######## design 1 ########
--- src/rtl/calc1.sv ---
// Four-port calculator: each port runs its own IDLE/OP2/WAIT/RESP sequence and
// shares one add/sub unit and one shift unit under fixed priority (port 1 highest).
module calc1 (
    output logic [0:31] out_data1,
    output logic [0:31] out_data2,
    output logic [0:31] out_data3,
    output logic [0:31] out_data4,
    output logic [0:1]  out_resp1,
    output logic [0:1]  out_resp2,
    output logic [0:1]  out_resp3,
    output logic [0:1]  out_resp4,
    input  logic        c_clk,
    input  logic [0:3]  req1_cmd_in,
    input  logic [0:31] req1_data_in,
    input  logic [0:3]  req2_cmd_in,
    input  logic [0:31] req2_data_in,
    input  logic [0:3]  req3_cmd_in,
    input  logic [0:31] req3_data_in,
    input  logic [0:3]  req4_cmd_in,
    input  logic [0:31] req4_data_in,
    input  logic [1:7]  reset
);

    typedef enum logic [1:0] {IDLE, OP2, WAIT, RESP} state_t;

    localparam logic [0:3] CMD_NOP = 4'd0;
    localparam logic [0:3] CMD_ADD = 4'd1;
    localparam logic [0:3] CMD_SUB = 4'd2;
    localparam logic [0:3] CMD_SHL = 4'd5;
    localparam logic [0:3] CMD_SHR = 4'd6;

    logic        rst;
    logic [0:3]  cmd_in   [4];
    logic [0:31] data_in  [4];
    logic [0:3]  cmd_cur  [4];
    logic [0:31] op1_cur  [4];
    logic [0:31] op2_cur  [4];
    logic [0:31] data_out [4];
    logic [0:1]  resp_out [4];
    logic [3:0]  want_alu, want_sh, grant_alu, grant_sh;

    assign rst = |reset;

    assign cmd_in[0]  = req1_cmd_in;
    assign cmd_in[1]  = req2_cmd_in;
    assign cmd_in[2]  = req3_cmd_in;
    assign cmd_in[3]  = req4_cmd_in;
    assign data_in[0] = req1_data_in;
    assign data_in[1] = req2_data_in;
    assign data_in[2] = req3_data_in;
    assign data_in[3] = req4_data_in;

    assign out_data1 = data_out[0];
    assign out_data2 = data_out[1];
    assign out_data3 = data_out[2];
    assign out_data4 = data_out[3];
    assign out_resp1 = resp_out[0];
    assign out_resp2 = resp_out[1];
    assign out_resp3 = resp_out[2];
    assign out_resp4 = resp_out[3];

    logic [0:3]  alu_cmd;
    logic [0:31] alu_a, alu_b, sh_a;
    logic [0:4]  sh_amt;
    logic        sh_left;

    // Grants are one-hot per unit, so the operand muxes reduce to a simple scan.
    always_comb begin
        alu_cmd = '0;
        alu_a   = '0;
        alu_b   = '0;
        sh_a    = '0;
        sh_amt  = '0;
        sh_left = 1'b0;
        for (int i = 0; i < 4; i++) begin
            if (grant_alu[i]) begin
                alu_cmd = cmd_cur[i];
                alu_a   = op1_cur[i];
                alu_b   = op2_cur[i];
            end
            if (grant_sh[i]) begin
                sh_a    = op1_cur[i];
                sh_amt  = op2_cur[i][27:31];
                sh_left = (cmd_cur[i] == CMD_SHL);
            end
        end
    end

    logic [32:0] alu_sum;
    logic [0:31] alu_data, sh_data;
    logic [0:1]  alu_resp;

    assign alu_sum = {1'b0, alu_a} + {1'b0, alu_b};
    assign sh_data = sh_left ? (sh_a << sh_amt) : (sh_a >> sh_amt);

    // Invalid opcodes fall through to the error response but still occupy the unit.
    always_comb begin
        alu_data = '0;
        alu_resp = 2'd2;
        case (alu_cmd)
            CMD_ADD: if (!alu_sum[32]) begin
                alu_data = alu_sum[31:0];
                alu_resp = 2'd1;
            end
            CMD_SUB: if (alu_b <= alu_a) begin
                alu_data = alu_a - alu_b;
                alu_resp = 2'd1;
            end
            default: ;
        endcase
    end

    for (genvar gi = 0; gi < 4; gi++) begin : g_port
        state_t      state_reg, state_next;
        logic [0:3]  cmd_reg;
        logic [0:31] op1_reg, op2_reg, res_data_reg, out_data_reg;
        logic [0:1]  res_resp_reg, out_resp_reg;
        logic        is_shift, granted;

        assign is_shift      = (cmd_reg == CMD_SHL) || (cmd_reg == CMD_SHR);
        assign want_alu[gi]  = (state_reg == WAIT) && !is_shift;
        assign want_sh[gi]   = (state_reg == WAIT) && is_shift;
        assign grant_alu[gi] = want_alu[gi] && !(|(want_alu & ((4'd1 << gi) - 4'd1)));
        assign grant_sh[gi]  = want_sh[gi] && !(|(want_sh & ((4'd1 << gi) - 4'd1)));
        assign granted       = grant_alu[gi] | grant_sh[gi];

        assign cmd_cur[gi]  = cmd_reg;
        assign op1_cur[gi]  = op1_reg;
        assign op2_cur[gi]  = op2_reg;
        assign data_out[gi] = out_data_reg;
        assign resp_out[gi] = out_resp_reg;

        always_comb begin
            state_next = state_reg;
            case (state_reg)
                IDLE:    if (cmd_in[gi] != CMD_NOP) state_next = OP2;
                OP2:     state_next = WAIT;
                WAIT:    if (granted) state_next = RESP;
                RESP:    state_next = IDLE;
                default: state_next = IDLE;
            endcase
        end

        always_ff @(posedge c_clk or posedge rst) begin
            if (rst) begin
                state_reg    <= IDLE;
                cmd_reg      <= '0;
                op1_reg      <= '0;
                op2_reg      <= '0;
                res_data_reg <= '0;
                res_resp_reg <= '0;
                out_data_reg <= '0;
                out_resp_reg <= '0;
            end else begin
                state_reg <= state_next;
                if (state_reg == IDLE && cmd_in[gi] != CMD_NOP) begin
                    cmd_reg <= cmd_in[gi];
                    op1_reg <= data_in[gi];
                end
                if (state_reg == OP2)
                    op2_reg <= data_in[gi];
                if (granted) begin
                    res_data_reg <= is_shift ? sh_data : alu_data;
                    res_resp_reg <= is_shift ? 2'd1 : alu_resp;
                end
                out_data_reg <= (state_reg == RESP) ? res_data_reg : '0;
                out_resp_reg <= (state_reg == RESP) ? res_resp_reg : 2'd0;
            end
        end
    end

endmodule

--- config.mk ---
export PLATFORM = sky130hd
export DESIGN_NAME = calc1
export DESIGN_NICKNAME = d
export VERILOG_FILES = /design/src/rtl/calc1.sv
export SDC_FILE = /design/constraint.sdc
export NUM_CORES = 2
export LEC_CHECK = 0
export CAP_MARGIN = 20
export CORE_ASPECT_RATIO = 0.8
export CORE_MARGIN = 2
export CORE_UTILIZATION = 60
export DETAILED_ROUTE_END_ITERATION = 12
export HOLD_SLACK_MARGIN = 0.12
export PLACE_DENSITY = 0.91
export SLEW_MARGIN = 10
export SYNTH_ARGS = -nofsm -noshare
export SYNTH_HDL_FRONTEND = slang
export SYNTH_SLANG_ARGS = --single-unit
--- constraint.sdc ---
create_clock -name c_clk -period 148.2 [get_ports c_clk]
set_input_delay 37.05 -clock c_clk [delete_from_list [all_inputs] [get_ports c_clk]]
set_output_delay 37.05 -clock c_clk [all_outputs]
set_load 0.01 [all_outputs]
==> results.ini <==
[route]
drtIter0Drc = 4424

[placement]
preCtsSetupSlack_ns = 108.07
portBuffers = 287

[clock_network]
clock_latency_ns = 0.66
path_clk_slew_ns = 0.07
root_buffer = clkbuf_16

[setup_path]
endpoint = out_data1[24]$_DFF_PP0_
rrSetupSlack_ns = 139.74
cp_cell_sequence = clkdlybuf4s50_1 > or4_1 > nor4_2 > buf_12 > buf_12
worst-path-stages = 5

[synth]
syn_inst = 3069
syn_nets = 3304

[job]
tool_warnings = 77

[sta]
rsz0062_at_grt = no
min_period_ns = 39.59
setup_violations = 0
setup_ws_ns = 108.61

[global_routing]
met3_usage_pct = 14.0
grt_pass1_wl_mm = 184

[finish]
fill_cells = 3531
num_antenna_cells = 0

[floorplan]
row_count = 74

[run_status]
status = complete, no violations

-- per-layer routing --
layer | vias up | routed length [um] | part of all wire (%)
met5 | - | 0 | 0
met4 | 0 | 9010 | 7.3
met3 | 641 | 17200 | 14
met2 | 2422 | 52500 | 43
met1 | 14300 | 44300 | 36
li1 | 11800 | - | -
-- layout make-up --
cell class / instances / area (um^2) / share of cell area (%)
well taps: 684 / 856 / 2.35
flip-flops and latches: 552 / 13800 / 37.9
clock buffers: 79 / 1560 / 4.29
repair buffers: 362 / 3480 / 9.55
inverters: 78 / 293 / 0.803
clock inverters: 20 / 299 / 0.820
multi-input cells: 2210 / 16200 / 44.3
**Design 1: the clock network**

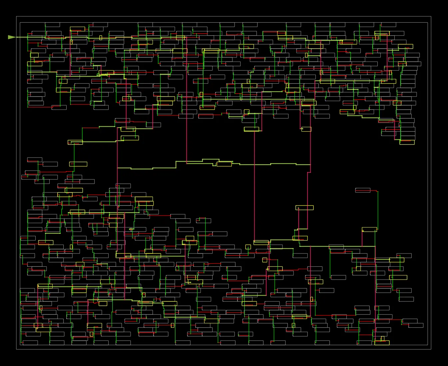
Num CTS Buffers: 53
CLK BUF: 79
CTS Sinks: 552
Clock Skews: 0.0495 ns


######## design 2 ########
**Design 2: ports around the boundary**

Scale bar: 50 um. Pins as bars across the die edge, other pins in grey.
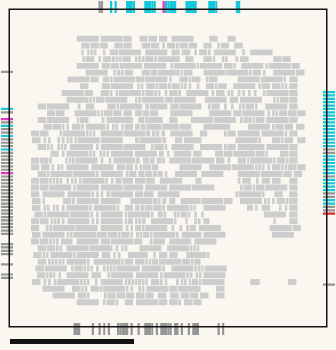
**Design 2: logic cells by family**

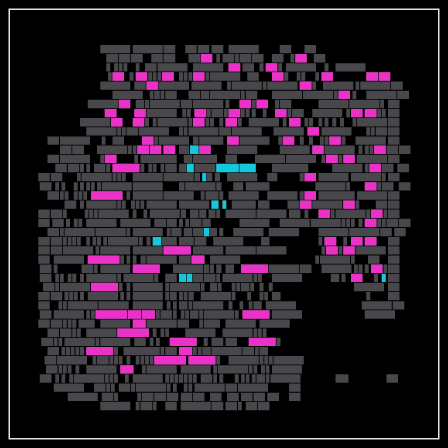
--- config.mk ---
export PLATFORM = sky130hd
export DESIGN_NAME = grey_seq_ctrl_flat
export DESIGN_NICKNAME = d
export VERILOG_FILES = /design/src/rtl/grey_pkg.sv /design/src/rtl/grey_seq_ctrl_if.sv /design/src/rtl/grey_scan.sv /design/src/rtl/grey_seq_ctrl.sv /design/src/flat_wrapper.sv
export SDC_FILE = /design/constraint.sdc
export NUM_CORES = 1
export LEC_CHECK = 0
export CAP_MARGIN = 20
export CORE_MARGIN = 8
export CORE_UTILIZATION = 50
export DETAILED_ROUTE_END_ITERATION = 10
export PLACE_DENSITY = 0.9
export SYNTH_ARGS = -nofsm -noshare
export SYNTH_HDL_FRONTEND = slang
export SYNTH_HIERARCHICAL = 1
export SYNTH_SLANG_ARGS = --single-unit
--- constraint.sdc ---
create_clock -name clk -period 2.98 [get_ports clk]
set_clock_uncertainty 0.15 [all_clocks]
set_input_delay 0.447 -clock clk [delete_from_list [all_inputs] [get_ports clk]]
set_output_delay 0.447 -clock clk [all_outputs]
set_load 0.005 [all_outputs]
--- src/rtl/grey_pkg.sv ---
// rtl/grey_pkg.sv - shared types and constants for the grey counter sequencer
package grey_pkg;

  localparam int NDIG = 12;
  localparam int DW   = 5;

  typedef enum logic [2:0] {
    CMD_NOP      = 3'd0,
    CMD_RUN      = 3'd1,
    CMD_HOLD     = 3'd2,
    CMD_STEP     = 3'd3,
    CMD_LOAD_DIG = 3'd4,
    CMD_COMMIT   = 3'd5,
    CMD_CLEAR    = 3'd6,
    CMD_SNAP     = 3'd7
  } cmd_e;

  typedef enum logic {
    IDLE = 1'b0,
    SCAN = 1'b1
  } scan_state_e;

  // Bit offset of digit sel inside a packed NDIG*DW vector.
  function automatic int dig_lsb(input logic [3:0] sel);
    return int'(sel) * DW;
  endfunction

endpackage

--- src/rtl/grey_seq_ctrl_if.sv ---
// rtl/grey_seq_ctrl_if.sv - command, counter and scan-out signal bundle
interface grey_seq_ctrl_if;
  import grey_pkg::*;

  logic                 cmd_valid;
  logic [2:0]           cmd;
  logic                 cmd_ready;
  logic [DW-1:0]        data_in;
  logic [NDIG*DW-1:0]   digits_in;
  logic                 cnt_en;
  logic                 load;
  logic [NDIG*DW-1:0]   init;
  logic                 running;
  logic [DW-1:0]        out_digit;
  logic [3:0]           out_sel;
  logic                 out_valid;
  logic                 out_last;

  modport master (
    output cmd_valid, cmd, data_in, digits_in,
    input  cmd_ready, cnt_en, load, init, running,
    input  out_digit, out_sel, out_valid, out_last
  );

  modport slave (
    input  cmd_valid, cmd, data_in, digits_in,
    output cmd_ready, cnt_en, load, init, running,
    output out_digit, out_sel, out_valid, out_last
  );

endinterface

--- src/rtl/grey_scan.sv ---
// rtl/grey_scan.sv - snapshots the live digits and serialises them MSD first
module grey_scan
  import grey_pkg::*;
(
  input  logic                clk,
  input  logic                rst_n,
  input  logic                snap_i,
  input  logic [NDIG*DW-1:0]  digits_i,
  output logic                busy_o,
  output logic [DW-1:0]       out_digit_o,
  output logic [3:0]          out_sel_o,
  output logic                out_valid_o,
  output logic                out_last_o
);

  scan_state_e          state_q, state_d;
  logic [NDIG*DW-1:0]   snap_q, snap_d;
  logic [3:0]           sel_q, sel_d;
  logic [DW-1:0]        digit_q, digit_d;
  logic                 valid_q, valid_d;
  logic                 last_q, last_d;

  always_comb begin
    state_d = state_q;
    snap_d  = snap_q;
    sel_d   = '0;
    digit_d = '0;
    valid_d = 1'b0;
    last_d  = 1'b0;
    case (state_q)
      IDLE: begin
        if (snap_i) begin
          state_d = SCAN;
          snap_d  = digits_i;
          sel_d   = 4'(NDIG - 1);
          digit_d = digits_i[dig_lsb(sel_d) +: DW];
          valid_d = 1'b1;
        end
      end
      SCAN: begin
        // out_* fall to zero in the cycle after the ones digit.
        if (sel_q != 4'd0) begin
          sel_d   = sel_q - 4'd1;
          digit_d = snap_q[dig_lsb(sel_d) +: DW];
          valid_d = 1'b1;
          last_d  = (sel_d == 4'd0);
        end else begin
          state_d = IDLE;
        end
      end
      default: state_d = IDLE;
    endcase
  end

  always_ff @(posedge clk or negedge rst_n) begin
    if (!rst_n) begin
      state_q <= IDLE;
      snap_q  <= '0;
      sel_q   <= '0;
      digit_q <= '0;
      valid_q <= 1'b0;
      last_q  <= 1'b0;
    end else begin
      state_q <= state_d;
      snap_q  <= snap_d;
      sel_q   <= sel_d;
      digit_q <= digit_d;
      valid_q <= valid_d;
      last_q  <= last_d;
    end
  end

  assign busy_o      = (state_q == SCAN);
  assign out_digit_o = digit_q;
  assign out_sel_o   = sel_q;
  assign out_valid_o = valid_q;
  assign out_last_o  = last_q;

endmodule

--- src/rtl/grey_seq_ctrl.sv ---
// rtl/grey_seq_ctrl.sv - command decoder, prescaler, init shifter and scan-out top
module grey_seq_ctrl
  import grey_pkg::*;
#(
  parameter int unsigned DIV = 0
)
(
  input  logic        clk,
  input  logic        rst_n,
  grey_seq_ctrl_if.slave bus
);

  localparam int PW = (DIV > 0) ? $clog2(DIV + 1) : 1;

  logic                 running_q, running_d;
  logic                 cnt_en_q, cnt_en_d;
  logic                 load_q, load_d;
  logic [NDIG*DW-1:0]   init_q, init_d;
  logic [PW-1:0]        presc_q, presc_d;
  logic                 busy;
  logic                 acc;
  logic                 at_div;
  cmd_e                 cmd_c;

  assign cmd_c         = cmd_e'(bus.cmd);
  assign bus.cmd_ready = ~load_q & ~busy;
  assign acc           = bus.cmd_valid & bus.cmd_ready;
  assign at_div        = (presc_q == PW'(DIV));

  always_comb begin
    running_d = running_q;
    presc_d   = presc_q;
    init_d    = init_q;
    load_d    = 1'b0;
    cnt_en_d  = running_q & at_div;
    if (running_q) presc_d = at_div ? '0 : presc_q + 1'b1;
    if (acc) begin
      case (cmd_c)
        CMD_RUN:      begin running_d = 1'b1; presc_d = '0; end
        CMD_HOLD:     begin running_d = 1'b0; presc_d = '0; cnt_en_d = 1'b0; end
        CMD_STEP:     if (!running_q) cnt_en_d = 1'b1;
        CMD_LOAD_DIG: init_d = {init_q[NDIG*DW-DW-1:0], bus.data_in};
        CMD_COMMIT:   begin load_d = 1'b1; presc_d = '0; end
        CMD_CLEAR:    begin init_d = '0; load_d = 1'b1; end
        default:      ;
      endcase
    end
    // A count coinciding with a load is dropped, not deferred.
    if (load_d) cnt_en_d = 1'b0;
  end

  always_ff @(posedge clk or negedge rst_n) begin
    if (!rst_n) begin
      running_q <= 1'b0;
      cnt_en_q  <= 1'b0;
      load_q    <= 1'b0;
      init_q    <= '0;
      presc_q   <= '0;
    end else begin
      running_q <= running_d;
      cnt_en_q  <= cnt_en_d;
      load_q    <= load_d;
      init_q    <= init_d;
      presc_q   <= presc_d;
    end
  end

  assign bus.running = running_q;
  assign bus.cnt_en  = cnt_en_q;
  assign bus.load    = load_q;
  assign bus.init    = init_q;

  grey_scan u_scan (
    .clk         (clk),
    .rst_n       (rst_n),
    .snap_i      (acc && (cmd_c == CMD_SNAP)),
    .digits_i    (bus.digits_in),
    .busy_o      (busy),
    .out_digit_o (bus.out_digit),
    .out_sel_o   (bus.out_sel),
    .out_valid_o (bus.out_valid),
    .out_last_o  (bus.out_last)
  );

endmodule

--- src/flat_wrapper.sv ---
// flat-port wrapper written by rule: the top's interface ports become plain ports
module grey_seq_ctrl_flat import grey_pkg::*;
#(
  parameter int unsigned DIV = 0
)
  (clk, rst_n, bus_cmd_valid, bus_cmd, bus_data_in, bus_digits_in, bus_cmd_ready, bus_cnt_en, bus_load, bus_init, bus_running, bus_out_digit, bus_out_sel, bus_out_valid, bus_out_last);
  grey_seq_ctrl_if bus_i ();
  input  logic clk;
  input  logic rst_n;
  input wire logic [$bits(bus_i.cmd_valid)-1:0] bus_cmd_valid;
  input wire logic [$bits(bus_i.cmd)-1:0] bus_cmd;
  input wire logic [$bits(bus_i.data_in)-1:0] bus_data_in;
  input wire logic [$bits(bus_i.digits_in)-1:0] bus_digits_in;
  output wire logic [$bits(bus_i.cmd_ready)-1:0] bus_cmd_ready;
  output wire logic [$bits(bus_i.cnt_en)-1:0] bus_cnt_en;
  output wire logic [$bits(bus_i.load)-1:0] bus_load;
  output wire logic [$bits(bus_i.init)-1:0] bus_init;
  output wire logic [$bits(bus_i.running)-1:0] bus_running;
  output wire logic [$bits(bus_i.out_digit)-1:0] bus_out_digit;
  output wire logic [$bits(bus_i.out_sel)-1:0] bus_out_sel;
  output wire logic [$bits(bus_i.out_valid)-1:0] bus_out_valid;
  output wire logic [$bits(bus_i.out_last)-1:0] bus_out_last;
  assign bus_i.cmd_valid = bus_cmd_valid;
  assign bus_i.cmd = bus_cmd;
  assign bus_i.data_in = bus_data_in;
  assign bus_i.digits_in = bus_digits_in;
  assign bus_cmd_ready = bus_i.cmd_ready;
  assign bus_cnt_en = bus_i.cnt_en;
  assign bus_load = bus_i.load;
  assign bus_init = bus_i.init;
  assign bus_running = bus_i.running;
  assign bus_out_digit = bus_i.out_digit;
  assign bus_out_sel = bus_i.out_sel;
  assign bus_out_valid = bus_i.out_valid;
  assign bus_out_last = bus_i.out_last;
  grey_seq_ctrl #(.DIV(DIV)) u_core (.clk(clk), .rst_n(rst_n), .bus(bus_i));
endmodule
==> results.ini <==
[run_status]
status = complete, no violations

[power]
p_clk_share_pct = 31.4
combPwrFrac_pct = 28.0
sw_frac_of_total_pct = 28.6
power.leakage_nw = 4.49

[setup_path]
crit_buf_inv = 1
crit_type = register to register
crit_path_end_kind = register
cp_cell_sequence = inv_1 > ha_1 > mux4_2 > mux2_2 > nand2_1 > o211ai_1
critical_path_peak_fanout = 12

[finish]
stdcell_area_um2 = 8370
seq_cell_count = 135
largestClassByArea = flip-flops and latches
drive_gt1_share_pct = 8.60
final-clk-cell-share_pct = 7.55
area_delta_synth_final_pct = 35.3

[sta]
worstMarginPinSlew_ns = 0.719

[job]
tool_warnings = 27

[route]
wl_per_cell_um = 17.0

[synth]
synthArstFlopShare_pct = 100
synthMuxAreaShare_pct = 16.6
syn_inst = 615
ys_sh_simple_pct = 18.0
synth.cellmix.compoundShare_pct = 1.88
area_leaders = dfrtp_1 55%, nand2_1 15%, mux2i_1 9.7%
synth_area_per_cell_um2 = 10.1

[placement]
preCtsSetupSlack_ns = 0.527
dp_cells = 902

[floorplan]
ios = 146

[global_routing]
grt_pass1_wl_mm = 26.1

## Picture notes: 'ports around the boundary' of design 2
bus_cmd -> magenta  # pins 3, direction input, edge 2 left, 1 top
bus_init -> cyan  # pins 60, direction output, edge 29 right, 27 top, 4 left
bus_cmd_ready -> red  # pins 1, direction output, edge right
all pins by edge = 45 left, 38 right, 33 bottom, 30 top
Chip Height: 127 um
Port-buffer cells: 145
chip width: 127 um

## Picture notes: 'logic cells by family' of design 2
nor cells -> cyan  # cells 12, where middle
mux cells -> magenta  # cells 81
final std cells w/o fill: 935
multi-input combinational area share: 27.7%
dominant logic cell type in the layout: nand2_1

layer usage:
metal  global-route usage (%)  wire length [um]  up-vias
li1                         -                 -     2223
met1                     22.8              6160     2357
met2                     34.5              8070      183
met3                     7.32              1210       31
met4                     8.96               413        0
met5                        0                 0        -
cells in the mapped netlist (5+ instances only):
cell and instances:
nand2_1 253, dfrtp_1 135, inv_1 63, mux2i_1 60, clkbuf_1 20, mux4_2 10
buf_12 6, mux2_2 6, o21ai_0 6, buf_2 5, mux4_1 5, o211ai_1 5

######## design 3 ########
==> config.mk <==
export PLATFORM = sky130hd
export DESIGN_NAME = mem_data_skid_reg
export DESIGN_NICKNAME = d
export VERILOG_FILES = /design/src/rtl/cpu_mem_pkg.sv /design/src/rtl/mem_data_skid_reg_load_aligner.sv /design/src/rtl/mem_data_skid_reg.sv
export SDC_FILE = /design/constraint.sdc
export NUM_CORES = 1
export LEC_CHECK = 0
export ABC_CLOCK_PERIOD_IN_PS = 3280
export CAP_MARGIN = 5
export CORE_UTILIZATION = 52
export DETAILED_ROUTE_END_ITERATION = 10
export PLACE_DENSITY_LB_ADDON = 0.25
export SETUP_SLACK_MARGIN = 0.1
export SLEW_MARGIN = 20
export SYNTH_ARGS = -nofsm -noshare
export SYNTH_HDL_FRONTEND = slang
export SYNTH_SLANG_ARGS = --single-unit
==> constraint.sdc <==
create_clock -name clk -period 3.28 [get_ports clk]
set_clock_uncertainty 0.05 [all_clocks]
set_input_delay 0.656 -clock clk [delete_from_list [all_inputs] [get_ports clk]]
set_output_delay 0.656 -clock clk [all_outputs]
set_load 0.005 [all_outputs]
==> src/rtl/cpu_mem_pkg.sv <==
// Shared definitions for the load path: access-size encodings and the
// byte-offset width derived from the datapath width.
package cpu_mem_pkg;

  localparam logic [1:0] SZ_BYTE  = 2'd0;
  localparam logic [1:0] SZ_HALF  = 2'd1;
  localparam logic [1:0] SZ_WORD  = 2'd2;
  localparam logic [1:0] SZ_DWORD = 2'd3;

  // Number of address bits that select a byte within one datapath word.
  function automatic int off_w(input int data_w);
    return $clog2(data_w / 8);
  endfunction

endpackage

==> src/rtl/mem_data_skid_reg_load_aligner.sv <==
// Load aligner: shifts the addressed lane of a raw memory word down to bit 0,
// then sign- or zero-extends it. Misaligned or illegal accesses return 0 and
// raise the misaligned flag.
module load_aligner
  import cpu_mem_pkg::*;
#(
  parameter int DATA_W = 32
) (
  input  logic [DATA_W-1:0]        in_data,
  input  logic [off_w(DATA_W)-1:0] in_addr_lo,
  input  logic [1:0]               in_size,
  input  logic                     in_signed,
  output logic [DATA_W-1:0]        aligned_data,
  output logic                     misaligned
);

  localparam logic [DATA_W-1:0] ONES = '1;

  logic [DATA_W-1:0] shifted;
  logic [DATA_W-1:0] mask;
  logic [DATA_W-1:0] ext;
  logic              sign_bit;

  // Select the lane, build its width mask and extend from the lane MSB.
  always_comb begin
    shifted    = in_data >> {in_addr_lo, 3'b000};
    mask       = '0;
    sign_bit   = 1'b0;
    misaligned = 1'b0;
    case (in_size)
      SZ_BYTE: begin
        mask     = ONES >> (DATA_W - 8);
        sign_bit = shifted[7];
      end
      SZ_HALF: begin
        mask       = ONES >> (DATA_W - 16);
        sign_bit   = shifted[15];
        misaligned = in_addr_lo[0];
      end
      SZ_WORD: begin
        mask       = ONES >> (DATA_W - 32);
        sign_bit   = shifted[31];
        misaligned = |in_addr_lo[1:0];
      end
      default: begin
        // A dword only exists on a 64-bit datapath and must be fully aligned.
        mask       = ONES;
        sign_bit   = shifted[DATA_W-1];
        misaligned = (DATA_W != 64) || (|in_addr_lo);
      end
    endcase
    ext = shifted & mask;
    if (in_signed && sign_bit) begin
      ext = ext | ~mask;
    end
    aligned_data = misaligned ? '0 : ext;
  end

endmodule

==> src/rtl/mem_data_skid_reg.sv <==
// Memory-data skid register: aligns returned load data on the push side and
// buffers results in a small FIFO so writeback can stall without losing data.
// Occupancy (empty / partial / full) is carried entirely by count.
module mem_data_skid_reg
  import cpu_mem_pkg::*;
#(
  parameter int DATA_W = 32,
  parameter int DEPTH  = 2,
  parameter int CNT_W  = $clog2(DEPTH + 1)
) (
  input  logic                     clk,
  input  logic                     reset,
  input  logic                     in_valid,
  output logic                     in_ready,
  input  logic [DATA_W-1:0]        in_data,
  input  logic [off_w(DATA_W)-1:0] in_addr_lo,
  input  logic [1:0]               in_size,
  input  logic                     in_signed,
  input  logic                     flush,
  output logic                     out_valid,
  input  logic                     out_ready,
  output logic [DATA_W-1:0]        out_data,
  output logic                     out_misaligned,
  output logic [CNT_W-1:0]         count
);

  localparam int PTR_W = $clog2(DEPTH);

  logic [DATA_W-1:0] mem_data [DEPTH];
  logic              mem_mis  [DEPTH];
  logic [PTR_W-1:0]  wr_ptr;
  logic [PTR_W-1:0]  rd_ptr;
  logic [DATA_W-1:0] aligned_data;
  logic              aligned_mis;
  logic              push;
  logic              pop;

  load_aligner #(.DATA_W(DATA_W)) u_aligner (
    .in_data      (in_data),
    .in_addr_lo   (in_addr_lo),
    .in_size      (in_size),
    .in_signed    (in_signed),
    .aligned_data (aligned_data),
    .misaligned   (aligned_mis)
  );

  // Handshake qualifiers; ready depends only on registered occupancy.
  always_comb begin
    in_ready       = (count < CNT_W'(DEPTH));
    out_valid      = (count != '0);
    push           = in_valid && in_ready;
    pop            = out_valid && out_ready;
    out_data       = out_valid ? mem_data[rd_ptr] : '0;
    out_misaligned = out_valid ? mem_mis[rd_ptr] : 1'b0;
  end

  // Pointer and occupancy update; flush overrides any same-cycle push/pop.
  always_ff @(posedge clk) begin
    if (reset || flush) begin
      wr_ptr <= '0;
      rd_ptr <= '0;
      count  <= '0;
    end else begin
      if (push) wr_ptr <= wr_ptr + PTR_W'(1);
      if (pop)  rd_ptr <= rd_ptr + PTR_W'(1);
      case ({push, pop})
        2'b10:   count <= count + CNT_W'(1);
        2'b01:   count <= count - CNT_W'(1);
        default: count <= count;
      endcase
    end
  end

  // Entry storage; cleared only by reset, written with the aligned result.
  always_ff @(posedge clk) begin
    if (reset) begin
      for (int i = 0; i < DEPTH; i++) begin
        mem_data[i] <= '0;
        mem_mis[i]  <= 1'b0;
      end
    end else if (push && !flush) begin
      mem_data[wr_ptr] <= aligned_data;
      mem_mis[wr_ptr]  <= aligned_mis;
    end
  end

endmodule

**Design 3: wiring heat map**

18 x 18 tiles, from white (low) to dark blue (high), scaled to the fullest tile. Values are wire area over tile area, all layers added.
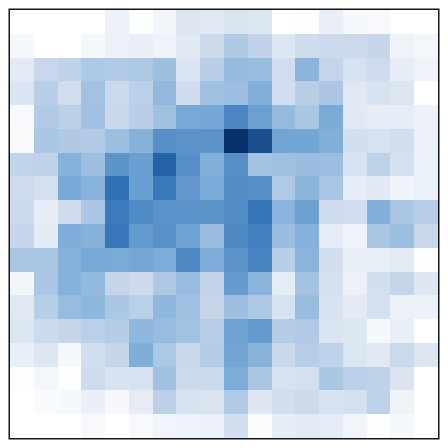
fullest tile = 0.71
densest ninth of the die = middle
mean over tiles = 0.20
nearly empty tiles = 7.7%
All-Layer GR Usage: 26.0%
drt wl/cell: 18.8 um
total number of vias: 2917

==> results.ini <==
[finish]
register_area_um2 = 2080
fin_util_pct = 70.6
comb_cells = 225
non_clock_inverter_count = 4
combGateArea_um2 = 1610
largest_register_ffs = 64

[global_routing]
grt_pass1_vias = 2866
grt_max_degree = 35

[placement]
preCtsSetupSlack_ns = 0.291
portBuffers = 78

[run_status]
status = complete, no violations

[synth]
synthMuxAreaShare_pct = 15.9
synth.logic.top_family = multiplexers
synth-main-ff-cell = edfxtp_1
ys_cells = 325
synth_flops = 71

[setup_path]
arrival_ns = 2.08
cp_cell_sequence = buf_12 > mux2i_1 > nor2_1 > clkdlybuf4s50_1

[floorplan]
ios = 79
dieWidth_um = 87.8

[clock_network]
root_buffer = clkbuf_8
hold_buffers = 0

[sta]
final.setup.tns_ns = 0
setup_violations = 0

[route]
drc_errors = 0

**Design 3: the clock network**

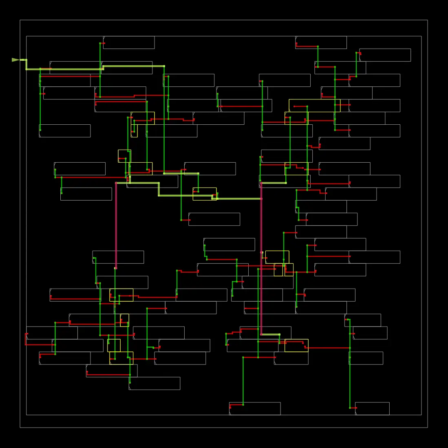
CTS Sinks: 71
P_clk: 0.000680 W
CLK BUF: 9

==> tightest hold or removal path, stage by stage, from the launching register on <==
cell	delay, ns
dfxtp_1	0.33
xnor2_1	0.09
nor2_1	0.08
==> layout by cell type, fill, tap and decap left out, types with 7 or more instances in the layout <==
cell type	netlist	final
and2_1	8	8
nor2_1	62	61
clkbuf_8	0	9
clkdlybuf4s50_1	0	78
mux4_2	7	7
nor2b_1	10	10
mux2i_1	35	35
nand2_1	8	8
mux2_2	9	9
a32oi_1	8	8
buf_4	1	9
a21oi_1	18	18
a2bb2oi_1	8	8
nor4_1	15	15
a21boi_0	9	9
edfxtp_1	66	66

######## design 4 ########
**Design 4: ports around the boundary**

Scale bar: 20 um. Pins as bars across the die edge, other pins in grey.
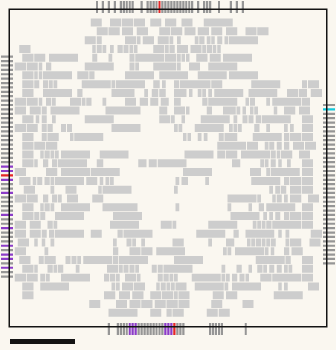
**Design 4: the clock network**

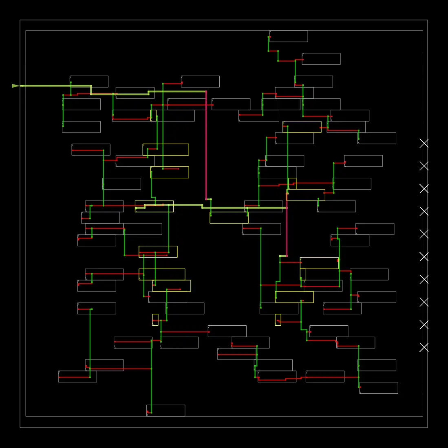
**Design 4: a small window of the routed layout**

Scale bar: 5 um. Window x 39 to 59, y 58 to 78 um. Cells in grey, sequential cells in the stronger grey; small squares are vias.
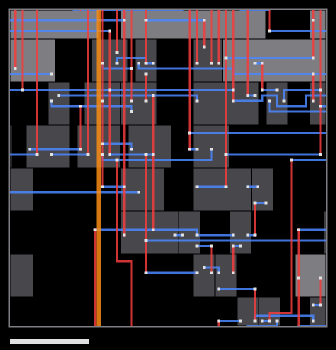
[src/rtl/alu_sched_if.sv]
// Bundle of the two requester ports, the shared result and the ALU drive
// lines for the round-robin ALU scheduler. The scheduler uses the slave
// modport. Requesters and the ALU sit on the master side.
interface alu_sched_if #(
    parameter int DW = 16
);
    // Port 0: execute stage (operate instructions)
    logic          r0_req_i_w;
    logic [2:0]    r0_op_i_w;
    logic [DW-1:0] r0_s1_i_w;
    logic [DW-1:0] r0_s2_i_w;
    logic          r0_ack_o_r;
    logic          r0_vld_o_r;
    logic          r0_rdy_i_w;
    // Port 1: address/increment path
    logic          r1_req_i_w;
    logic [2:0]    r1_op_i_w;
    logic [DW-1:0] r1_s1_i_w;
    logic [DW-1:0] r1_s2_i_w;
    logic          r1_ack_o_r;
    logic          r1_vld_o_r;
    logic          r1_rdy_i_w;
    // Shared result
    logic [DW-1:0] res_o_r;
    logic [2:0]    nzp_o_r;
    // ALU drive and return
    logic          alu_en_o_r;
    logic [2:0]    alu_op_o_r;
    logic [DW-1:0] alu_s1_o_r;
    logic [DW-1:0] alu_s2_o_r;
    logic [DW-1:0] alu_out_i_w;
    logic          busy_o_w;

    modport slave (
        input  r0_req_i_w, r0_op_i_w, r0_s1_i_w, r0_s2_i_w, r0_rdy_i_w,
        input  r1_req_i_w, r1_op_i_w, r1_s1_i_w, r1_s2_i_w, r1_rdy_i_w,
        input  alu_out_i_w,
        output r0_ack_o_r, r0_vld_o_r, r1_ack_o_r, r1_vld_o_r,
        output res_o_r, nzp_o_r,
        output alu_en_o_r, alu_op_o_r, alu_s1_o_r, alu_s2_o_r,
        output busy_o_w
    );

    modport master (
        output r0_req_i_w, r0_op_i_w, r0_s1_i_w, r0_s2_i_w, r0_rdy_i_w,
        output r1_req_i_w, r1_op_i_w, r1_s1_i_w, r1_s2_i_w, r1_rdy_i_w,
        output alu_out_i_w,
        input  r0_ack_o_r, r0_vld_o_r, r1_ack_o_r, r1_vld_o_r,
        input  res_o_r, nzp_o_r,
        input  alu_en_o_r, alu_op_o_r, alu_s1_o_r, alu_s2_o_r,
        input  busy_o_w
    );
endinterface

[src/rtl/alu_sched.sv]
// Round-robin scheduler sharing one combinational ALU between two requesters.
// One operation in flight: grant (IDLE) -> drive ALU (EXEC) -> hold result
// until the owner accepts it (RESP). Result carries LC-3 NZP codes.
module alu_sched #(
    parameter int DW = 16
) (
    input logic        clk_i_w,
    input logic        rst_i_w,
    alu_sched_if.slave bus
);
    localparam logic [2:0] ALU_OP_ADD = 3'd0;
    localparam logic [2:0] ALU_OP_AND = 3'd1;
    localparam logic [2:0] ALU_OP_NOT = 3'd2;

    typedef enum logic [1:0] {
        ST_IDLE = 2'd0,
        ST_EXEC = 2'd1,
        ST_RESP = 2'd2
    } state_t;

    state_t        r_state;
    logic          r_owner;   // port that owns the in-flight operation
    logic          r_last;    // last granted port; reset = port 1

    logic          w_any_req;
    logic          w_win;
    logic [2:0]    w_win_op;
    logic [DW-1:0] w_win_s1;
    logic [DW-1:0] w_win_s2;
    logic          w_win_op_ok;
    logic [DW-1:0] w_res;
    logic [2:0]    w_nzp;
    logic          w_accept;

    // Arbitration, winner operand mux, result gating and NZP derivation
    always_comb begin
        w_any_req   = bus.r0_req_i_w | bus.r1_req_i_w;
        // Both requesting: the port not granted last wins; otherwise the lone requester
        w_win       = (bus.r0_req_i_w & bus.r1_req_i_w) ? ~r_last : bus.r1_req_i_w;
        w_win_op    = w_win ? bus.r1_op_i_w : bus.r0_op_i_w;
        w_win_s1    = w_win ? bus.r1_s1_i_w : bus.r0_s1_i_w;
        w_win_s2    = w_win ? bus.r1_s2_i_w : bus.r0_s2_i_w;
        w_win_op_ok = (w_win_op == ALU_OP_ADD) || (w_win_op == ALU_OP_AND) ||
                      (w_win_op == ALU_OP_NOT);
        // alu_en_o_r is high in EXEC only for valid ops; invalid ops yield zero
        w_res       = bus.alu_en_o_r ? bus.alu_out_i_w : '0;
        if (w_res[DW-1])
            w_nzp = 3'b100;
        else if (w_res == '0)
            w_nzp = 3'b010;
        else
            w_nzp = 3'b001;
        w_accept    = r_owner ? (bus.r1_vld_o_r & bus.r1_rdy_i_w)
                              : (bus.r0_vld_o_r & bus.r0_rdy_i_w);
    end

    assign bus.busy_o_w = (r_state != ST_IDLE);

    // Scheduler FSM with all outputs registered
    always_ff @(posedge clk_i_w or negedge rst_i_w) begin
        if (!rst_i_w) begin
            r_state        <= ST_IDLE;
            r_owner        <= 1'b0;
            r_last         <= 1'b1;
            bus.r0_ack_o_r <= 1'b0;
            bus.r1_ack_o_r <= 1'b0;
            bus.r0_vld_o_r <= 1'b0;
            bus.r1_vld_o_r <= 1'b0;
            bus.res_o_r    <= '0;
            bus.nzp_o_r    <= 3'b000;
            bus.alu_en_o_r <= 1'b0;
            bus.alu_op_o_r <= 3'b000;
            bus.alu_s1_o_r <= '0;
            bus.alu_s2_o_r <= '0;
        end else begin
            // Ack is a single-cycle pulse following the grant edge
            bus.r0_ack_o_r <= 1'b0;
            bus.r1_ack_o_r <= 1'b0;
            case (r_state)
                ST_IDLE: begin
                    if (w_any_req) begin
                        bus.alu_op_o_r <= w_win_op;
                        bus.alu_s1_o_r <= w_win_s1;
                        bus.alu_s2_o_r <= w_win_s2;
                        bus.alu_en_o_r <= w_win_op_ok;
                        r_owner        <= w_win;
                        r_last         <= w_win;
                        if (w_win)
                            bus.r1_ack_o_r <= 1'b1;
                        else
                            bus.r0_ack_o_r <= 1'b1;
                        r_state        <= ST_EXEC;
                    end
                end
                ST_EXEC: begin
                    bus.alu_en_o_r <= 1'b0;
                    bus.res_o_r    <= w_res;
                    bus.nzp_o_r    <= w_nzp;
                    if (r_owner)
                        bus.r1_vld_o_r <= 1'b1;
                    else
                        bus.r0_vld_o_r <= 1'b1;
                    r_state        <= ST_RESP;
                end
                ST_RESP: begin
                    if (w_accept) begin
                        bus.r0_vld_o_r <= 1'b0;
                        bus.r1_vld_o_r <= 1'b0;
                        r_state        <= ST_IDLE;
                    end
                end
                default: r_state <= ST_IDLE;
            endcase
        end
    end
endmodule
[src/flat_wrapper.sv]
// flat-port wrapper written by rule: the top's interface ports become plain ports
module alu_sched_flat 
#(
    parameter int DW = 16
)
  (clk_i_w, rst_i_w, bus_r0_req_i_w, bus_r0_op_i_w, bus_r0_s1_i_w, bus_r0_s2_i_w, bus_r0_rdy_i_w, bus_r1_req_i_w, bus_r1_op_i_w, bus_r1_s1_i_w, bus_r1_s2_i_w, bus_r1_rdy_i_w, bus_alu_out_i_w, bus_r0_ack_o_r, bus_r0_vld_o_r, bus_r1_ack_o_r, bus_r1_vld_o_r, bus_res_o_r, bus_nzp_o_r, bus_alu_en_o_r, bus_alu_op_o_r, bus_alu_s1_o_r, bus_alu_s2_o_r, bus_busy_o_w);
  alu_sched_if #(.DW(DW)) bus_i ();
  input logic clk_i_w;
  input logic rst_i_w;
  input wire logic [$bits(bus_i.r0_req_i_w)-1:0] bus_r0_req_i_w;
  input wire logic [$bits(bus_i.r0_op_i_w)-1:0] bus_r0_op_i_w;
  input wire logic [$bits(bus_i.r0_s1_i_w)-1:0] bus_r0_s1_i_w;
  input wire logic [$bits(bus_i.r0_s2_i_w)-1:0] bus_r0_s2_i_w;
  input wire logic [$bits(bus_i.r0_rdy_i_w)-1:0] bus_r0_rdy_i_w;
  input wire logic [$bits(bus_i.r1_req_i_w)-1:0] bus_r1_req_i_w;
  input wire logic [$bits(bus_i.r1_op_i_w)-1:0] bus_r1_op_i_w;
  input wire logic [$bits(bus_i.r1_s1_i_w)-1:0] bus_r1_s1_i_w;
  input wire logic [$bits(bus_i.r1_s2_i_w)-1:0] bus_r1_s2_i_w;
  input wire logic [$bits(bus_i.r1_rdy_i_w)-1:0] bus_r1_rdy_i_w;
  input wire logic [$bits(bus_i.alu_out_i_w)-1:0] bus_alu_out_i_w;
  output wire logic [$bits(bus_i.r0_ack_o_r)-1:0] bus_r0_ack_o_r;
  output wire logic [$bits(bus_i.r0_vld_o_r)-1:0] bus_r0_vld_o_r;
  output wire logic [$bits(bus_i.r1_ack_o_r)-1:0] bus_r1_ack_o_r;
  output wire logic [$bits(bus_i.r1_vld_o_r)-1:0] bus_r1_vld_o_r;
  output wire logic [$bits(bus_i.res_o_r)-1:0] bus_res_o_r;
  output wire logic [$bits(bus_i.nzp_o_r)-1:0] bus_nzp_o_r;
  output wire logic [$bits(bus_i.alu_en_o_r)-1:0] bus_alu_en_o_r;
  output wire logic [$bits(bus_i.alu_op_o_r)-1:0] bus_alu_op_o_r;
  output wire logic [$bits(bus_i.alu_s1_o_r)-1:0] bus_alu_s1_o_r;
  output wire logic [$bits(bus_i.alu_s2_o_r)-1:0] bus_alu_s2_o_r;
  output wire logic [$bits(bus_i.busy_o_w)-1:0] bus_busy_o_w;
  assign bus_i.r0_req_i_w = bus_r0_req_i_w;
  assign bus_i.r0_op_i_w = bus_r0_op_i_w;
  assign bus_i.r0_s1_i_w = bus_r0_s1_i_w;
  assign bus_i.r0_s2_i_w = bus_r0_s2_i_w;
  assign bus_i.r0_rdy_i_w = bus_r0_rdy_i_w;
  assign bus_i.r1_req_i_w = bus_r1_req_i_w;
  assign bus_i.r1_op_i_w = bus_r1_op_i_w;
  assign bus_i.r1_s1_i_w = bus_r1_s1_i_w;
  assign bus_i.r1_s2_i_w = bus_r1_s2_i_w;
  assign bus_i.r1_rdy_i_w = bus_r1_rdy_i_w;
  assign bus_i.alu_out_i_w = bus_alu_out_i_w;
  assign bus_r0_ack_o_r = bus_i.r0_ack_o_r;
  assign bus_r0_vld_o_r = bus_i.r0_vld_o_r;
  assign bus_r1_ack_o_r = bus_i.r1_ack_o_r;
  assign bus_r1_vld_o_r = bus_i.r1_vld_o_r;
  assign bus_res_o_r = bus_i.res_o_r;
  assign bus_nzp_o_r = bus_i.nzp_o_r;
  assign bus_alu_en_o_r = bus_i.alu_en_o_r;
  assign bus_alu_op_o_r = bus_i.alu_op_o_r;
  assign bus_alu_s1_o_r = bus_i.alu_s1_o_r;
  assign bus_alu_s2_o_r = bus_i.alu_s2_o_r;
  assign bus_busy_o_w = bus_i.busy_o_w;
  alu_sched #(.DW(DW)) u_core (.clk_i_w(clk_i_w), .rst_i_w(rst_i_w), .bus(bus_i));
endmodule
[config.mk]
export PLATFORM = sky130hd
export DESIGN_NAME = alu_sched_flat
export DESIGN_NICKNAME = d
export VERILOG_FILES = /design/src/rtl/alu_sched_if.sv /design/src/rtl/alu_sched.sv /design/src/flat_wrapper.sv
export SDC_FILE = /design/constraint.sdc
export NUM_CORES = 1
export LEC_CHECK = 0
export ABC_AREA = 1
export CAP_MARGIN = 20
export CORE_UTILIZATION = 30
export CTS_BUF_LIST = sky130_fd_sc_hd__clkbuf_16
export CTS_CLUSTER_DIAMETER = 150
export DETAILED_ROUTE_END_ITERATION = 10
export GPL_ROUTABILITY_DRIVEN = 1
export PLACE_DENSITY = 0.74
export SLEW_MARGIN = 25
export SYNTH_ARGS = -nofsm -noshare
export SYNTH_HDL_FRONTEND = slang
export SYNTH_SLANG_ARGS = --single-unit
[constraint.sdc]
create_clock -name clk_i_w -period 1.7 [get_ports clk_i_w]
set_input_delay 0.17 -clock clk_i_w [delete_from_list [all_inputs] [get_ports clk_i_w]]
set_output_delay 0.17 -clock clk_i_w [all_outputs]
set_load 0.01 [all_outputs]
==> results.ini <==
[finish]
final_cell_mix = 150 x clkdlybuf4s50_1, 100 x nand2_1, 61 x dfrtp_1, 46 x o21ai_1, 38 x nor2_1

[setup_path]
r2r_cells = 6
cp_cell_sequence = inv_2 > nand2_4 > clkdlybuf4s50_1

[route]
drtIter0Drc = 76
dr_wl_met2_mm = 3.85
drc_errors = 20
wl_per_cell_um = 13.1

[run_status]
violations = design-rule violations
status = finished with violations

[power]
p_sw_w = 0.00292
seqPwrFrac_pct = 31.5

[placement]
preCtsSetupSlack_ns = 0.0615

[synth]
top_cell = nand2_1

[clock_network]
cts_buffers = 9

[sta]
min_period_ns = 1.64

About 'ports around the boundary' of design 4:
bus_r0_vld_o_r -> cyan  # pins 1, direction output, edge right
bus_r1_op_i_w -> red  # pins 3, direction input, edge 1 left, 1 bottom, 1 top
bus_r1_s1_i_w -> purple  # pins 16, direction input, edge 10 left, 6 bottom
all pins by edge = 51 left, 37 right, 34 top, 30 bottom
chip width: 97.7 um
Chip Height: 97.7 um

About 'the clock network' of design 4:
CTS Sinks: 62
CLK BUF: 9
Clock Skews: 0.00690 ns
Worst-Skew Late Latency: 0.31 ns

About 'a small window of the routed layout' of design 4:
M2 -> red
M4 -> orange
M1 -> blue
most frequent = nand2_1 (7), buf_4 (4), nor2_1 (3)
sequential cells in the window = 3
netlist names of flops here include = u_core.bus.alu_s2_o_r (2), u_core.r_last (1)
cells with their middle in the window = 27

logic make-up (layout without fill, tap and decap cells):
group           after synthesis  after routing  synth area share, %
buf+inv                      26            188                 5.01
compound gates               68             68                 12.5
simple gates                170            170                 26.0
flops                        62             62                 56.5
stage by stage:
step | util (%) | instances | hold WS (ns)
after global routing | 53.4 | 596 | 0.435
after CTS | 53.4 | 596 | 0.406
after global placement | 49.8 | 579 | 0.191
after floorplan | - | 326 | -0.126
final | 53.4 | 596 | 0.400
after detailed placement | 49.8 | 579 | 0.194

######## design 5 ########
**Design 5: the clock network**

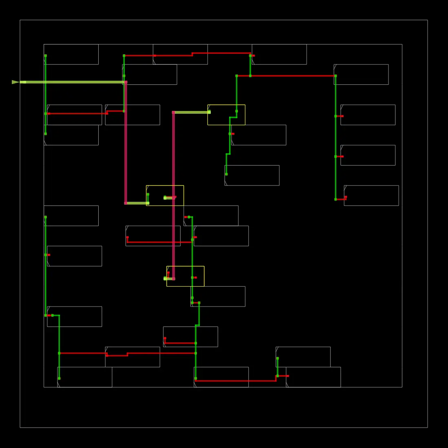
**Design 5: a small window of the routed layout**

Scale bar: 5 um. Window x 17 to 37, y 28 to 48 um. Cells in grey, sequential cells in the stronger grey; small squares are vias.
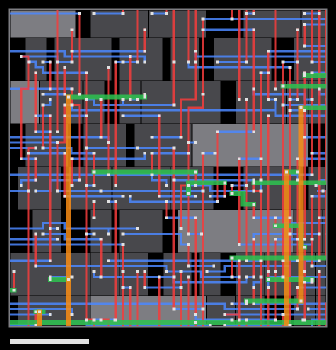
**Design 5: logic cells by family**

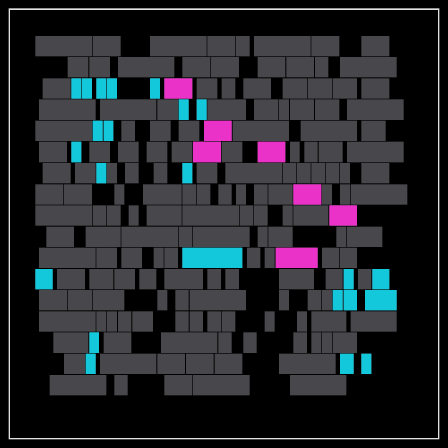
**config.mk**
```make
export PLATFORM = sky130hd
export DESIGN_NAME = div_seq_ctrl
export DESIGN_NICKNAME = d
export VERILOG_FILES = /design/src/rtl/div_seq_pkg.sv /design/src/rtl/div_seq_step.sv /design/src/rtl/div_seq_ctrl.sv
export SDC_FILE = /design/constraint.sdc
export NUM_CORES = 1
export LEC_CHECK = 0
export CORE_MARGIN = 3
export CORE_UTILIZATION = 58
export CTS_BUF_LIST = sky130_fd_sc_hd__clkbuf_8
export DETAILED_ROUTE_END_ITERATION = 10
export GPL_TIMING_DRIVEN = 0
export PLACE_DENSITY = 0.85
export SYNTH_ARGS = -nofsm -noshare
export SYNTH_HDL_FRONTEND = slang
export SYNTH_HIERARCHICAL = 1
export SYNTH_SLANG_ARGS = --single-unit
```
**constraint.sdc**
```tcl
create_clock -name clk -period 5.2 [get_ports clk]
set_clock_uncertainty 0.2 [all_clocks]
set_input_delay 0.52 -clock clk [delete_from_list [all_inputs] [get_ports clk]]
set_output_delay 0.52 -clock clk [all_outputs]
set_load 0.005 [all_outputs]
```
**src/rtl/div_seq_pkg.sv**
```systemverilog
// Shared state encoding and sizing helpers for the sequential restoring divider.
package div_seq_pkg;

    typedef enum logic [1:0] {
        S_IDLE = 2'd0,
        S_ITER = 2'd1,
        S_DONE = 2'd2
    } state_t;

    // Iteration counter must be able to hold WIDTH itself.
    function automatic int cnt_width(input int width);
        return $clog2(width + 1);
    endfunction

endpackage

```
**src/rtl/div_seq_step.sv**
```systemverilog
// One restoring-division iteration: shift the next dividend bit into the partial
// remainder, subtract the divisor if it fits, and shift the quotient bit into dq.
module div_seq_step
    import div_seq_pkg::*;
#(
    parameter int WIDTH = 4
) (
    input  logic [WIDTH-1:0] i_pr,
    input  logic [WIDTH-1:0] i_dq,
    input  logic [WIDTH-1:0] i_divisor,
    output logic [WIDTH-1:0] o_pr_next,
    output logic [WIDTH-1:0] o_dq_next
);

    logic [WIDTH:0] w_t;
    logic [WIDTH:0] w_diff;
    logic           w_ge;

    assign w_t    = {i_pr, i_dq[WIDTH-1]};
    assign w_ge   = (w_t >= {1'b0, i_divisor});
    assign w_diff = w_t - {1'b0, i_divisor};

    // After the restore step the remainder is below the divisor, so WIDTH bits hold it.
    assign o_pr_next = w_ge ? w_diff[WIDTH-1:0] : w_t[WIDTH-1:0];
    assign o_dq_next = {i_dq[WIDTH-2:0], w_ge};

endmodule

```
**src/rtl/div_seq_ctrl.sv**
```systemverilog
// Multi-cycle unsigned restoring divider: FSM, counter and start/done handshake.
// Optional macro DIV_SEQ_EARLY_TERM_EN skips leading-zero iterations of the dividend.
module div_seq_ctrl
    import div_seq_pkg::*;
#(
    parameter int WIDTH = 4
) (
    input  logic             clk,
    input  logic             rst,
    input  logic             start,
    input  logic [WIDTH-1:0] dividend,
    input  logic [WIDTH-1:0] divisor,
    output logic             ready,
    output logic             busy,
    output logic             done,
    output logic [WIDTH-1:0] quotient,
    output logic [WIDTH-1:0] remainder,
    output logic             div_by_zero,
    output state_t           o_dbg_state
);

    localparam int CW = cnt_width(WIDTH);

    // Handshake: a start is accepted on the rising edge where start & ready are both 1;
    // done pulses for exactly one cycle and results stay valid until the next accept.
    state_t           r_state;
    state_t           w_state_next;
    logic [WIDTH-1:0] r_divisor;
    logic [WIDTH-1:0] r_dq;
    logic [WIDTH-1:0] r_pr;
    logic [CW-1:0]    r_count;
    logic [WIDTH-1:0] r_quotient;
    logic [WIDTH-1:0] r_remainder;
    logic             r_dbz;

    logic             w_accept;
    logic             w_last_step;
    logic [WIDTH-1:0] w_pr_next;
    logic [WIDTH-1:0] w_dq_next;
    logic [WIDTH-1:0] w_dq_init;
    logic [CW-1:0]    w_count_init;

`ifdef DIV_SEQ_EARLY_TERM_EN
    logic [CW-1:0] w_lead_pos;

    always_comb begin
        w_lead_pos = '0;
        for (int i = 0; i < WIDTH; i++) begin
            if (dividend[i]) w_lead_pos = CW'(i);
        end
    end

    // Align the leading one to the MSB so only p+1 iterations remain.
    assign w_dq_init    = dividend << (CW'(WIDTH - 1) - w_lead_pos);
    assign w_count_init = w_lead_pos + CW'(1);
`else
    assign w_dq_init    = dividend;
    assign w_count_init = CW'(WIDTH);
`endif

    assign ready       = (r_state != S_ITER);
    assign busy        = (r_state == S_ITER);
    assign done        = (r_state == S_DONE);
    assign quotient    = r_quotient;
    assign remainder   = r_remainder;
    assign div_by_zero = r_dbz;
    assign o_dbg_state = r_state;

    assign w_accept    = start & ready;
    assign w_last_step = (r_state == S_ITER) && (r_count == CW'(1));

    div_seq_step #(.WIDTH(WIDTH)) u_step (
        .i_pr      (r_pr),
        .i_dq      (r_dq),
        .i_divisor (r_divisor),
        .o_pr_next (w_pr_next),
        .o_dq_next (w_dq_next)
    );

    always_comb begin
        w_state_next = r_state;
        case (r_state)
            S_IDLE, S_DONE: begin
                if (start) w_state_next = (divisor == '0) ? S_DONE : S_ITER;
                else       w_state_next = S_IDLE;
            end
            S_ITER: begin
                if (w_last_step) w_state_next = S_DONE;
            end
            default: w_state_next = S_IDLE;
        endcase
    end

    always_ff @(posedge clk) begin
        if (rst) begin
            r_state     <= S_IDLE;
            r_divisor   <= '0;
            r_dq        <= '0;
            r_pr        <= '0;
            r_count     <= '0;
            r_quotient  <= '0;
            r_remainder <= '0;
            r_dbz       <= 1'b0;
        end else begin
            r_state <= w_state_next;
            if (w_accept) begin
                r_divisor <= divisor;
                r_dq      <= w_dq_init;
                r_pr      <= '0;
                r_count   <= w_count_init;
                // Divide by zero finishes on the accept edge itself: no iterations.
                if (divisor == '0) begin
                    r_quotient  <= '1;
                    r_remainder <= dividend;
                    r_dbz       <= 1'b1;
                end else begin
                    r_dbz <= 1'b0;
                end
            end else if (r_state == S_ITER) begin
                r_pr    <= w_pr_next;
                r_dq    <= w_dq_next;
                r_count <= r_count - CW'(1);
                if (w_last_step) begin
                    r_quotient  <= w_dq_next;
                    r_remainder <= w_pr_next;
                end
            end
        end
    end

endmodule
```
==> results.ini <==
[setup_path]
r2r_cells = 8
timing.rr.end = remainder[0]$_SDFFE_PP0P_
slowest_stage = clkdlybuf4s50_1
cp_cell_sequence = nand2b_1 > buf_2 > buf_2 > clkdlybuf4s50_1
crit_path_end_kind = primary output

[finish]
non_clock_inverter_count = 11
seq_share_pct = 30.5
combGateArea_um2 = 758

[global_routing]
grt_pass1_vias = 1302
met3_usage_pct = 6.17

[job]
drv_cap = 0

[power]
finalPower_w = 0.000457

[sta]
slew_headroom_pct = 64.5
final.setup.tns_ns = 0

[run_status]
status = complete, no violations

[floorplan]
row_count = 17
initCoreUtil_pct = 62.2

[clock_network]
ctsResizeCount = 0

[synth]
synth-main-ff-cell = dfxtp_1

Notes on 'the clock network' of design 5 above:
CLK BUF: 3
Num CTS Buffers: 3
CTS Sinks: 26
Worst-Skew Late Latency: 0.26 ns
P_clk: 0.000109 W

Notes on 'a small window of the routed layout' of design 5 above:
M3 -> green
M2 -> red
M1 -> blue
M4 -> orange
sequential cells in the window = 4
cells with their middle in the window = 43
netlist names of flops here include = r_dq (3), r_pr (1)

Notes on 'logic cells by family' of design 5 above:
mux cells -> magenta  # cells 7
nor cells -> cyan  # cells 23, where widely spread
final std cells w/o fill: 215
multi-input combinational area share: 44.4%
dominant logic cell type in the layout: dfxtp_1

## synthesized netlist by cell type (2+ instances only)
| master | count |
|---|---|
| buf_2 | 5 |
| a21oi_1 | 12 |
| nand3_1 | 9 |
| a311oi_1 | 8 |
| mux2i_1 | 6 |
| nor2_1 | 17 |
| buf_4 | 4 |
| o21ai_0 | 10 |
| a211oi_1 | 11 |
| clkbuf_1 | 3 |
| nand2b_1 | 2 |
| nand2_1 | 8 |
| xnor2_1 | 2 |
| ha_1 | 6 |
| inv_1 | 11 |
| dfxtp_1 | 26 |
| nor3_1 | 2 |

######## design 6 ########
**Design 6: a small window of the routed layout**

Scale bar: 5 um. Window x 77 to 97, y 112 to 132 um. Cells in grey, sequential cells in the stronger grey; small squares are vias.
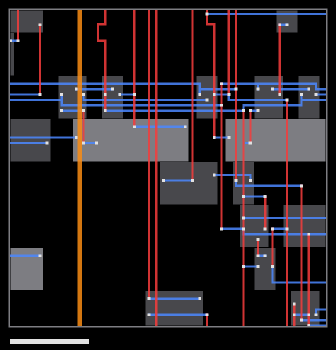
$ cat src/rtl/pipeline_pkg.sv
// ============================================================================
// Module : pipeline_pkg
// Brief  : Shared pipeline types, ALUOp encodings and opcode constants.
// Rev    : 1.0  initial release
// ============================================================================
`default_nettype none

package pipeline_pkg;

    localparam logic [1:0] ALUOP_LDST   = 2'b00;
    localparam logic [1:0] ALUOP_BRANCH = 2'b01;
    localparam logic [1:0] ALUOP_ARITH  = 2'b10;
    localparam logic [1:0] ALUOP_JMP    = 2'b11;

    localparam logic [6:0] OPC_RTYPE  = 7'b0110011;
    localparam logic [6:0] OPC_ITYPE  = 7'b0010011;
    localparam logic [6:0] OPC_LOAD   = 7'b0000011;
    localparam logic [6:0] OPC_STORE  = 7'b0100011;
    localparam logic [6:0] OPC_BRANCH = 7'b1100011;
    localparam logic [6:0] OPC_JAL    = 7'b1101111;
    localparam logic [6:0] OPC_JALR   = 7'b1100111;

    typedef struct packed {
        logic       branch;
        logic       memRead;
        logic       memToReg;
        logic [1:0] ALUOp;
        logic       memWrite;
        logic       ALUSrc;
        logic       regWrite;
    } ctrl_t;

    localparam ctrl_t BUBBLE_CTRL = '0;

    // ALUSrc is not a side-effecting control, so it survives a bubble.
    function automatic ctrl_t kill_ctrl(input ctrl_t c);
        ctrl_t k;
        k        = BUBBLE_CTRL;
        k.ALUSrc = c.ALUSrc;
        return k;
    endfunction

endpackage

`default_nettype wire

$ cat src/rtl/id_ex_reg_hazard_detect.sv
// ============================================================================
// Module : hazard_detect
// Brief  : Combinational load-use hazard detector (ID vs. EX).
// Rev    : 1.0  initial release
// ============================================================================
`default_nettype none

module hazard_detect #(
    parameter int REG_W = 5
) (
    input  logic             id_valid,
    input  logic [REG_W-1:0] id_rs1,
    input  logic [REG_W-1:0] id_rs2,
    input  logic             id_ALUSrc,
    input  logic             id_memWrite,
    input  logic             ex_valid,
    input  logic             ex_memRead,
    input  logic [REG_W-1:0] ex_rd,
    output logic             hz
);

    logic use_rs2;
    logic rs1_hit;
    logic rs2_hit;

    // rs1 is always compared, which is conservative for J-type.
    assign use_rs2 = ~id_ALUSrc | id_memWrite;
    assign rs1_hit = (id_rs1 == ex_rd);
    assign rs2_hit = use_rs2 & (id_rs2 == ex_rd);

    assign hz = id_valid & ex_valid & ex_memRead & (ex_rd != '0) & (rs1_hit | rs2_hit);

endmodule

`default_nettype wire

$ cat src/rtl/id_ex_reg.sv
// ============================================================================
// Module : id_ex_reg
// Brief  : ID/EX pipeline register with load-use bubble, stall and flush.
// Rev    : 1.0  initial release
// ============================================================================
`default_nettype none

module id_ex_reg
    import pipeline_pkg::*;
#(
    parameter int XLEN  = 32,
    parameter int REG_W = 5,
    parameter int CNT_W = 16
) (
    input  logic             clk,
    input  logic             rst,
    input  logic             stall,
    input  logic             flush,
    input  logic             id_valid,
    input  logic [XLEN-1:0]  id_pc,
    input  logic [XLEN-1:0]  id_rs1_data,
    input  logic [XLEN-1:0]  id_rs2_data,
    input  logic [XLEN-1:0]  id_imm,
    input  logic [REG_W-1:0] id_rs1,
    input  logic [REG_W-1:0] id_rs2,
    input  logic [REG_W-1:0] id_rd,
    input  logic [2:0]       id_funct3,
    input  logic             id_funct7_5,
    input  logic             id_branch,
    input  logic             id_memRead,
    input  logic             id_memToReg,
    input  logic             id_memWrite,
    input  logic             id_ALUSrc,
    input  logic             id_regWrite,
    input  logic [1:0]       id_ALUOp,
    output logic             ex_valid,
    output logic [XLEN-1:0]  ex_pc,
    output logic [XLEN-1:0]  ex_rs1_data,
    output logic [XLEN-1:0]  ex_rs2_data,
    output logic [XLEN-1:0]  ex_imm,
    output logic [REG_W-1:0] ex_rs1,
    output logic [REG_W-1:0] ex_rs2,
    output logic [REG_W-1:0] ex_rd,
    output logic [2:0]       ex_funct3,
    output logic             ex_funct7_5,
    output logic             ex_branch,
    output logic             ex_memRead,
    output logic             ex_memToReg,
    output logic             ex_memWrite,
    output logic             ex_ALUSrc,
    output logic             ex_regWrite,
    output logic [1:0]       ex_ALUOp,
    output logic             load_use_stall,
    output logic [CNT_W-1:0] bubble_count
);

    ctrl_t id_ctrl;
    ctrl_t ex_ctrl;
    logic  hz;

    assign id_ctrl = {id_branch, id_memRead, id_memToReg, id_ALUOp,
                      id_memWrite, id_ALUSrc, id_regWrite};

    hazard_detect #(.REG_W(REG_W)) u_hazard_detect (
        .id_valid    (id_valid),
        .id_rs1      (id_rs1),
        .id_rs2      (id_rs2),
        .id_ALUSrc   (id_ALUSrc),
        .id_memWrite (id_memWrite),
        .ex_valid    (ex_valid),
        .ex_memRead  (ex_ctrl.memRead),
        .ex_rd       (ex_rd),
        .hz          (hz)
    );

    // A flush kills the ID instruction, so it also cancels the hazard hold.
    assign load_use_stall = hz & ~flush & ~rst;

    always_ff @(posedge clk) begin
        if (rst) begin
            ex_valid     <= 1'b0;
            ex_ctrl      <= BUBBLE_CTRL;
            ex_pc        <= '0;
            ex_rs1_data  <= '0;
            ex_rs2_data  <= '0;
            ex_imm       <= '0;
            ex_rs1       <= '0;
            ex_rs2       <= '0;
            ex_rd        <= '0;
            ex_funct3    <= '0;
            ex_funct7_5  <= 1'b0;
            bubble_count <= '0;
        end else if (flush || !stall) begin
            // Data and index fields always follow ID, even into a bubble.
            ex_pc       <= id_pc;
            ex_rs1_data <= id_rs1_data;
            ex_rs2_data <= id_rs2_data;
            ex_imm      <= id_imm;
            ex_rs1      <= id_rs1;
            ex_rs2      <= id_rs2;
            ex_rd       <= id_rd;
            ex_funct3   <= id_funct3;
            ex_funct7_5 <= id_funct7_5;
            if (flush || hz || !id_valid) begin
                ex_valid <= 1'b0;
                ex_ctrl  <= kill_ctrl(id_ctrl);
            end else begin
                ex_valid <= 1'b1;
                ex_ctrl  <= id_ctrl;
            end
            if (!flush && hz && (bubble_count != {CNT_W{1'b1}})) begin
                bubble_count <= bubble_count + CNT_W'(1);
            end
        end
    end

    assign ex_branch   = ex_ctrl.branch;
    assign ex_memRead  = ex_ctrl.memRead;
    assign ex_memToReg = ex_ctrl.memToReg;
    assign ex_ALUOp    = ex_ctrl.ALUOp;
    assign ex_memWrite = ex_ctrl.memWrite;
    assign ex_ALUSrc   = ex_ctrl.ALUSrc;
    assign ex_regWrite = ex_ctrl.regWrite;

endmodule

`default_nettype wire

$ cat config.mk
export PLATFORM = sky130hd
export DESIGN_NAME = id_ex_reg
export DESIGN_NICKNAME = d
export VERILOG_FILES = /design/src/rtl/pipeline_pkg.sv /design/src/rtl/id_ex_reg_hazard_detect.sv /design/src/rtl/id_ex_reg.sv
export SDC_FILE = /design/constraint.sdc
export NUM_CORES = 1
export LEC_CHECK = 0
export CELL_PAD_IN_SITES_DETAIL_PLACEMENT = 1
export CELL_PAD_IN_SITES_GLOBAL_PLACEMENT = 2
export CORE_MARGIN = 2
export CORE_UTILIZATION = 22
export DETAILED_ROUTE_END_ITERATION = 10
export GPL_ROUTABILITY_DRIVEN = 0
export PLACE_DENSITY_LB_ADDON = 0.15
export SLEW_MARGIN = 10
export SYNTH_ARGS = -nofsm -noshare
export SYNTH_HDL_FRONTEND = slang
export SYNTH_HIERARCHICAL = 1
export SYNTH_SLANG_ARGS = --single-unit
$ cat constraint.sdc
create_clock -name clk -period 5.5 [get_ports clk]
set_clock_uncertainty 0.15 [all_clocks]
set_input_delay 1.65 -clock clk [delete_from_list [all_inputs] [get_ports clk]]
set_output_delay 1.65 -clock clk [all_outputs]
set_load 0.01 [all_outputs]
==> results.ini <==
[run_status]
status = complete, no violations

[finish]
fill_cells = 3428
layout.cells.most_common = clkdlybuf4s50_1
combGateArea_um2 = 2690
drive_gt1_share_pct = 4.93

[power]
power.internal_w = 0.00227

[synth]
synth_flops = 172
ys_cells = 799
synth.cellmix.compoundShare_pct = 15.0
ys_sh_simple_pct = 24.5

[clock_network]
cts_buffers = 17
ctsResizeCount = 2

[global_routing]
gr-usage-met1_pct = 19.8
antenna_found_initial = 1

[placement]
preCtsSetupSlack_ns = -0.122

[route]
drt-vias-per-instance = 4.39
wl_mm = 25.0

[job]
tool_warnings = 26

Notes on 'a small window of the routed layout' of design 6 above:
M1 -> blue
M4 -> orange
M2 -> red
most frequent = nand2_1 (6), clkdlybuf4s50_1 (5), a21oi_1 (4)
sequential cells in the window = 2
netlist names of flops here include = ex_rs2 (1), ex_rs2_data (1)
cells with their middle in the window = 17

-- stage by stage --
step,cells,TNS (ns)
final,1500,0
after global routing,1499,0
after CTS,1499,0
after detailed placement,1469,-0.122
after global placement,1469,-0.0738
after floorplan,799,0
-- final cells by class --
| class | instances | area share [%] |
|---|---|---|
| Inverter | 5 | 0.176 |
| Tap cell | 384 | 4.51 |
| Sequential cell | 172 | 32.3 |
| Antenna cell | 1 | 0.0235 |
| Clock buffer | 18 | 4.12 |
| Clock inverter | 12 | 1.43 |
| Multi-Input combinational cell | 567 | 25.3 |
| Timing Repair Buffer | 341 | 32.2 |

######## design 7 ########
**config.mk**
```make
export PLATFORM = sky130hd
export DESIGN_NAME = i2c_reg_poller
export DESIGN_NICKNAME = d
export VERILOG_FILES = /design/src/rtl/i2c_poller_pkg.sv /design/src/rtl/i2c_poll_timer.sv /design/src/rtl/i2c_reg_poller.sv
export SDC_FILE = /design/constraint.sdc
export NUM_CORES = 1
export LEC_CHECK = 0
export CORE_MARGIN = 5
export CORE_UTILIZATION = 51
export DETAILED_ROUTE_END_ITERATION = 12
export PLACE_DENSITY = 0.73
export SYNTH_ARGS = -nofsm -noshare
export SYNTH_HDL_FRONTEND = slang
export SYNTH_HIERARCHICAL = 1
export SYNTH_SLANG_ARGS = --single-unit
```
**constraint.sdc**
```tcl
create_clock -name clk_in -period 3.3 [get_ports clk_in]
set_clock_uncertainty 0.15 [all_clocks]
set_input_delay 0.66 -clock clk_in [delete_from_list [all_inputs] [get_ports clk_in]]
set_output_delay 0.66 -clock clk_in [all_outputs]
set_load 0.02 [all_outputs]
```
**src/rtl/i2c_poller_pkg.sv**
```systemverilog
// Shared types and constants for the I2C register poller.
// Holds the sequencer state encoding and the error codes reported to consumers.
package i2c_poller_pkg;

    typedef enum logic [2:0] {
        IDLE,
        WAIT_READY,
        ADDR_W,
        REG_PTR,
        ADDR_R,
        READ,
        DONE,
        BACKOFF
    } state_t;

    localparam logic [1:0] ERR_NONE  = 2'd0;
    localparam logic [1:0] ERR_NACK  = 2'd1;
    localparam logic [1:0] ERR_START = 2'd2;
    localparam logic [1:0] ERR_ARB   = 2'd3;

    // Arbitration loss outranks a start error, which outranks a bad ack bit.
    function automatic logic [1:0] err_classify(input logic arb_err, input logic st_err);
        if (arb_err) return ERR_ARB;
        if (st_err)  return ERR_START;
        return ERR_NACK;
    endfunction

endpackage

```
**src/rtl/i2c_poll_timer.sv**
```systemverilog
// Loadable down-counter; expired is high while the count sits at zero.
// Used both for the auto-poll interval and for the retry back-off.
module i2c_poll_timer #(
    parameter int unsigned     WIDTH       = 8,
    parameter logic [WIDTH-1:0] RESET_VALUE = '0
) (
    input  logic             clk_in,
    input  logic             RESETn,
    input  logic             load,
    input  logic [WIDTH-1:0] load_value,
    input  logic             en,
    output logic             expired
);

    logic [WIDTH-1:0] count;

    always_ff @(posedge clk_in or negedge RESETn) begin
        if (!RESETn) begin
            count <= RESET_VALUE;
        end else if (load) begin
            count <= load_value;
        end else if (en && (count != '0)) begin
            count <= count - 1'b1;
        end
    end

    assign expired = (count == '0);

endmodule

```
**src/rtl/i2c_reg_poller.sv**
```systemverilog
// Register-burst reader sequencing i2c_master: address write, pointer write,
// repeated start, address read and an N-byte read, with retry and auto-poll.
module i2c_reg_poller #(
    parameter logic [6:0]  DEVICE_ADDR    = 7'h6B,
    parameter logic [7:0]  FIRST_REG      = 8'h08,
    parameter int unsigned NUM_REGS       = 1,
    parameter int unsigned POLL_INTERVAL  = 4800000,
    parameter int unsigned MAX_RETRIES    = 3,
    parameter int unsigned BACKOFF_CYCLES = 4800
) (
    input  logic                  clk_in,
    input  logic                  RESETn,
    input  logic                  enable,
    input  logic                  trigger,
    input  logic                  transfer_ready,
    input  logic                  interrupt,
    input  logic                  transaction_complete,
    input  logic                  nack,
    input  logic                  start_err,
    input  logic                  arbitration_err,
    input  logic [7:0]            data_rx,
    output logic                  mode,
    output logic                  transfer_start,
    output logic                  transfer_continue,
    output logic [7:0]            data_tx,
    output logic [8*NUM_REGS-1:0] regs,
    output logic                  regs_valid,
    output logic                  busy,
    output logic                  fail,
    output logic [1:0]            err_code,
    output logic [3:0]            retry_count
);

    import i2c_poller_pkg::*;

    localparam int unsigned IDX_W  = (NUM_REGS > 1) ? $clog2(NUM_REGS) : 1;
    localparam int unsigned POLL_W = (POLL_INTERVAL > 0) ? $clog2(POLL_INTERVAL + 1) : 1;
    localparam int unsigned BACK_W = (BACKOFF_CYCLES > 1) ? $clog2(BACKOFF_CYCLES) : 1;

    localparam logic [POLL_W-1:0] POLL_LOAD   = POLL_W'(POLL_INTERVAL);
    localparam logic [BACK_W-1:0] BACK_LOAD   = (BACKOFF_CYCLES > 0) ? BACK_W'(BACKOFF_CYCLES - 1) : '0;
    localparam logic [IDX_W-1:0]  LAST_IDX    = IDX_W'(NUM_REGS - 1);
    localparam logic [3:0]        RETRY_LIMIT = 4'(MAX_RETRIES);

    state_t state, state_nxt;

    logic                  mode_nxt;
    logic                  start_nxt;
    logic                  cont_nxt;
    logic [7:0]            data_tx_nxt;
    logic [8*NUM_REGS-1:0] regs_nxt;
    logic                  regs_valid_nxt;
    logic                  fail_nxt;
    logic [1:0]            err_code_nxt;
    logic [3:0]            retry_nxt;
    logic [IDX_W-1:0]      idx, idx_nxt;
    logic [8*NUM_REGS-1:0] shadow, shadow_nxt;

    logic poll_load, poll_en, poll_expired;
    logic back_load, back_en, back_expired;
    logic got, bus_err, exp_nack, nack_bad, byte_active, err_hit;

    // Poll timer holds "remaining" rather than "elapsed"; reload == elapsed back to 0.
    i2c_poll_timer #(
        .WIDTH       (POLL_W),
        .RESET_VALUE (POLL_LOAD)
    ) u_poll_timer (
        .clk_in     (clk_in),
        .RESETn     (RESETn),
        .load       (poll_load),
        .load_value (POLL_LOAD),
        .en         (poll_en),
        .expired    (poll_expired)
    );

    i2c_poll_timer #(
        .WIDTH       (BACK_W),
        .RESET_VALUE ('0)
    ) u_backoff_timer (
        .clk_in     (clk_in),
        .RESETn     (RESETn),
        .load       (back_load),
        .load_value (BACK_LOAD),
        .en         (back_en),
        .expired    (back_expired)
    );

    assign busy = (state != IDLE);

    always_ff @(posedge clk_in or negedge RESETn) begin
        if (!RESETn) begin
            state             <= IDLE;
            mode              <= 1'b0;
            transfer_start    <= 1'b0;
            transfer_continue <= 1'b0;
            data_tx           <= '0;
            regs              <= '0;
            regs_valid        <= 1'b0;
            fail              <= 1'b0;
            err_code          <= ERR_NONE;
            retry_count       <= '0;
            idx               <= '0;
            shadow            <= '0;
        end else begin
            state             <= state_nxt;
            mode              <= mode_nxt;
            transfer_start    <= start_nxt;
            transfer_continue <= cont_nxt;
            data_tx           <= data_tx_nxt;
            regs              <= regs_nxt;
            regs_valid        <= regs_valid_nxt;
            fail              <= fail_nxt;
            err_code          <= err_code_nxt;
            retry_count       <= retry_nxt;
            idx               <= idx_nxt;
            shadow            <= shadow_nxt;
        end
    end

    always_comb begin
        state_nxt      = state;
        mode_nxt       = mode;
        start_nxt      = transfer_start;
        cont_nxt       = transfer_continue;
        data_tx_nxt    = data_tx;
        regs_nxt       = regs;
        regs_valid_nxt = 1'b0;
        fail_nxt       = 1'b0;
        err_code_nxt   = err_code;
        retry_nxt      = retry_count;
        idx_nxt        = idx;
        shadow_nxt     = shadow;

        poll_load = (state != IDLE);
        poll_en   = (state == IDLE) && enable;
        back_load = (state != BACKOFF);
        back_en   = (state == BACKOFF);

        got         = interrupt && transaction_complete;
        bus_err     = interrupt && (start_err || arbitration_err);
        exp_nack    = (state == READ) && (idx == LAST_IDX);
        nack_bad    = got && (nack != exp_nack);
        byte_active = (state == ADDR_W) || (state == REG_PTR) ||
                      (state == ADDR_R) || (state == READ);
        err_hit     = byte_active && (bus_err || nack_bad);

        case (state)
            IDLE: begin
                if (trigger || (enable && (POLL_INTERVAL != 0) && poll_expired)) begin
                    state_nxt = WAIT_READY;
                end
            end
            WAIT_READY: begin
                if (transfer_ready) begin
                    start_nxt   = 1'b1;
                    cont_nxt    = 1'b1;
                    mode_nxt    = 1'b0;
                    data_tx_nxt = {DEVICE_ADDR, 1'b0};
                    state_nxt   = ADDR_W;
                end
            end
            ADDR_W: begin
                if (got && !nack) begin
                    start_nxt   = 1'b0;
                    cont_nxt    = 1'b0;
                    mode_nxt    = 1'b0;
                    data_tx_nxt = FIRST_REG;
                    state_nxt   = REG_PTR;
                end
            end
            REG_PTR: begin
                if (got && !nack) begin
                    start_nxt   = 1'b1;
                    cont_nxt    = 1'b0;
                    mode_nxt    = 1'b0;
                    data_tx_nxt = {DEVICE_ADDR, 1'b1};
                    state_nxt   = ADDR_R;
                end
            end
            ADDR_R: begin
                if (got && !nack) begin
                    start_nxt = 1'b0;
                    mode_nxt  = 1'b1;
                    cont_nxt  = (NUM_REGS > 1);
                    idx_nxt   = '0;
                    state_nxt = READ;
                end
            end
            READ: begin
                if (got && !nack_bad) begin
                    shadow_nxt[{idx, 3'b000} +: 8] = data_rx;
                    if (idx == LAST_IDX) begin
                        state_nxt = DONE;
                    end else begin
                        idx_nxt  = idx + 1'b1;
                        cont_nxt = ((32'(idx) + 32'd2) < NUM_REGS);
                    end
                end
            end
            DONE: begin
                regs_nxt       = shadow;
                regs_valid_nxt = 1'b1;
                retry_nxt      = '0;
                err_code_nxt   = ERR_NONE;
                state_nxt      = IDLE;
            end
            BACKOFF: begin
                if (back_expired) begin
                    state_nxt = WAIT_READY;
                end
            end
            default: state_nxt = IDLE;
        endcase

        // Errors override whatever the per-state success path decided above.
        if (err_hit) begin
            err_code_nxt = err_classify(arbitration_err && interrupt, start_err && interrupt);
            start_nxt    = 1'b0;
            cont_nxt     = 1'b0;
            if (retry_count < RETRY_LIMIT) begin
                retry_nxt = retry_count + 1'b1;
                state_nxt = BACKOFF;
            end else begin
                fail_nxt  = 1'b1;
                retry_nxt = '0;
                state_nxt = IDLE;
            end
        end
    end

endmodule

```
**Design 7: ports around the boundary**

Scale bar: 20 um. Pins as bars across the die edge, other pins in grey.
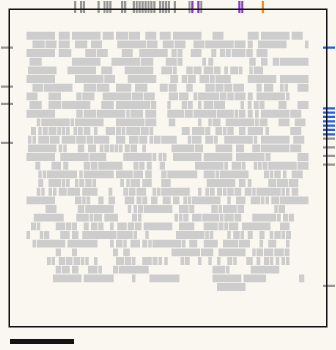
fail -> orange  # pins 1, direction output, edge top
retry_count -> purple  # pins 4, direction output, edge top
data_tx -> blue  # pins 8, direction output, edge right
all pins by edge = 29 top, 13 right, 4 left
Port-buffer cells: 44
chip width: 99.2 um
Chip Height: 99.2 um

**Design 7: the clock network**

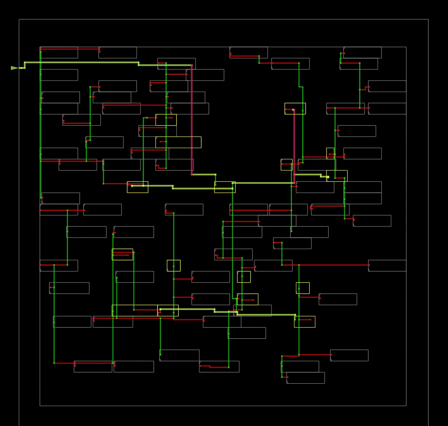
CTS Sinks: 69
CLK BUF: 9

==> results.ini <==
[run_status]
status = complete, no violations

[placement]
dp_hpwl_mm = 6.27

[synth]
yosysTopAreaCell = dfrtp_1
syn_inst = 425
area_leaders = dfrtp_1 38%, dfstp_2 5.2%, mux2_2 5.0%
synth_flops = 69
synth_cell_types = 69

[power]
p_clk_share_pct = 18.8
pg_clk_w = 0.000780
sw_frac_of_total_pct = 39.3
seqPwrFrac_pct = 36.5

[setup_path]
required_ns = 2.49
crit_buf_inv = 2

[clock_network]
path_clk_slew_ns = 0.08
ctsResizeCount = 0
cts_tree = built
clock_latency_ns = 0.35

[finish]
register_area_um2 = 1740
final-clk-cell-share_pct = 4.53

[global_routing]
grt_pass1_wl_mm = 14.9
met3_usage_pct = 4.35

[sta]
min_period_ns = 3.06
final.setup.tns_ns = 0

[floorplan]
row_count = 32

[route]
wl_met3_um = 341

==> through the flow <==
stage | utilization [%] | setup slack, ns | cells
2_1_floorplan | - | 0.611 | 460
3_3_place_gp | 60.8 | 0.553 | 591
3_5_place_dp | 60.8 | 0.468 | 591
4_1_cts | 63.6 | 0.229 | 607
5_1_grt | 63.6 | 0.109 | 607
6_report | 63.6 | 0.241 | 607

######## design 8 ########
## src/rtl/int_pkg.sv

```systemverilog
// Shared sizing constants, FSM encoding and the nesting-threshold helper
// for the interrupt priority controller.
package int_pkg;
  localparam int N_SRC  = 8;
  localparam int TYPE_W = 3;

  localparam logic [0:0] IDLE = 1'b0;
  localparam logic [0:0] REQ  = 1'b1;

  // Sources strictly above the highest active handler may preempt; with no
  // active handler every source qualifies.
  function automatic logic [N_SRC-1:0] above_mask(input logic [TYPE_W-1:0] idx,
                                                  input logic              valid);
    above_mask = '1;
    if (valid) begin
      for (int i = 0; i < N_SRC; i++) begin
        above_mask[i] = (TYPE_W'(i) > idx);
      end
    end
  endfunction
endpackage

```

## src/rtl/prio_enc8.sv

```systemverilog
// 8-input priority encoder: reports the highest set bit index and whether
// any bit is set.
module prio_enc8 (
  input  logic [7:0] req,
  output logic [2:0] idx,
  output logic       valid
);

  // Ascending scan so the highest set bit is the last one written.
  always_comb begin
    idx   = '0;
    valid = 1'b0;
    for (int i = 0; i < 8; i++) begin
      if (req[i]) begin
        idx   = 3'(i);
        valid = 1'b1;
      end
    end
  end

endmodule

```

## src/rtl/int_priority_ctrl.sv

```systemverilog
// Nested, fixed-priority interrupt controller: synchronises level lines,
// latches rising edges and raises one stable request at a time to the CPU.
module int_priority_ctrl #(
  parameter int N_SRC  = 8,
  parameter int TYPE_W = 3
) (
  input  logic              clk_10hz,
  input  logic              rst,
  input  logic [N_SRC-1:0]  irq_in,
  input  logic              mask_we,
  input  logic [N_SRC-1:0]  mask_wdata,
  input  logic              int_ack,
  input  logic              int_ret,
  output logic              Interrupt,
  output logic [TYPE_W-1:0] Int_type,
  output logic [N_SRC-1:0]  pending,
  output logic [N_SRC-1:0]  in_service,
  output logic [N_SRC-1:0]  mask
);
  import int_pkg::*;

  logic [N_SRC-1:0]  sync1, sync2, hist;
  logic [N_SRC-1:0]  rise;
  logic [N_SRC-1:0]  eligible;
  logic [N_SRC-1:0]  pending_nxt, in_service_nxt;
  logic [TYPE_W-1:0] elig_idx, svc_idx;
  logic              elig_valid, svc_valid;
  logic [0:0]        state;
  logic              ack_fire;

  assign rise      = sync2 & ~hist;
  assign ack_fire  = int_ack && (state == REQ);
  assign Interrupt = (state == REQ);
  assign eligible  = pending & ~mask & above_mask(svc_idx, svc_valid);

  prio_enc8 u_elig_enc (
    .req   (eligible),
    .idx   (elig_idx),
    .valid (elig_valid)
  );

  prio_enc8 u_svc_enc (
    .req   (in_service),
    .idx   (svc_idx),
    .valid (svc_valid)
  );

  // Ack clears before new edges are merged so a coincident edge survives;
  // ret retires the innermost handler before ack records the new one.
  always_comb begin
    pending_nxt    = pending;
    in_service_nxt = in_service;
    if (ack_fire) begin
      pending_nxt[Int_type] = 1'b0;
    end
    pending_nxt = pending_nxt | rise;
    if (int_ret && svc_valid) begin
      in_service_nxt[svc_idx] = 1'b0;
    end
    if (ack_fire) begin
      in_service_nxt[Int_type] = 1'b1;
    end
  end

  always_ff @(posedge clk_10hz or negedge rst) begin
    if (!rst) begin
      sync1      <= '0;
      sync2      <= '0;
      hist       <= '0;
      pending    <= '0;
      in_service <= '0;
      mask       <= '0;
      state      <= IDLE;
      Int_type   <= '0;
    end else begin
      sync1      <= irq_in;
      sync2      <= sync1;
      hist       <= sync2;
      pending    <= pending_nxt;
      in_service <= in_service_nxt;
      if (mask_we) begin
        mask <= mask_wdata;
      end
      // Int_type only moves when leaving IDLE, so a live request never retargets.
      case (state)
        IDLE: begin
          if (elig_valid) begin
            Int_type <= elig_idx;
            state    <= REQ;
          end
        end
        default: begin
          if (int_ack) begin
            state <= IDLE;
          end
        end
      endcase
    end
  end

endmodule

```

## config.mk

```make
export PLATFORM = sky130hd
export DESIGN_NAME = int_priority_ctrl
export DESIGN_NICKNAME = d
export VERILOG_FILES = /design/src/rtl/int_pkg.sv /design/src/rtl/prio_enc8.sv /design/src/rtl/int_priority_ctrl.sv
export SDC_FILE = /design/constraint.sdc
export NUM_CORES = 1
export LEC_CHECK = 0
export CORE_MARGIN = 1.5
export CORE_UTILIZATION = 45
export CTS_BUF_LIST = sky130_fd_sc_hd__clkbuf_4
export DETAILED_ROUTE_END_ITERATION = 8
export HOLD_SLACK_MARGIN = 0.15
export PLACE_DENSITY = 0.77
export SYNTH_ARGS = -nofsm -noshare
export SYNTH_HDL_FRONTEND = slang
export SYNTH_HIERARCHICAL = 1
export SYNTH_SLANG_ARGS = --single-unit
export TNS_END_PERCENT = 5
```

## constraint.sdc

```tcl
create_clock -name clk_10hz -period 2.4 [get_ports clk_10hz]
set_clock_uncertainty 0.2 [all_clocks]
set_input_delay 0.24 -clock clk_10hz [delete_from_list [all_inputs] [get_ports clk_10hz]]
set_output_delay 0.24 -clock clk_10hz [all_outputs]
set_load 0.02 [all_outputs]
```

**Design 8: ports around the boundary**

Scale bar: 20 um. Pins as bars across the die edge, other pins in grey.
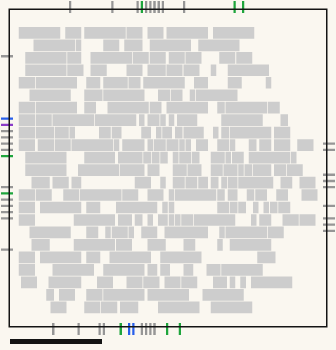
pending -> green  # pins 8, direction output, edge 3 top, 3 bottom, 2 left
Interrupt -> purple  # pins 1, direction output, edge left
Int_type -> blue  # pins 3, direction output, edge 2 bottom, 1 left
Port-buffer cells: 48
Chip Height: 68.9 um
chip width: 68.9 um

**Design 8: wiring heat map**

14 x 14 tiles, from white (low) to dark blue (high), scaled to the fullest tile. Values are wire area over tile area, all layers added.
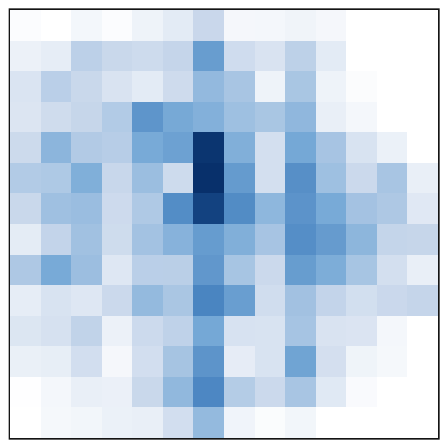
fullest tile = 0.58
emptiest ninth of the die = top right
nearly empty tiles = 13%
tiles over half the peak = 13%
mean over tiles = 0.15
densest ninth of the die = middle
drt wl/cell: 15.6 um
WL final: 4.46 mm
All-Layer GR Usage: 20.2%
total number of vias: 1498

==> results.ini <==
[synth]
synth_cell_types = 28
ys_sh_simple_pct = 12.9
synth-main-ff-cell = dfrtp_1
ys_cells = 159
yosysTopAreaCell = dfrtp_1

[power]
finalPower_w = 0.00330

[finish]
num-clock-buffers = 5
seq_cell_count = 52

[floorplan]
die-area_um2 = 4750
taps = 50

[clock_network]
clock_latency_ns = 0.36

[sta]
setup_violations = 0

[route]
drtIter0Drc = 93
ant_nets = 0
drtPass1Iterations = 5

[global_routing]
grt.overflow.total = 0

[run_status]
status = complete, no violations

[setup_path]
crit_path_end_kind = register

**Design 8: logic cells by family**

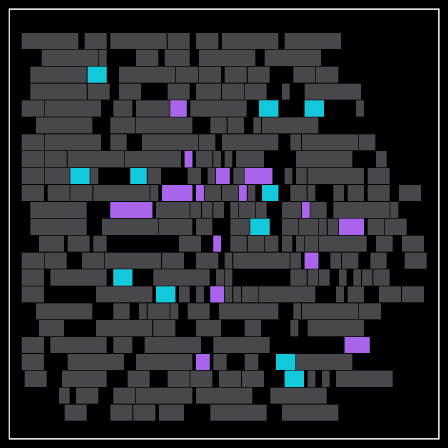
non-inverting ao/oa cells -> cyan  # cells 11
nor cells -> purple  # cells 15, where middle
dominant logic cell type in the layout: dfrtp_1
final std cells w/o fill: 286
multi-input combinational area share: 23.5%

## cell usage in the layout, fill, tap and decap left out, types with 2 or more instances in the layout
cell	n
nor2_1	5
nor2_4	2
nand3_1	3
clkinvlp_4	2
nand4_1	2
o21ai_0	8
clkinv_1	2
clkbuf_4	5
buf_4	13
nor2_2	2
dfrtp_1	51
mux2_4	3
a21oi_1	6
clkdlybuf4s50_1	47
nand2_1	17
o31ai_1	3
nand2b_1	4
a22o_1	8
dlygate4sd3_1	9
mux2_2	8
inv_1	12
nor2b_1	2

######## design 9 ########
**src/rtl/fc_pkg.sv**
```systemverilog
// Shared types and saturating arithmetic for the parallel fully-connected layer.
package fc_pkg;

  typedef enum logic [1:0] {StIdle, StRun, StDrain, StLoad} fc_state_e;

  // Cycles after the last issue until the final product has been accumulated.
  localparam int unsigned DrainCycles = 3;

  function automatic longint sat_max(input int unsigned w);
    return (longint'(1) << (w - 1)) - 1;
  endfunction

  function automatic longint sat_min(input int unsigned w);
    return -(longint'(1) << (w - 1));
  endfunction

  function automatic longint sat_clip(input longint v, input int unsigned w);
    if (v > sat_max(w)) return sat_max(w);
    if (v < sat_min(w)) return sat_min(w);
    return v;
  endfunction

  function automatic longint sat_add(input longint a, input longint b, input int unsigned w);
    return sat_clip(a + b, w);
  endfunction

  function automatic longint sat_mul(input longint a, input longint b, input int unsigned w);
    return sat_clip(a * b, w);
  endfunction

endpackage

```
**src/rtl/fc_mac_lane.sv**
```systemverilog
// One MAC lane: private weight bank, operand register, product register and
// saturating accumulator with synchronous clear.
module fc_mac_lane
  import fc_pkg::*;
#(
  parameter int unsigned Width = 16,
  parameter int unsigned Depth = 16,
  parameter int unsigned AddrW = 4
) (
  input  logic                    clk,
  input  logic                    reset,
  input  logic                    w_wr_en,
  input  logic [AddrW-1:0]        w_addr,
  input  logic [Width-1:0]        w_data,
  input  logic [AddrW-1:0]        rd_addr,
  input  logic [Width-1:0]        x_data,
  input  logic                    issue,
  input  logic                    clear,
  output logic signed [Width-1:0] acc
);

  logic signed [Width-1:0] wmem [Depth];
  logic signed [Width-1:0] w_op_q, x_op_q, prod_q, acc_q;
  logic                    v1_q, v2_q;

  // Weight bank is not reset; contents survive a layer reset.
  always_ff @(posedge clk) begin
    if (w_wr_en) wmem[w_addr] <= w_data;
  end

  always_ff @(posedge clk or posedge reset) begin
    if (reset) begin
      w_op_q <= '0;
      x_op_q <= '0;
      prod_q <= '0;
      acc_q  <= '0;
      v1_q   <= 1'b0;
      v2_q   <= 1'b0;
    end else begin
      v1_q <= issue;
      if (issue) begin
        w_op_q <= wmem[rd_addr];
        x_op_q <= x_data;
      end
      v2_q <= v1_q;
      if (v1_q) prod_q <= Width'(sat_mul(longint'(w_op_q), longint'(x_op_q), Width));
      if (clear) begin
        acc_q <= '0;
      end else if (v2_q) begin
        acc_q <= Width'(sat_add(longint'(acc_q), longint'(prod_q), Width));
      end
    end
  end

  assign acc = acc_q;

endmodule

```
**src/rtl/fc_layer_par.sv**
```systemverilog
// Fully-connected layer y = act(W*x) with P parallel MAC lanes, a double-buffered
// input vector, run-time weight loading and valid/ready streaming on both sides.
module fc_layer_par
  import fc_pkg::*;
#(
  parameter int unsigned WIDTH = 16,
  parameter int unsigned M     = 8,
  parameter int unsigned N     = 8,
  parameter int unsigned P     = 2,
  parameter bit          RELU  = 1'b1,
  localparam int unsigned LaneW = (P > 1) ? $clog2(P) : 1,
  localparam int unsigned AddrW = $clog2(M / P * N)
) (
  input  logic             clk,
  input  logic             reset,
  input  logic             input_valid,
  output logic             input_ready,
  input  logic [WIDTH-1:0] input_data,
  output logic             output_valid,
  input  logic             output_ready,
  output logic [WIDTH-1:0] output_data,
  input  logic             w_wr_en,
  input  logic [LaneW-1:0] w_lane,
  input  logic [AddrW-1:0] w_addr,
  input  logic [WIDTH-1:0] w_data,
  output logic             w_ready
);

  localparam int unsigned G    = M / P;
  localparam int unsigned Bank = G * N;
  localparam int unsigned NW   = $clog2(N);
  localparam int unsigned GW   = (G > 1) ? $clog2(G) : 1;
  localparam int unsigned OW   = (P > 1) ? $clog2(P) : 1;

  if (M % P != 0) begin : g_bad_p
    $error("fc_layer_par: M must be a multiple of P");
  end

  fc_state_e               state_q;
  logic [NW-1:0]           n_q, wr_idx_q;
  logic [GW-1:0]           g_q;
  logic [1:0]              drain_q;
  logic [1:0]              full_q;
  logic                    wr_bank_q, rd_bank_q, ready_en_q;
  logic [WIDTH-1:0]        x_mem [2][N];
  logic [WIDTH-1:0]        x_rd;
  logic signed [WIDTH-1:0] acc [P];
  logic [WIDTH-1:0]        out_buf_q [P];
  logic [OW-1:0]           out_idx_q;
  logic                    out_valid_q;
  logic                    in_fire, in_last, out_fire, issue, load_go, start;
  logic [AddrW-1:0]        rd_addr;

  assign input_ready  = ready_en_q && !(full_q[0] && full_q[1]);
  assign in_fire      = input_valid && input_ready;
  assign in_last      = in_fire && (wr_idx_q == NW'(N - 1));
  assign out_fire     = out_valid_q && output_ready;
  assign w_ready      = (state_q == StIdle);
  assign issue        = (state_q == StRun);
  assign load_go      = (state_q == StLoad) && !out_valid_q;
  assign rd_addr      = AddrW'(32'(g_q) * N + 32'(n_q));
  assign x_rd         = x_mem[rd_bank_q][n_q];
  assign output_valid = out_valid_q;
  assign output_data  = out_buf_q[out_idx_q];
  // A bank completing on this edge may start compute immediately.
  assign start        = full_q[rd_bank_q] || (in_last && (wr_bank_q == rd_bank_q));

  always_ff @(posedge clk) begin
    if (in_fire) x_mem[wr_bank_q][wr_idx_q] <= input_data;
  end

  for (genvar k = 0; k < P; k++) begin : g_lane
    fc_mac_lane #(
      .Width(WIDTH),
      .Depth(Bank),
      .AddrW(AddrW)
    ) u_lane (
      .clk    (clk),
      .reset  (reset),
      .w_wr_en(w_wr_en && w_ready && (w_lane == LaneW'(k))),
      .w_addr (w_addr),
      .w_data (w_data),
      .rd_addr(rd_addr),
      .x_data (x_rd),
      .issue  (issue),
      .clear  (load_go),
      .acc    (acc[k])
    );
  end

  always_ff @(posedge clk or posedge reset) begin
    if (reset) begin
      state_q     <= StIdle;
      n_q         <= '0;
      g_q         <= '0;
      drain_q     <= '0;
      full_q      <= '0;
      wr_bank_q   <= 1'b0;
      rd_bank_q   <= 1'b0;
      wr_idx_q    <= '0;
      ready_en_q  <= 1'b0;
      out_valid_q <= 1'b0;
      out_idx_q   <= '0;
      for (int k = 0; k < P; k++) out_buf_q[k] <= '0;
    end else begin
      ready_en_q <= 1'b1;
      if (in_fire) begin
        if (in_last) begin
          wr_idx_q          <= '0;
          wr_bank_q         <= ~wr_bank_q;
          full_q[wr_bank_q] <= 1'b1;
        end else begin
          wr_idx_q <= wr_idx_q + 1'b1;
        end
      end
      if (out_fire) begin
        if (out_idx_q == OW'(P - 1)) begin
          out_valid_q <= 1'b0;
          out_idx_q   <= '0;
        end else begin
          out_idx_q <= out_idx_q + 1'b1;
        end
      end
      case (state_q)
        StIdle: begin
          if (start) begin
            state_q <= StRun;
            g_q     <= '0;
            n_q     <= '0;
          end
        end
        StRun: begin
          if (n_q == NW'(N - 1)) begin
            state_q <= StDrain;
            n_q     <= '0;
            drain_q <= '0;
          end else begin
            n_q <= n_q + 1'b1;
          end
        end
        StDrain: begin
          if (drain_q == 2'(DrainCycles - 1)) state_q <= StLoad;
          else drain_q <= drain_q + 1'b1;
        end
        StLoad: begin
          // Uses the registered empty flag, so a same-cycle final accept costs one wait cycle.
          if (!out_valid_q) begin
            for (int k = 0; k < P; k++) out_buf_q[k] <= (RELU && acc[k][WIDTH-1]) ? '0 : acc[k];
            out_valid_q <= 1'b1;
            out_idx_q   <= '0;
            if (g_q == GW'(G - 1)) begin
              full_q[rd_bank_q] <= 1'b0;
              rd_bank_q         <= ~rd_bank_q;
              state_q           <= StIdle;
            end else begin
              g_q     <= g_q + 1'b1;
              state_q <= StRun;
            end
          end
        end
        default: state_q <= StIdle;
      endcase
    end
  end

endmodule
```
**config.mk**
```make
export PLATFORM = sky130hd
export DESIGN_NAME = fc_layer_par
export DESIGN_NICKNAME = d
export VERILOG_FILES = /design/src/rtl/fc_pkg.sv /design/src/rtl/fc_mac_lane.sv /design/src/rtl/fc_layer_par.sv
export SDC_FILE = /design/constraint.sdc
export NUM_CORES = 2
export LEC_CHECK = 0
export CORE_ASPECT_RATIO = 1.75
export CORE_MARGIN = 2
export CORE_UTILIZATION = 40
export DETAILED_ROUTE_END_ITERATION = 7
export GPL_TIMING_DRIVEN = 0
export PLACE_DENSITY = 0.64
export REMOVE_ABC_BUFFERS = 1
export SLEW_MARGIN = 20
export SYNTH_ARGS = -nofsm -noshare
export SYNTH_HDL_FRONTEND = slang
export SYNTH_SLANG_ARGS = --single-unit
export TNS_END_PERCENT = 5
```
**constraint.sdc**
```tcl
create_clock -name clk -period 12.6 [get_ports clk]
set_input_delay 2.52 -clock clk [delete_from_list [all_inputs] [get_ports clk]]
set_output_delay 2.52 -clock clk [all_outputs]
set_load 0.01 [all_outputs]
```
**Design 9: the clock network**

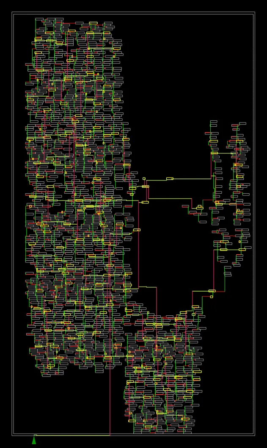
Num CTS Buffers: 140
Clock Skews: 0.0656 ns

**Design 9: ports around the boundary**

Scale bar: 100 um. Pins as bars across the die edge, other pins in grey.
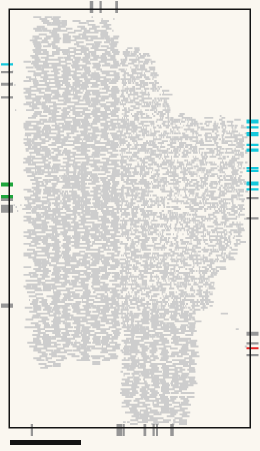
output_data -> cyan  # pins 16, direction output, edge 15 right, 1 left
w_addr -> green  # pins 5, direction input, edge left
reset -> red  # pins 1, direction input, edge right
all pins by edge = 22 right, 22 left, 13 bottom, 5 top
Port-buffer cells: 60
chip width: 336 um

**Design 9: wiring heat map**

17 x 29 tiles, from white (low) to dark blue (high), scaled to the fullest tile. Values are wire area over tile area, all layers added.
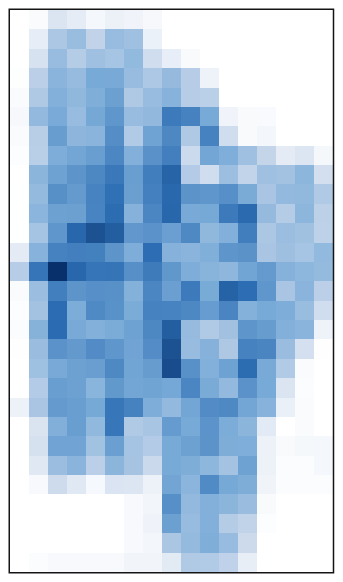
densest ninth of the die = middle
nearly empty tiles = 22%
emptiest ninth of the die = top right
drt wl/cell: 23.0 um
total number of vias: 41300

==> registers in the layout, indices dropped and copies added, names as in the netlist <==
name	flops
g_lane.u_lane.wmem	1024
x_mem	256
g_lane.u_lane.acc	32
g_lane.u_lane.prod_q	32
g_lane.u_lane.w_op_q	32
out_buf_q	30
g_lane.u_lane.x_op_q	16
n_q	3
wr_idx_q	3
drain_q	2
full_q	2
g_q	2
state_q	2
g_lane.u_lane.v2_q	1
g_lane.u_lane.v1_q	1
out_idx_q	1
output_valid	1
rd_bank_q	1
ready_en_q	1
wr_bank_q	1
==> results.ini <==
[global_routing]
grt.overflow.total = 0
gr-usage-met1_pct = 20.0

[sta]
min_period_ns = 8.67
rsz0062_at_grt = no
maxSlewViolCount = 0
hold_ws_ns = 0.475

[run_status]
status = complete, no violations

[clock_network]
ctsResizeCount = 0

[finish]
non_clock_inverter_count = 606
final-clk-cell-share_pct = 5.03
fin_util_pct = 45.0
drive_gt1_share_pct = 16.7
finalNetCount = 5859

[setup_path]
crit_type = register to register
arrival_ns = 9.22

[placement]
dp_hpwl_mm = 124
place_area_um2 = 82100

[synth]
ys_chip_area_um2 = 77200
synth_cell_types = 89
ys_sh_simple_pct = 6.46
yosys.area.top_type_share_pct = 49.8

[route]
dr_wl_met2_mm = 102
top_layer = met5
wl_met3_mm = 6.57

[floorplan]
ios = 62


######## design 10 ########
**Design 10: ports around the boundary**

Scale bar: 20 um. Pins as bars across the die edge, other pins in grey.
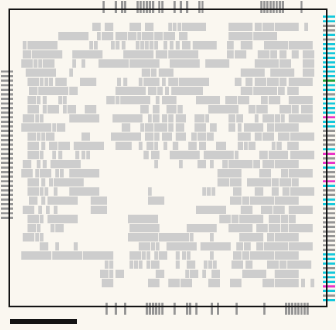
**Design 10: wiring heat map**

19 x 18 tiles, from white (low) to dark blue (high), scaled to the fullest tile. Values are wire area over tile area, all layers added.
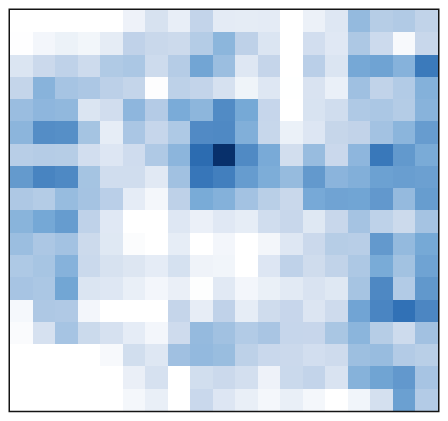
[config.mk]
export PLATFORM = sky130hd
export DESIGN_NAME = pipe_ctrl
export DESIGN_NICKNAME = d
export VERILOG_FILES = /design/src/rtl/pipe_ctrl.sv
export SDC_FILE = /design/constraint.sdc
export NUM_CORES = 1
export LEC_CHECK = 0
export CAP_MARGIN = 30
export CORE_AREA = 3 3 91 85
export CTS_CLUSTER_DIAMETER = 80
export DETAILED_ROUTE_END_ITERATION = 10
export DIE_AREA = 0 0 94 88
export PLACE_DENSITY = 0.71
export SETUP_SLACK_MARGIN = 0.1
export SYNTH_ARGS = -nofsm -noshare
export SYNTH_HDL_FRONTEND = slang
export SYNTH_SLANG_ARGS = --single-unit
[constraint.sdc]
create_clock -name clk -period 2.3 [get_ports clk]
set_input_delay 0.23 -clock clk [delete_from_list [all_inputs] [get_ports clk]]
set_output_delay 0.23 -clock clk [all_outputs]
set_load 0.1 [all_outputs]
[src/rtl/pipe_ctrl.sv]
// pipe_ctrl: hazard/sequencing controller producing stall/flush/redirect for a 5-stage pipeline.
// Optional perf counters under `PIPE_CTRL_PERF_EN.
module pipe_ctrl #(
  parameter int          MCYC_LAT = 4,
  parameter int          CNT_W    = 6,
  parameter logic [31:0] EXC_VEC  = 32'h0000_0080
) (
  input  logic        clk,
  input  logic        rst,
  input  logic        id_loaduse,
  input  logic        ex_branch,
  input  logic [31:0] ex_branch_tgt,
  input  logic        ex_mcyc_start,
  input  logic        mem_exc,
  input  logic [31:0] mem_pc,
  output logic [4:0]  stall,
  output logic [4:0]  flush,
  output logic        redirect,
  output logic [31:0] redirect_pc,
  output logic        mcyc_done,
  output logic        mcyc_kill,
  output logic [31:0] epc
`ifdef PIPE_CTRL_PERF_EN
  ,
  output logic [31:0] perf_stall_cyc,
  output logic [31:0] perf_flush_cnt
`endif
);
  typedef enum logic [1:0] {RUN, MCYC, EXC} state_t;
  state_t state, state_nx;
  logic [CNT_W-1:0] cnt, cnt_nx;
  logic [31:0] epc_nx, rpc_c;
  logic [4:0] stall_c, flush_c;
  logic redir_c, done_c, kill_c;
  always_ff @(posedge clk or negedge rst) begin
    if (!rst) begin
      state <= RUN;
      cnt   <= '0;
      epc   <= '0;
    end else begin
      state <= state_nx;
      cnt   <= cnt_nx;
      epc   <= epc_nx;
    end
  end
  always_comb begin
    state_nx = state;
    cnt_nx   = cnt;
    epc_nx   = epc;
    stall_c  = '0;
    flush_c  = '0;
    redir_c  = 1'b0;
    rpc_c    = '0;
    done_c   = 1'b0;
    kill_c   = 1'b0;
    if (mem_exc && state != EXC) begin
      flush_c  = 5'b11110;
      redir_c  = 1'b1;
      rpc_c    = EXC_VEC;
      epc_nx   = mem_pc;
      state_nx = EXC;
      kill_c   = state == MCYC;
      cnt_nx   = state == MCYC ? '0 : cnt;
    end else if (state == MCYC) begin
      stall_c  = cnt != '0 ? 5'b00111 : 5'b00000;
      flush_c  = cnt != '0 ? 5'b01000 : 5'b00000;
      cnt_nx   = cnt != '0 ? cnt - CNT_W'(1) : cnt;
      done_c   = cnt == '0;
      state_nx = cnt == '0 ? RUN : MCYC;
    end else if (ex_branch) begin
      // younger instructions are on the wrong path, so their requests are dropped
      flush_c  = 5'b00110;
      redir_c  = 1'b1;
      rpc_c    = ex_branch_tgt;
      state_nx = RUN;
    end else if (ex_mcyc_start) begin
      stall_c  = 5'b00111;
      flush_c  = 5'b01000;
      cnt_nx   = CNT_W'(MCYC_LAT - 1);
      state_nx = MCYC;
    end else begin
      stall_c  = id_loaduse ? 5'b00011 : 5'b00000;
      flush_c  = id_loaduse ? 5'b00100 : 5'b00000;
      state_nx = RUN;
    end
  end
  // all combinational outputs are forced quiet while reset is held
  assign stall       = rst ? stall_c : '0;
  assign flush       = rst ? flush_c : '0;
  assign redirect    = rst & redir_c;
  assign redirect_pc = rst ? rpc_c : '0;
  assign mcyc_done   = rst & done_c;
  assign mcyc_kill   = rst & kill_c;
`ifdef PIPE_CTRL_PERF_EN
  always_ff @(posedge clk or negedge rst) begin
    if (!rst) begin
      perf_stall_cyc <= '0;
      perf_flush_cnt <= '0;
    end else begin
      if (stall[0] && perf_stall_cyc != '1) perf_stall_cyc <= perf_stall_cyc + 32'd1;
      if (redirect && perf_flush_cnt != '1) perf_flush_cnt <= perf_flush_cnt + 32'd1;
    end
  end
`endif
endmodule

==> results.ini <==
[placement]
dp_hpwl_mm = 5.75
preCtsSetupSlack_ns = 0.262
gp_routability_congestion = 0.887

[power]
pg_seq_w = 0.000936
p_clk_share_pct = 14.1
irDropWorstVdd_v = 0.000542

[finish]
register_area_um2 = 1000
final-clk-cell-share_pct = 2.24
stdcell_area_um2 = 4030
signal_buffers = 150

[setup_path]
endpoint = mcyc_done
critPathLaunchType = register
critPathMaxStageDelay_ns = 0.45
r2r_start = state[0]$_DFF_PN0_
required_ns = 2.07
crit_family = simple AND/OR/NAND/NOR gates

[sta]
setup_violations = 0

[worst_hold_path]
holdCritPathClass = primary input to async pin

[clock_network]
post_cts_buffers = 0
path_clk_slew_ns = 0.07
cts_buffers = 5

[synth]
synthArstFlopShare_pct = 100
ys_cells = 250
synth-main-ff-cell = dfrtp_1
top_cell = nand2_1

[run_status]
status = complete, no violations

[route]
drc_errors = 0
top_layer = met4

[global_routing]
grt_pass1_vias = 2059

Notes on 'ports around the boundary' of design 10 above:
id_loaduse -> green  # pins 1, direction input, edge right
ex_branch_tgt -> cyan  # pins 32, direction input, edge right
flush -> magenta  # pins 5, direction output, edge right
all pins by edge = 63 right, 33 left, 26 top, 25 bottom
chip width: 94 um
Chip Height: 88 um
Port-buffer cells: 143

Notes on 'wiring heat map' of design 10 above:
fullest tile = 0.53
mean over tiles = 0.14
tiles over half the peak = 14%
densest ninth of the die = right middle
nearly empty tiles = 12%
emptiest ninth of the die = bottom left
drt wl/cell: 14.5 um
All-Layer GR Usage: 16.9%
total number of vias: 2147
WL final: 7.05 mm

==> through the flow <==
stage	TNS [ns]	total power (W)	std cells	utilization, %
floorplan	-0.539	0.00228	252	-
global placement	0	0.00283	478	56.9
detailed placement	0	0.00285	478	56.9
CTS	0	0.00334	487	58.3
global route	0	0.00347	487	58.4
finish	0	0.00330	487	58.4
==> kinds of logic (layout without fill, tap and decap cells) <==
kind of cell	after synthesis	after routing	share of synthesized area [%]
DFF	40	40	49.3
adders and majority gates	3	3	1.79
and+or+nand+nor	163	163	37.0
buffers and inverters	24	166	5.67
other	1	3	0.185
AOI/OAI and AO/OA	19	19	6.10

######## design 11 ########
**Design 11: ports around the boundary**

Scale bar: 50 um. Pins as bars across the die edge, other pins in grey.
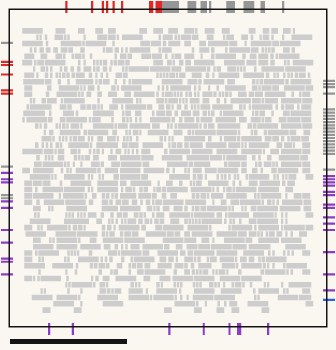
**Design 11: the clock network**

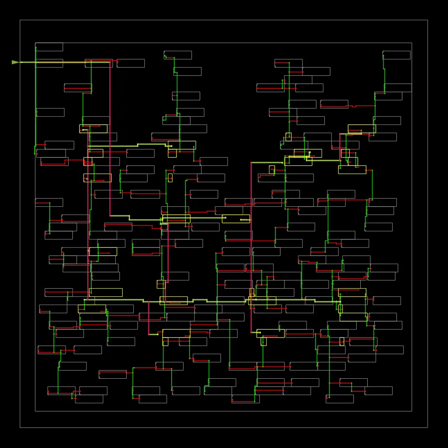
### config.mk
export PLATFORM = sky130hd
export DESIGN_NAME = peak_detector
export DESIGN_NICKNAME = d
export VERILOG_FILES = /design/src/rtl/package_settings.sv /design/src/rtl/peak_detector_parameters.sv /design/src/rtl/peak_detector.sv
export SDC_FILE = /design/constraint.sdc
export NUM_CORES = 1
export LEC_CHECK = 0
export ABC_AREA = 1
export CORE_MARGIN = 5
export CORE_UTILIZATION = 50
export CTS_CLUSTER_DIAMETER = 40
export DETAILED_ROUTE_END_ITERATION = 6
export GPL_TIMING_DRIVEN = 0
export HOLD_SLACK_MARGIN = 0.02
export PLACE_DENSITY_LB_ADDON = 0.05
export SLEW_MARGIN = 25
export SYNTH_ARGS = -nofsm -noshare
export SYNTH_HDL_FRONTEND = slang
export SYNTH_SLANG_ARGS = --single-unit
### constraint.sdc
create_clock -name clk -period 1.8 [get_ports clk]
set_input_delay 0.18 -clock clk [delete_from_list [all_inputs] [get_ports clk]]
set_output_delay 0.18 -clock clk [all_outputs]
set_load 0.03 [all_outputs]
### src/rtl/package_settings.sv
// System-wide settings shared by the shaping filter and its downstream stages.
package package_settings;

  localparam int SIZE_ADC_DATA = 16;

endpackage

### src/rtl/peak_detector_parameters.sv
// Peak detector configuration constants and FSM state encoding.
package peak_detector_parameters;

  localparam int TS_WIDTH       = 32;
  localparam int HOLDOFF        = 16;
  localparam int MAX_PULSE      = 64;
  localparam int LOST_CNT_WIDTH = 16;

  typedef enum logic [1:0] {
    IDLE = 2'd0,
    RISE = 2'd1,
    HOLD = 2'd2
  } pd_state_t;

endpackage

### src/rtl/peak_detector.sv
// Threshold-triggered peak detector: extracts each pulse's maximum and its timestamp
// and presents it as one event on a valid/ready port, counting events lost to back-pressure.
module peak_detector
  import package_settings::*;
  import peak_detector_parameters::*;
(
  input  logic                      clk,
  input  logic                      reset,
  input  logic [SIZE_ADC_DATA-1:0]  input_data,
  input  logic [SIZE_ADC_DATA-1:0]  threshold,
  output logic                      peak_valid,
  input  logic                      peak_ready,
  output logic [SIZE_ADC_DATA-1:0]  peak_amp,
  output logic [TS_WIDTH-1:0]       peak_time,
  output logic                      pileup,
  output logic [LOST_CNT_WIDTH-1:0] lost_cnt
);

  localparam int LEN_W  = $clog2(MAX_PULSE + 1);
  localparam int HOLD_W = $clog2(HOLDOFF + 1);

  pd_state_t                 state_q, state_d;
  logic [TS_WIDTH-1:0]       ts_q, ts_d;
  logic [SIZE_ADC_DATA-1:0]  max_q, max_d;
  logic [TS_WIDTH-1:0]       tmax_q, tmax_d;
  logic [LEN_W-1:0]          len_q, len_d;
  logic [HOLD_W-1:0]         hold_q, hold_d;
  logic                      valid_q, valid_d;
  logic [SIZE_ADC_DATA-1:0]  amp_q, amp_d;
  logic [TS_WIDTH-1:0]       time_q, time_d;
  logic                      pile_q, pile_d;
  logic [LOST_CNT_WIDTH-1:0] lost_q, lost_d;

  logic hit_s;
  logic finish_s;
  logic finish_pile_s;

  assign hit_s = (input_data > threshold);

  // Next-state logic for the pulse FSM, timestamp and output slot.
  always_comb begin
    state_d       = state_q;
    ts_d          = ts_q + TS_WIDTH'(1);
    max_d         = max_q;
    tmax_d        = tmax_q;
    len_d         = len_q;
    hold_d        = hold_q;
    finish_s      = 1'b0;
    finish_pile_s = 1'b0;
    valid_d       = valid_q;
    amp_d         = amp_q;
    time_d        = time_q;
    pile_d        = pile_q;
    lost_d        = lost_q;

    case (state_q)
      IDLE: begin
        if (hit_s) begin
          state_d = RISE;
          max_d   = input_data;
          tmax_d  = ts_q;
          len_d   = LEN_W'(1);
        end else begin
          state_d = IDLE;
        end
      end
      RISE: begin
        if (!hit_s) begin
          finish_s = 1'b1;
          state_d  = HOLD;
          hold_d   = HOLD_W'(0);
        end else if (len_q == LEN_W'(MAX_PULSE)) begin
          // Piled-up pulse: the current sample is not part of it.
          finish_s      = 1'b1;
          finish_pile_s = 1'b1;
          state_d       = HOLD;
          hold_d        = HOLD_W'(0);
        end else begin
          len_d = len_q + LEN_W'(1);
          if (input_data > max_q) begin
            max_d  = input_data;
            tmax_d = ts_q;
          end else begin
            max_d  = max_q;
          end
        end
      end
      HOLD: begin
        if (hold_q == HOLD_W'(HOLDOFF - 1)) begin
          state_d = IDLE;
        end else begin
          hold_d = hold_q + HOLD_W'(1);
        end
      end
      default: begin
        state_d = IDLE;
      end
    endcase

    // A finishing event may reuse the slot on the same edge it is accepted.
    if (finish_s && (!valid_q || peak_ready)) begin
      valid_d = 1'b1;
      amp_d   = max_q;
      time_d  = tmax_q;
      pile_d  = finish_pile_s;
    end else if (finish_s) begin
      if (lost_q != {LOST_CNT_WIDTH{1'b1}}) begin
        lost_d = lost_q + LOST_CNT_WIDTH'(1);
      end else begin
        lost_d = lost_q;
      end
    end else if (valid_q && peak_ready) begin
      valid_d = 1'b0;
    end else begin
      valid_d = valid_q;
    end
  end

  // All detector state: FSM, timestamp counter and output register.
  always_ff @(posedge clk or negedge reset) begin
    if (!reset) begin
      state_q <= IDLE;
      ts_q    <= '0;
      max_q   <= '0;
      tmax_q  <= '0;
      len_q   <= '0;
      hold_q  <= '0;
      valid_q <= 1'b0;
      amp_q   <= '0;
      time_q  <= '0;
      pile_q  <= 1'b0;
      lost_q  <= '0;
    end else begin
      state_q <= state_d;
      ts_q    <= ts_d;
      max_q   <= max_d;
      tmax_q  <= tmax_d;
      len_q   <= len_d;
      hold_q  <= hold_d;
      valid_q <= valid_d;
      amp_q   <= amp_d;
      time_q  <= time_d;
      pile_q  <= pile_d;
      lost_q  <= lost_d;
    end
  end

  assign peak_valid = valid_q;
  assign peak_amp   = amp_q;
  assign peak_time  = time_q;
  assign pileup     = pile_q;
  assign lost_cnt   = lost_q;

endmodule
==> results.ini <==
[power]
pg_seq_w = 0.00460
combPwrFrac_pct = 36.4
power.leakage_nw = 5.71
sw_frac_of_total_pct = 35.6
power.internal_w = 0.00807

[sta]
setup_ws_ns = -0.199
setup_violations = 48
period_used_pct = 111

[finish]
finalNetCount = 1155
num_antenna_cells = 0
area_delta_synth_final_pct = 38.8

[setup_path]
r2r_cells = 14
timing.rr.end = max_q[10]$_DFFE_PN0P_
rrSetupSlack_ns = -0.20

[global_routing]
grt_pass1_vias = 6426
grt.overflow.total = 0

[synth]
ys_sh_xor_pct = 5.46
yosys_warnings = 0
synth_flops = 160
top_cells_by_count = 328 x nand2_1, 160 x dfrtp_1, 81 x inv_1

[run_status]
violations = negative setup slack
status = finished with violations

[placement]
preCtsSetupSlack_ns = -0.880
place_area_um2 = 9170

[route]
drc_errors = 0

[floorplan]
ios = 101

[clock_network]
cts.sink_count = 160
clock_latency_ns = 0.43
cts_tree = built

About 'ports around the boundary' of design 11:
peak_time -> purple  # pins 32, direction output, edge 14 right, 10 left, 8 bottom
reset -> blue  # pins 1, direction input, edge right
lost_cnt -> red  # pins 16, direction output, edge 11 top, 5 left
all pins by edge = 39 top, 35 right, 19 left, 8 bottom
chip width: 135 um
Port-buffer cells: 100
Chip Height: 135 um

About 'the clock network' of design 11:
Seq cells: 160
P_clk: 0.00337 W
CLK BUF: 22

[final cells by class]
type	count	area, um^2
fillers	1274	4390
clock inverters	10	88.8
well taps	211	264
repair inverters	1	16.3
inverters	85	332
plain buffers	27	285
multi-input cells	643	3950
repair buffers	147	1520
clock buffers	22	454
flip-flops and latches	160	4010
[what timing repair did]
action | CTS | global route
pin swaps | 21 | 37
setup buffers | 20 | 22
hold buffers | 1 | 0
gates resized | 146 | 96
hold endpoints to repair | 78 | 0
setup endpoints to repair | 133 | 144
cloned | 6 | 0

######## design 12 ########
==> src/rtl/alarm_pkg.sv <==
// Shared constants and helpers for the alarm generator and its
// interrupt controller.
package alarm_pkg;

    localparam int NB_CAPTURES_DEF    = 10;
    localparam int TIMER_BITWIDTH_DEF = 32;
    localparam int CNT_BITWIDTH_DEF   = 8;

    function automatic int clog2_min1(input int n);
        return (n <= 2) ? 1 : $clog2(n);
    endfunction

endpackage

==> src/rtl/alarm_prio_enc.sv <==
// Lowest-index-first combinational priority encoder over the
// pending-and-unmasked alarm channels.
module alarm_prio_enc
    import alarm_pkg::*;
#(
    parameter int NB_CAPTURES = NB_CAPTURES_DEF,
    parameter int ID_BITWIDTH = clog2_min1(NB_CAPTURES)
) (
    input  logic [NB_CAPTURES-1:0] req,
    output logic                   valid,
    output logic [ID_BITWIDTH-1:0] id
);

    always_comb begin
        valid = |req;
        id    = '0;
        // Scan downward so the lowest set index is written last.
        for (int i = NB_CAPTURES - 1; i >= 0; i--) begin
            if (req[i]) begin
                id = ID_BITWIDTH'(i);
            end
        end
    end

endmodule

==> src/rtl/alarm_irq_ctrl.sv <==
// Turns alarm levels into sticky status/overrun flags, saturating
// event counters and one registered, masked interrupt.
module alarm_irq_ctrl
    import alarm_pkg::*;
#(
    parameter int NB_CAPTURES  = NB_CAPTURES_DEF,
    parameter int CNT_BITWIDTH = CNT_BITWIDTH_DEF,
    parameter int ID_BITWIDTH  = clog2_min1(NB_CAPTURES)
) (
    input  logic                              clk_i,
    input  logic                              rst_an_i,
    input  logic [NB_CAPTURES-1:0]            alarm_i,
    input  logic [NB_CAPTURES-1:0]            irq_mask_i,
    input  logic [NB_CAPTURES-1:0]            clear_i,
    output logic [NB_CAPTURES-1:0]            status_o,
    output logic [NB_CAPTURES-1:0]            overrun_o,
    output logic [NB_CAPTURES*CNT_BITWIDTH-1:0] event_cnt_o,
    output logic                              irq_o,
    output logic [ID_BITWIDTH-1:0]            irq_id_o
);

    logic [NB_CAPTURES-1:0] alarm_d;
    logic [NB_CAPTURES-1:0] rise;
    logic [NB_CAPTURES-1:0] status_q;
    logic [NB_CAPTURES-1:0] status_nxt;
    logic [NB_CAPTURES-1:0] overrun_q;
    logic [NB_CAPTURES-1:0] overrun_nxt;
    logic                   prio_valid;
    logic [ID_BITWIDTH-1:0] prio_id;

    assign rise = alarm_i & ~alarm_d;

    // Set beats clear; overrun only latches when the rise is not
    // acknowledged in the same cycle.
    always_comb begin
        status_nxt  = rise | (status_q & ~clear_i);
        overrun_nxt = overrun_q;
        for (int i = 0; i < NB_CAPTURES; i++) begin
            if (clear_i[i]) begin
                overrun_nxt[i] = 1'b0;
            end else if (rise[i] && status_q[i]) begin
                overrun_nxt[i] = 1'b1;
            end
        end
    end

    always_ff @(posedge clk_i or negedge rst_an_i) begin
        if (!rst_an_i) begin
            alarm_d   <= '0;
            status_q  <= '0;
            overrun_q <= '0;
        end else begin
            alarm_d   <= alarm_i;
            status_q  <= status_nxt;
            overrun_q <= overrun_nxt;
        end
    end

    for (genvar g = 0; g < NB_CAPTURES; g++) begin : g_cnt
        logic [CNT_BITWIDTH-1:0] cnt_q;

        always_ff @(posedge clk_i or negedge rst_an_i) begin
            if (!rst_an_i) begin
                cnt_q <= '0;
            end else if (clear_i[g]) begin
                cnt_q <= {{(CNT_BITWIDTH-1){1'b0}}, rise[g]};
            end else if (rise[g] && (cnt_q != '1)) begin
                cnt_q <= cnt_q + 1'b1;
            end
        end

        assign event_cnt_o[g*CNT_BITWIDTH +: CNT_BITWIDTH] = cnt_q;
    end

    alarm_prio_enc #(
        .NB_CAPTURES (NB_CAPTURES),
        .ID_BITWIDTH (ID_BITWIDTH)
    ) u_prio (
        .req   (status_q & irq_mask_i),
        .valid (prio_valid),
        .id    (prio_id)
    );

    always_ff @(posedge clk_i or negedge rst_an_i) begin
        if (!rst_an_i) begin
            irq_o    <= 1'b0;
            irq_id_o <= '0;
        end else begin
            irq_o    <= prio_valid;
            irq_id_o <= prio_valid ? prio_id : '0;
        end
    end

    assign status_o  = status_q;
    assign overrun_o = overrun_q;

endmodule
==> config.mk <==
export PLATFORM = sky130hd
export DESIGN_NAME = alarm_irq_ctrl
export DESIGN_NICKNAME = d
export VERILOG_FILES = /design/src/rtl/alarm_pkg.sv /design/src/rtl/alarm_prio_enc.sv /design/src/rtl/alarm_irq_ctrl.sv
export SDC_FILE = /design/constraint.sdc
export NUM_CORES = 1
export LEC_CHECK = 0
export ABC_CLOCK_PERIOD_IN_PS = 2950
export CAP_MARGIN = 20
export CORE_MARGIN = 2
export CORE_UTILIZATION = 30
export DETAILED_ROUTE_END_ITERATION = 10
export GPL_ROUTABILITY_DRIVEN = 0
export HOLD_SLACK_MARGIN = 0.08
export PLACE_DENSITY = 0.65
export SLEW_MARGIN = 15
export SYNTH_ARGS = -nofsm -noshare
export SYNTH_HDL_FRONTEND = slang
export SYNTH_HIERARCHICAL = 1
export SYNTH_SLANG_ARGS = --single-unit
export TNS_END_PERCENT = 10
==> constraint.sdc <==
create_clock -name clk_i -period 2.95 [get_ports clk_i]
set_input_delay 0.7375 -clock clk_i [delete_from_list [all_inputs] [get_ports clk_i]]
set_output_delay 0.7375 -clock clk_i [all_outputs]
set_load 0.05 [all_outputs]
==> results.ini <==
[setup_path]
rrSetupSlack_ns = 1.26
crit_type = register to primary output
crit_family = buffers and inverters
endpoint = event_cnt_o[51]
arrival_ns = 1.78
cp_cell_sequence = clkdlybuf4s50_1
critPathLaunchType = register

[global_routing]
gr-usage-met1_pct = 20.1
grt_max_degree = 59
met2_usage_pct = 21.2

[synth]
ys_chip_area_um2 = 5750
ys_cells = 594

[clock_network]
hold_buffers = 0
path_clk_slew_ns = 0.05

[route]
drtIter0Drc = 196
wl_per_cell_um = 14.4
vias = 4971

[sta]
setup_violations = 0
hold_viol = 0

[finish]
final_cell_mix = 135 x clkdlybuf4s50_1, 115 x dfrtp_1, 67 x nor2_1, 41 x a21oi_1, 36 x nor3_1
stdcell_area_um2 = 8010

[run_status]
status = complete, no violations

[job]
tool_warnings = 26

[power]
combPwrFrac_pct = 13.0

layout make-up:
type / instances / area [um^2]
Inverter: 24 / 90.1
Timing Repair Buffer: 140 / 1400
Clock inverter: 10 / 155
Fill cell: 1844 / 10800
Multi-Input combinational cell: 441 / 2720
Sequential cell: 115 / 2880
Tap cell: 234 / 293
Clock buffer: 22 / 464
state kept, by name (all words and copies together), names as in the netlist:
register,cells
irq_id_o,4
alarm_d,10
status_o,10
g_cnt.cnt_q,80
overrun_o,10
irq_o,1
**Design 12: I/O nets highlighted**

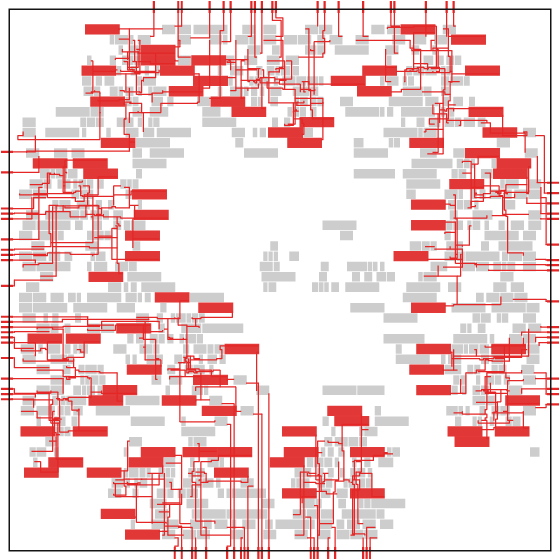
event_cnt_o -> red  # bits 80, direction output, end cells 80, wire 4150 um
IO Count: 137
Port-buffer cells: 136

**Design 12: the clock network**

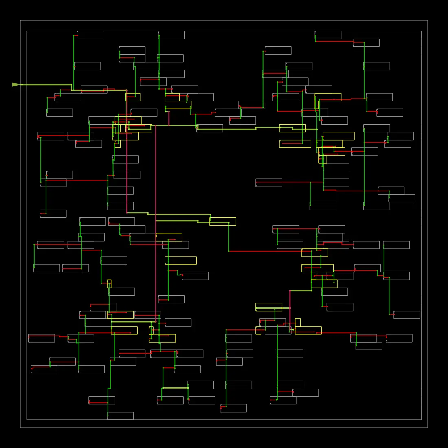
CLK BUF: 22
Clock Skews: 0.00764 ns
Num CTS Buffers: 17



## Gallery

Ports around the boundary.
image #1
Scale bar: 50 um. Pins as bars across the die edge, other pins in grey.
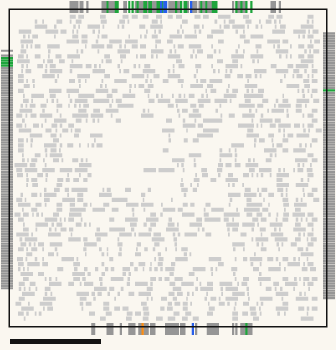
image #2
Scale bar: 100 um. Pins as bars across the die edge, other pins in grey.
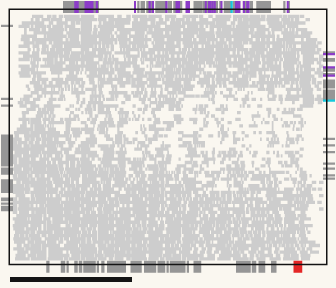
image #3
Scale bar: 50 um. Pins as bars across the die edge, other pins in grey.
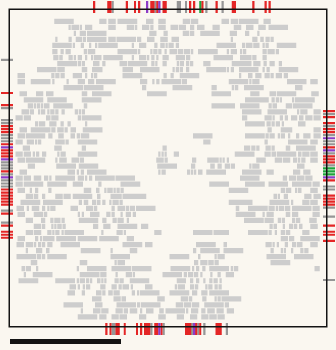
image #4
Scale bar: 20 um. Pins as bars across the die edge, other pins in grey.
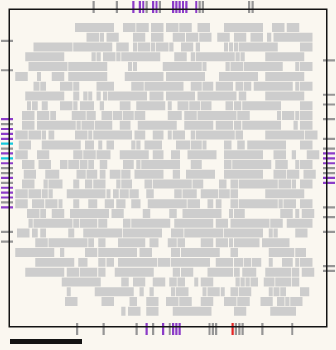
image #5
Scale bar: 20 um. Pins as bars across the die edge, other pins in grey.
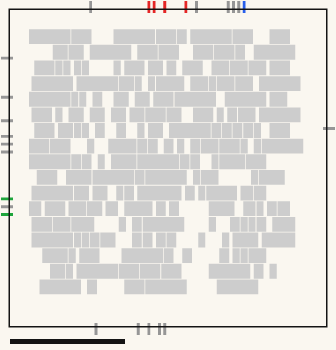
- smallest die: image #5
- fewest pins: image #5
Image #5 is design 5.
Image #1 is design 6.
Image #2 is design 1.
Image #3 is design 12.
Image #4 is design 3.

Key to image #1:
ex_rs2 -> blue  # pins 5, direction output, edge 4 top, 1 bottom
id_ALUSrc -> orange  # pins 1, direction input, edge bottom
ex_rs2_data -> green  # pins 32, direction output, edge 26 top, 4 left, 1 right, 1 bottom
all pins by edge = 108 right, 96 left, 80 top, 49 bottom


==> notes/layouts.md <==
Pictures saved along the way, in no particular order.

The clock network.
(a)
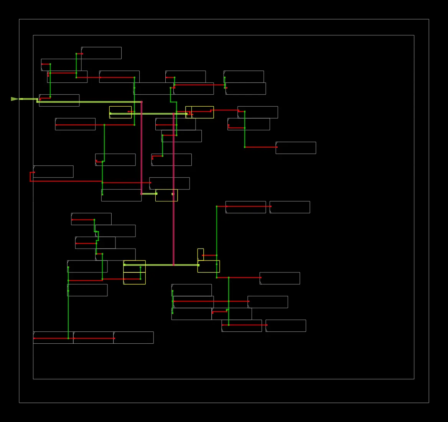
(b)
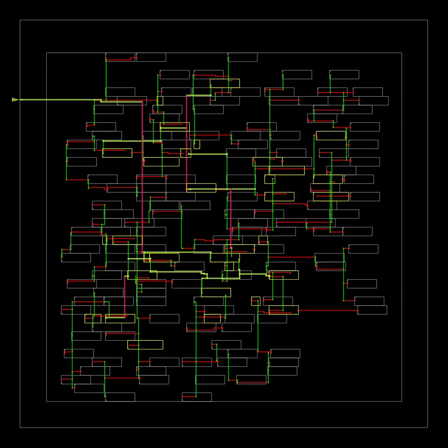
(c)
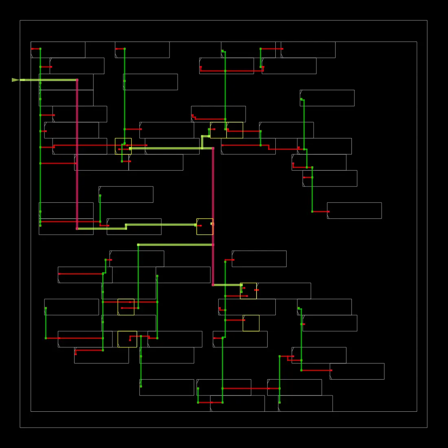
(d)
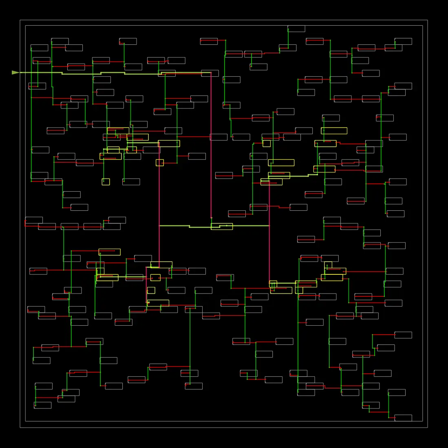
Design 2 is (b).
Design 8 is (c).
Design 10 is (a).
Design 6 is (d).
- most sequential cells: (d)
- fewest clock buffers: (c)

Power and IR drop assume default switching activity.
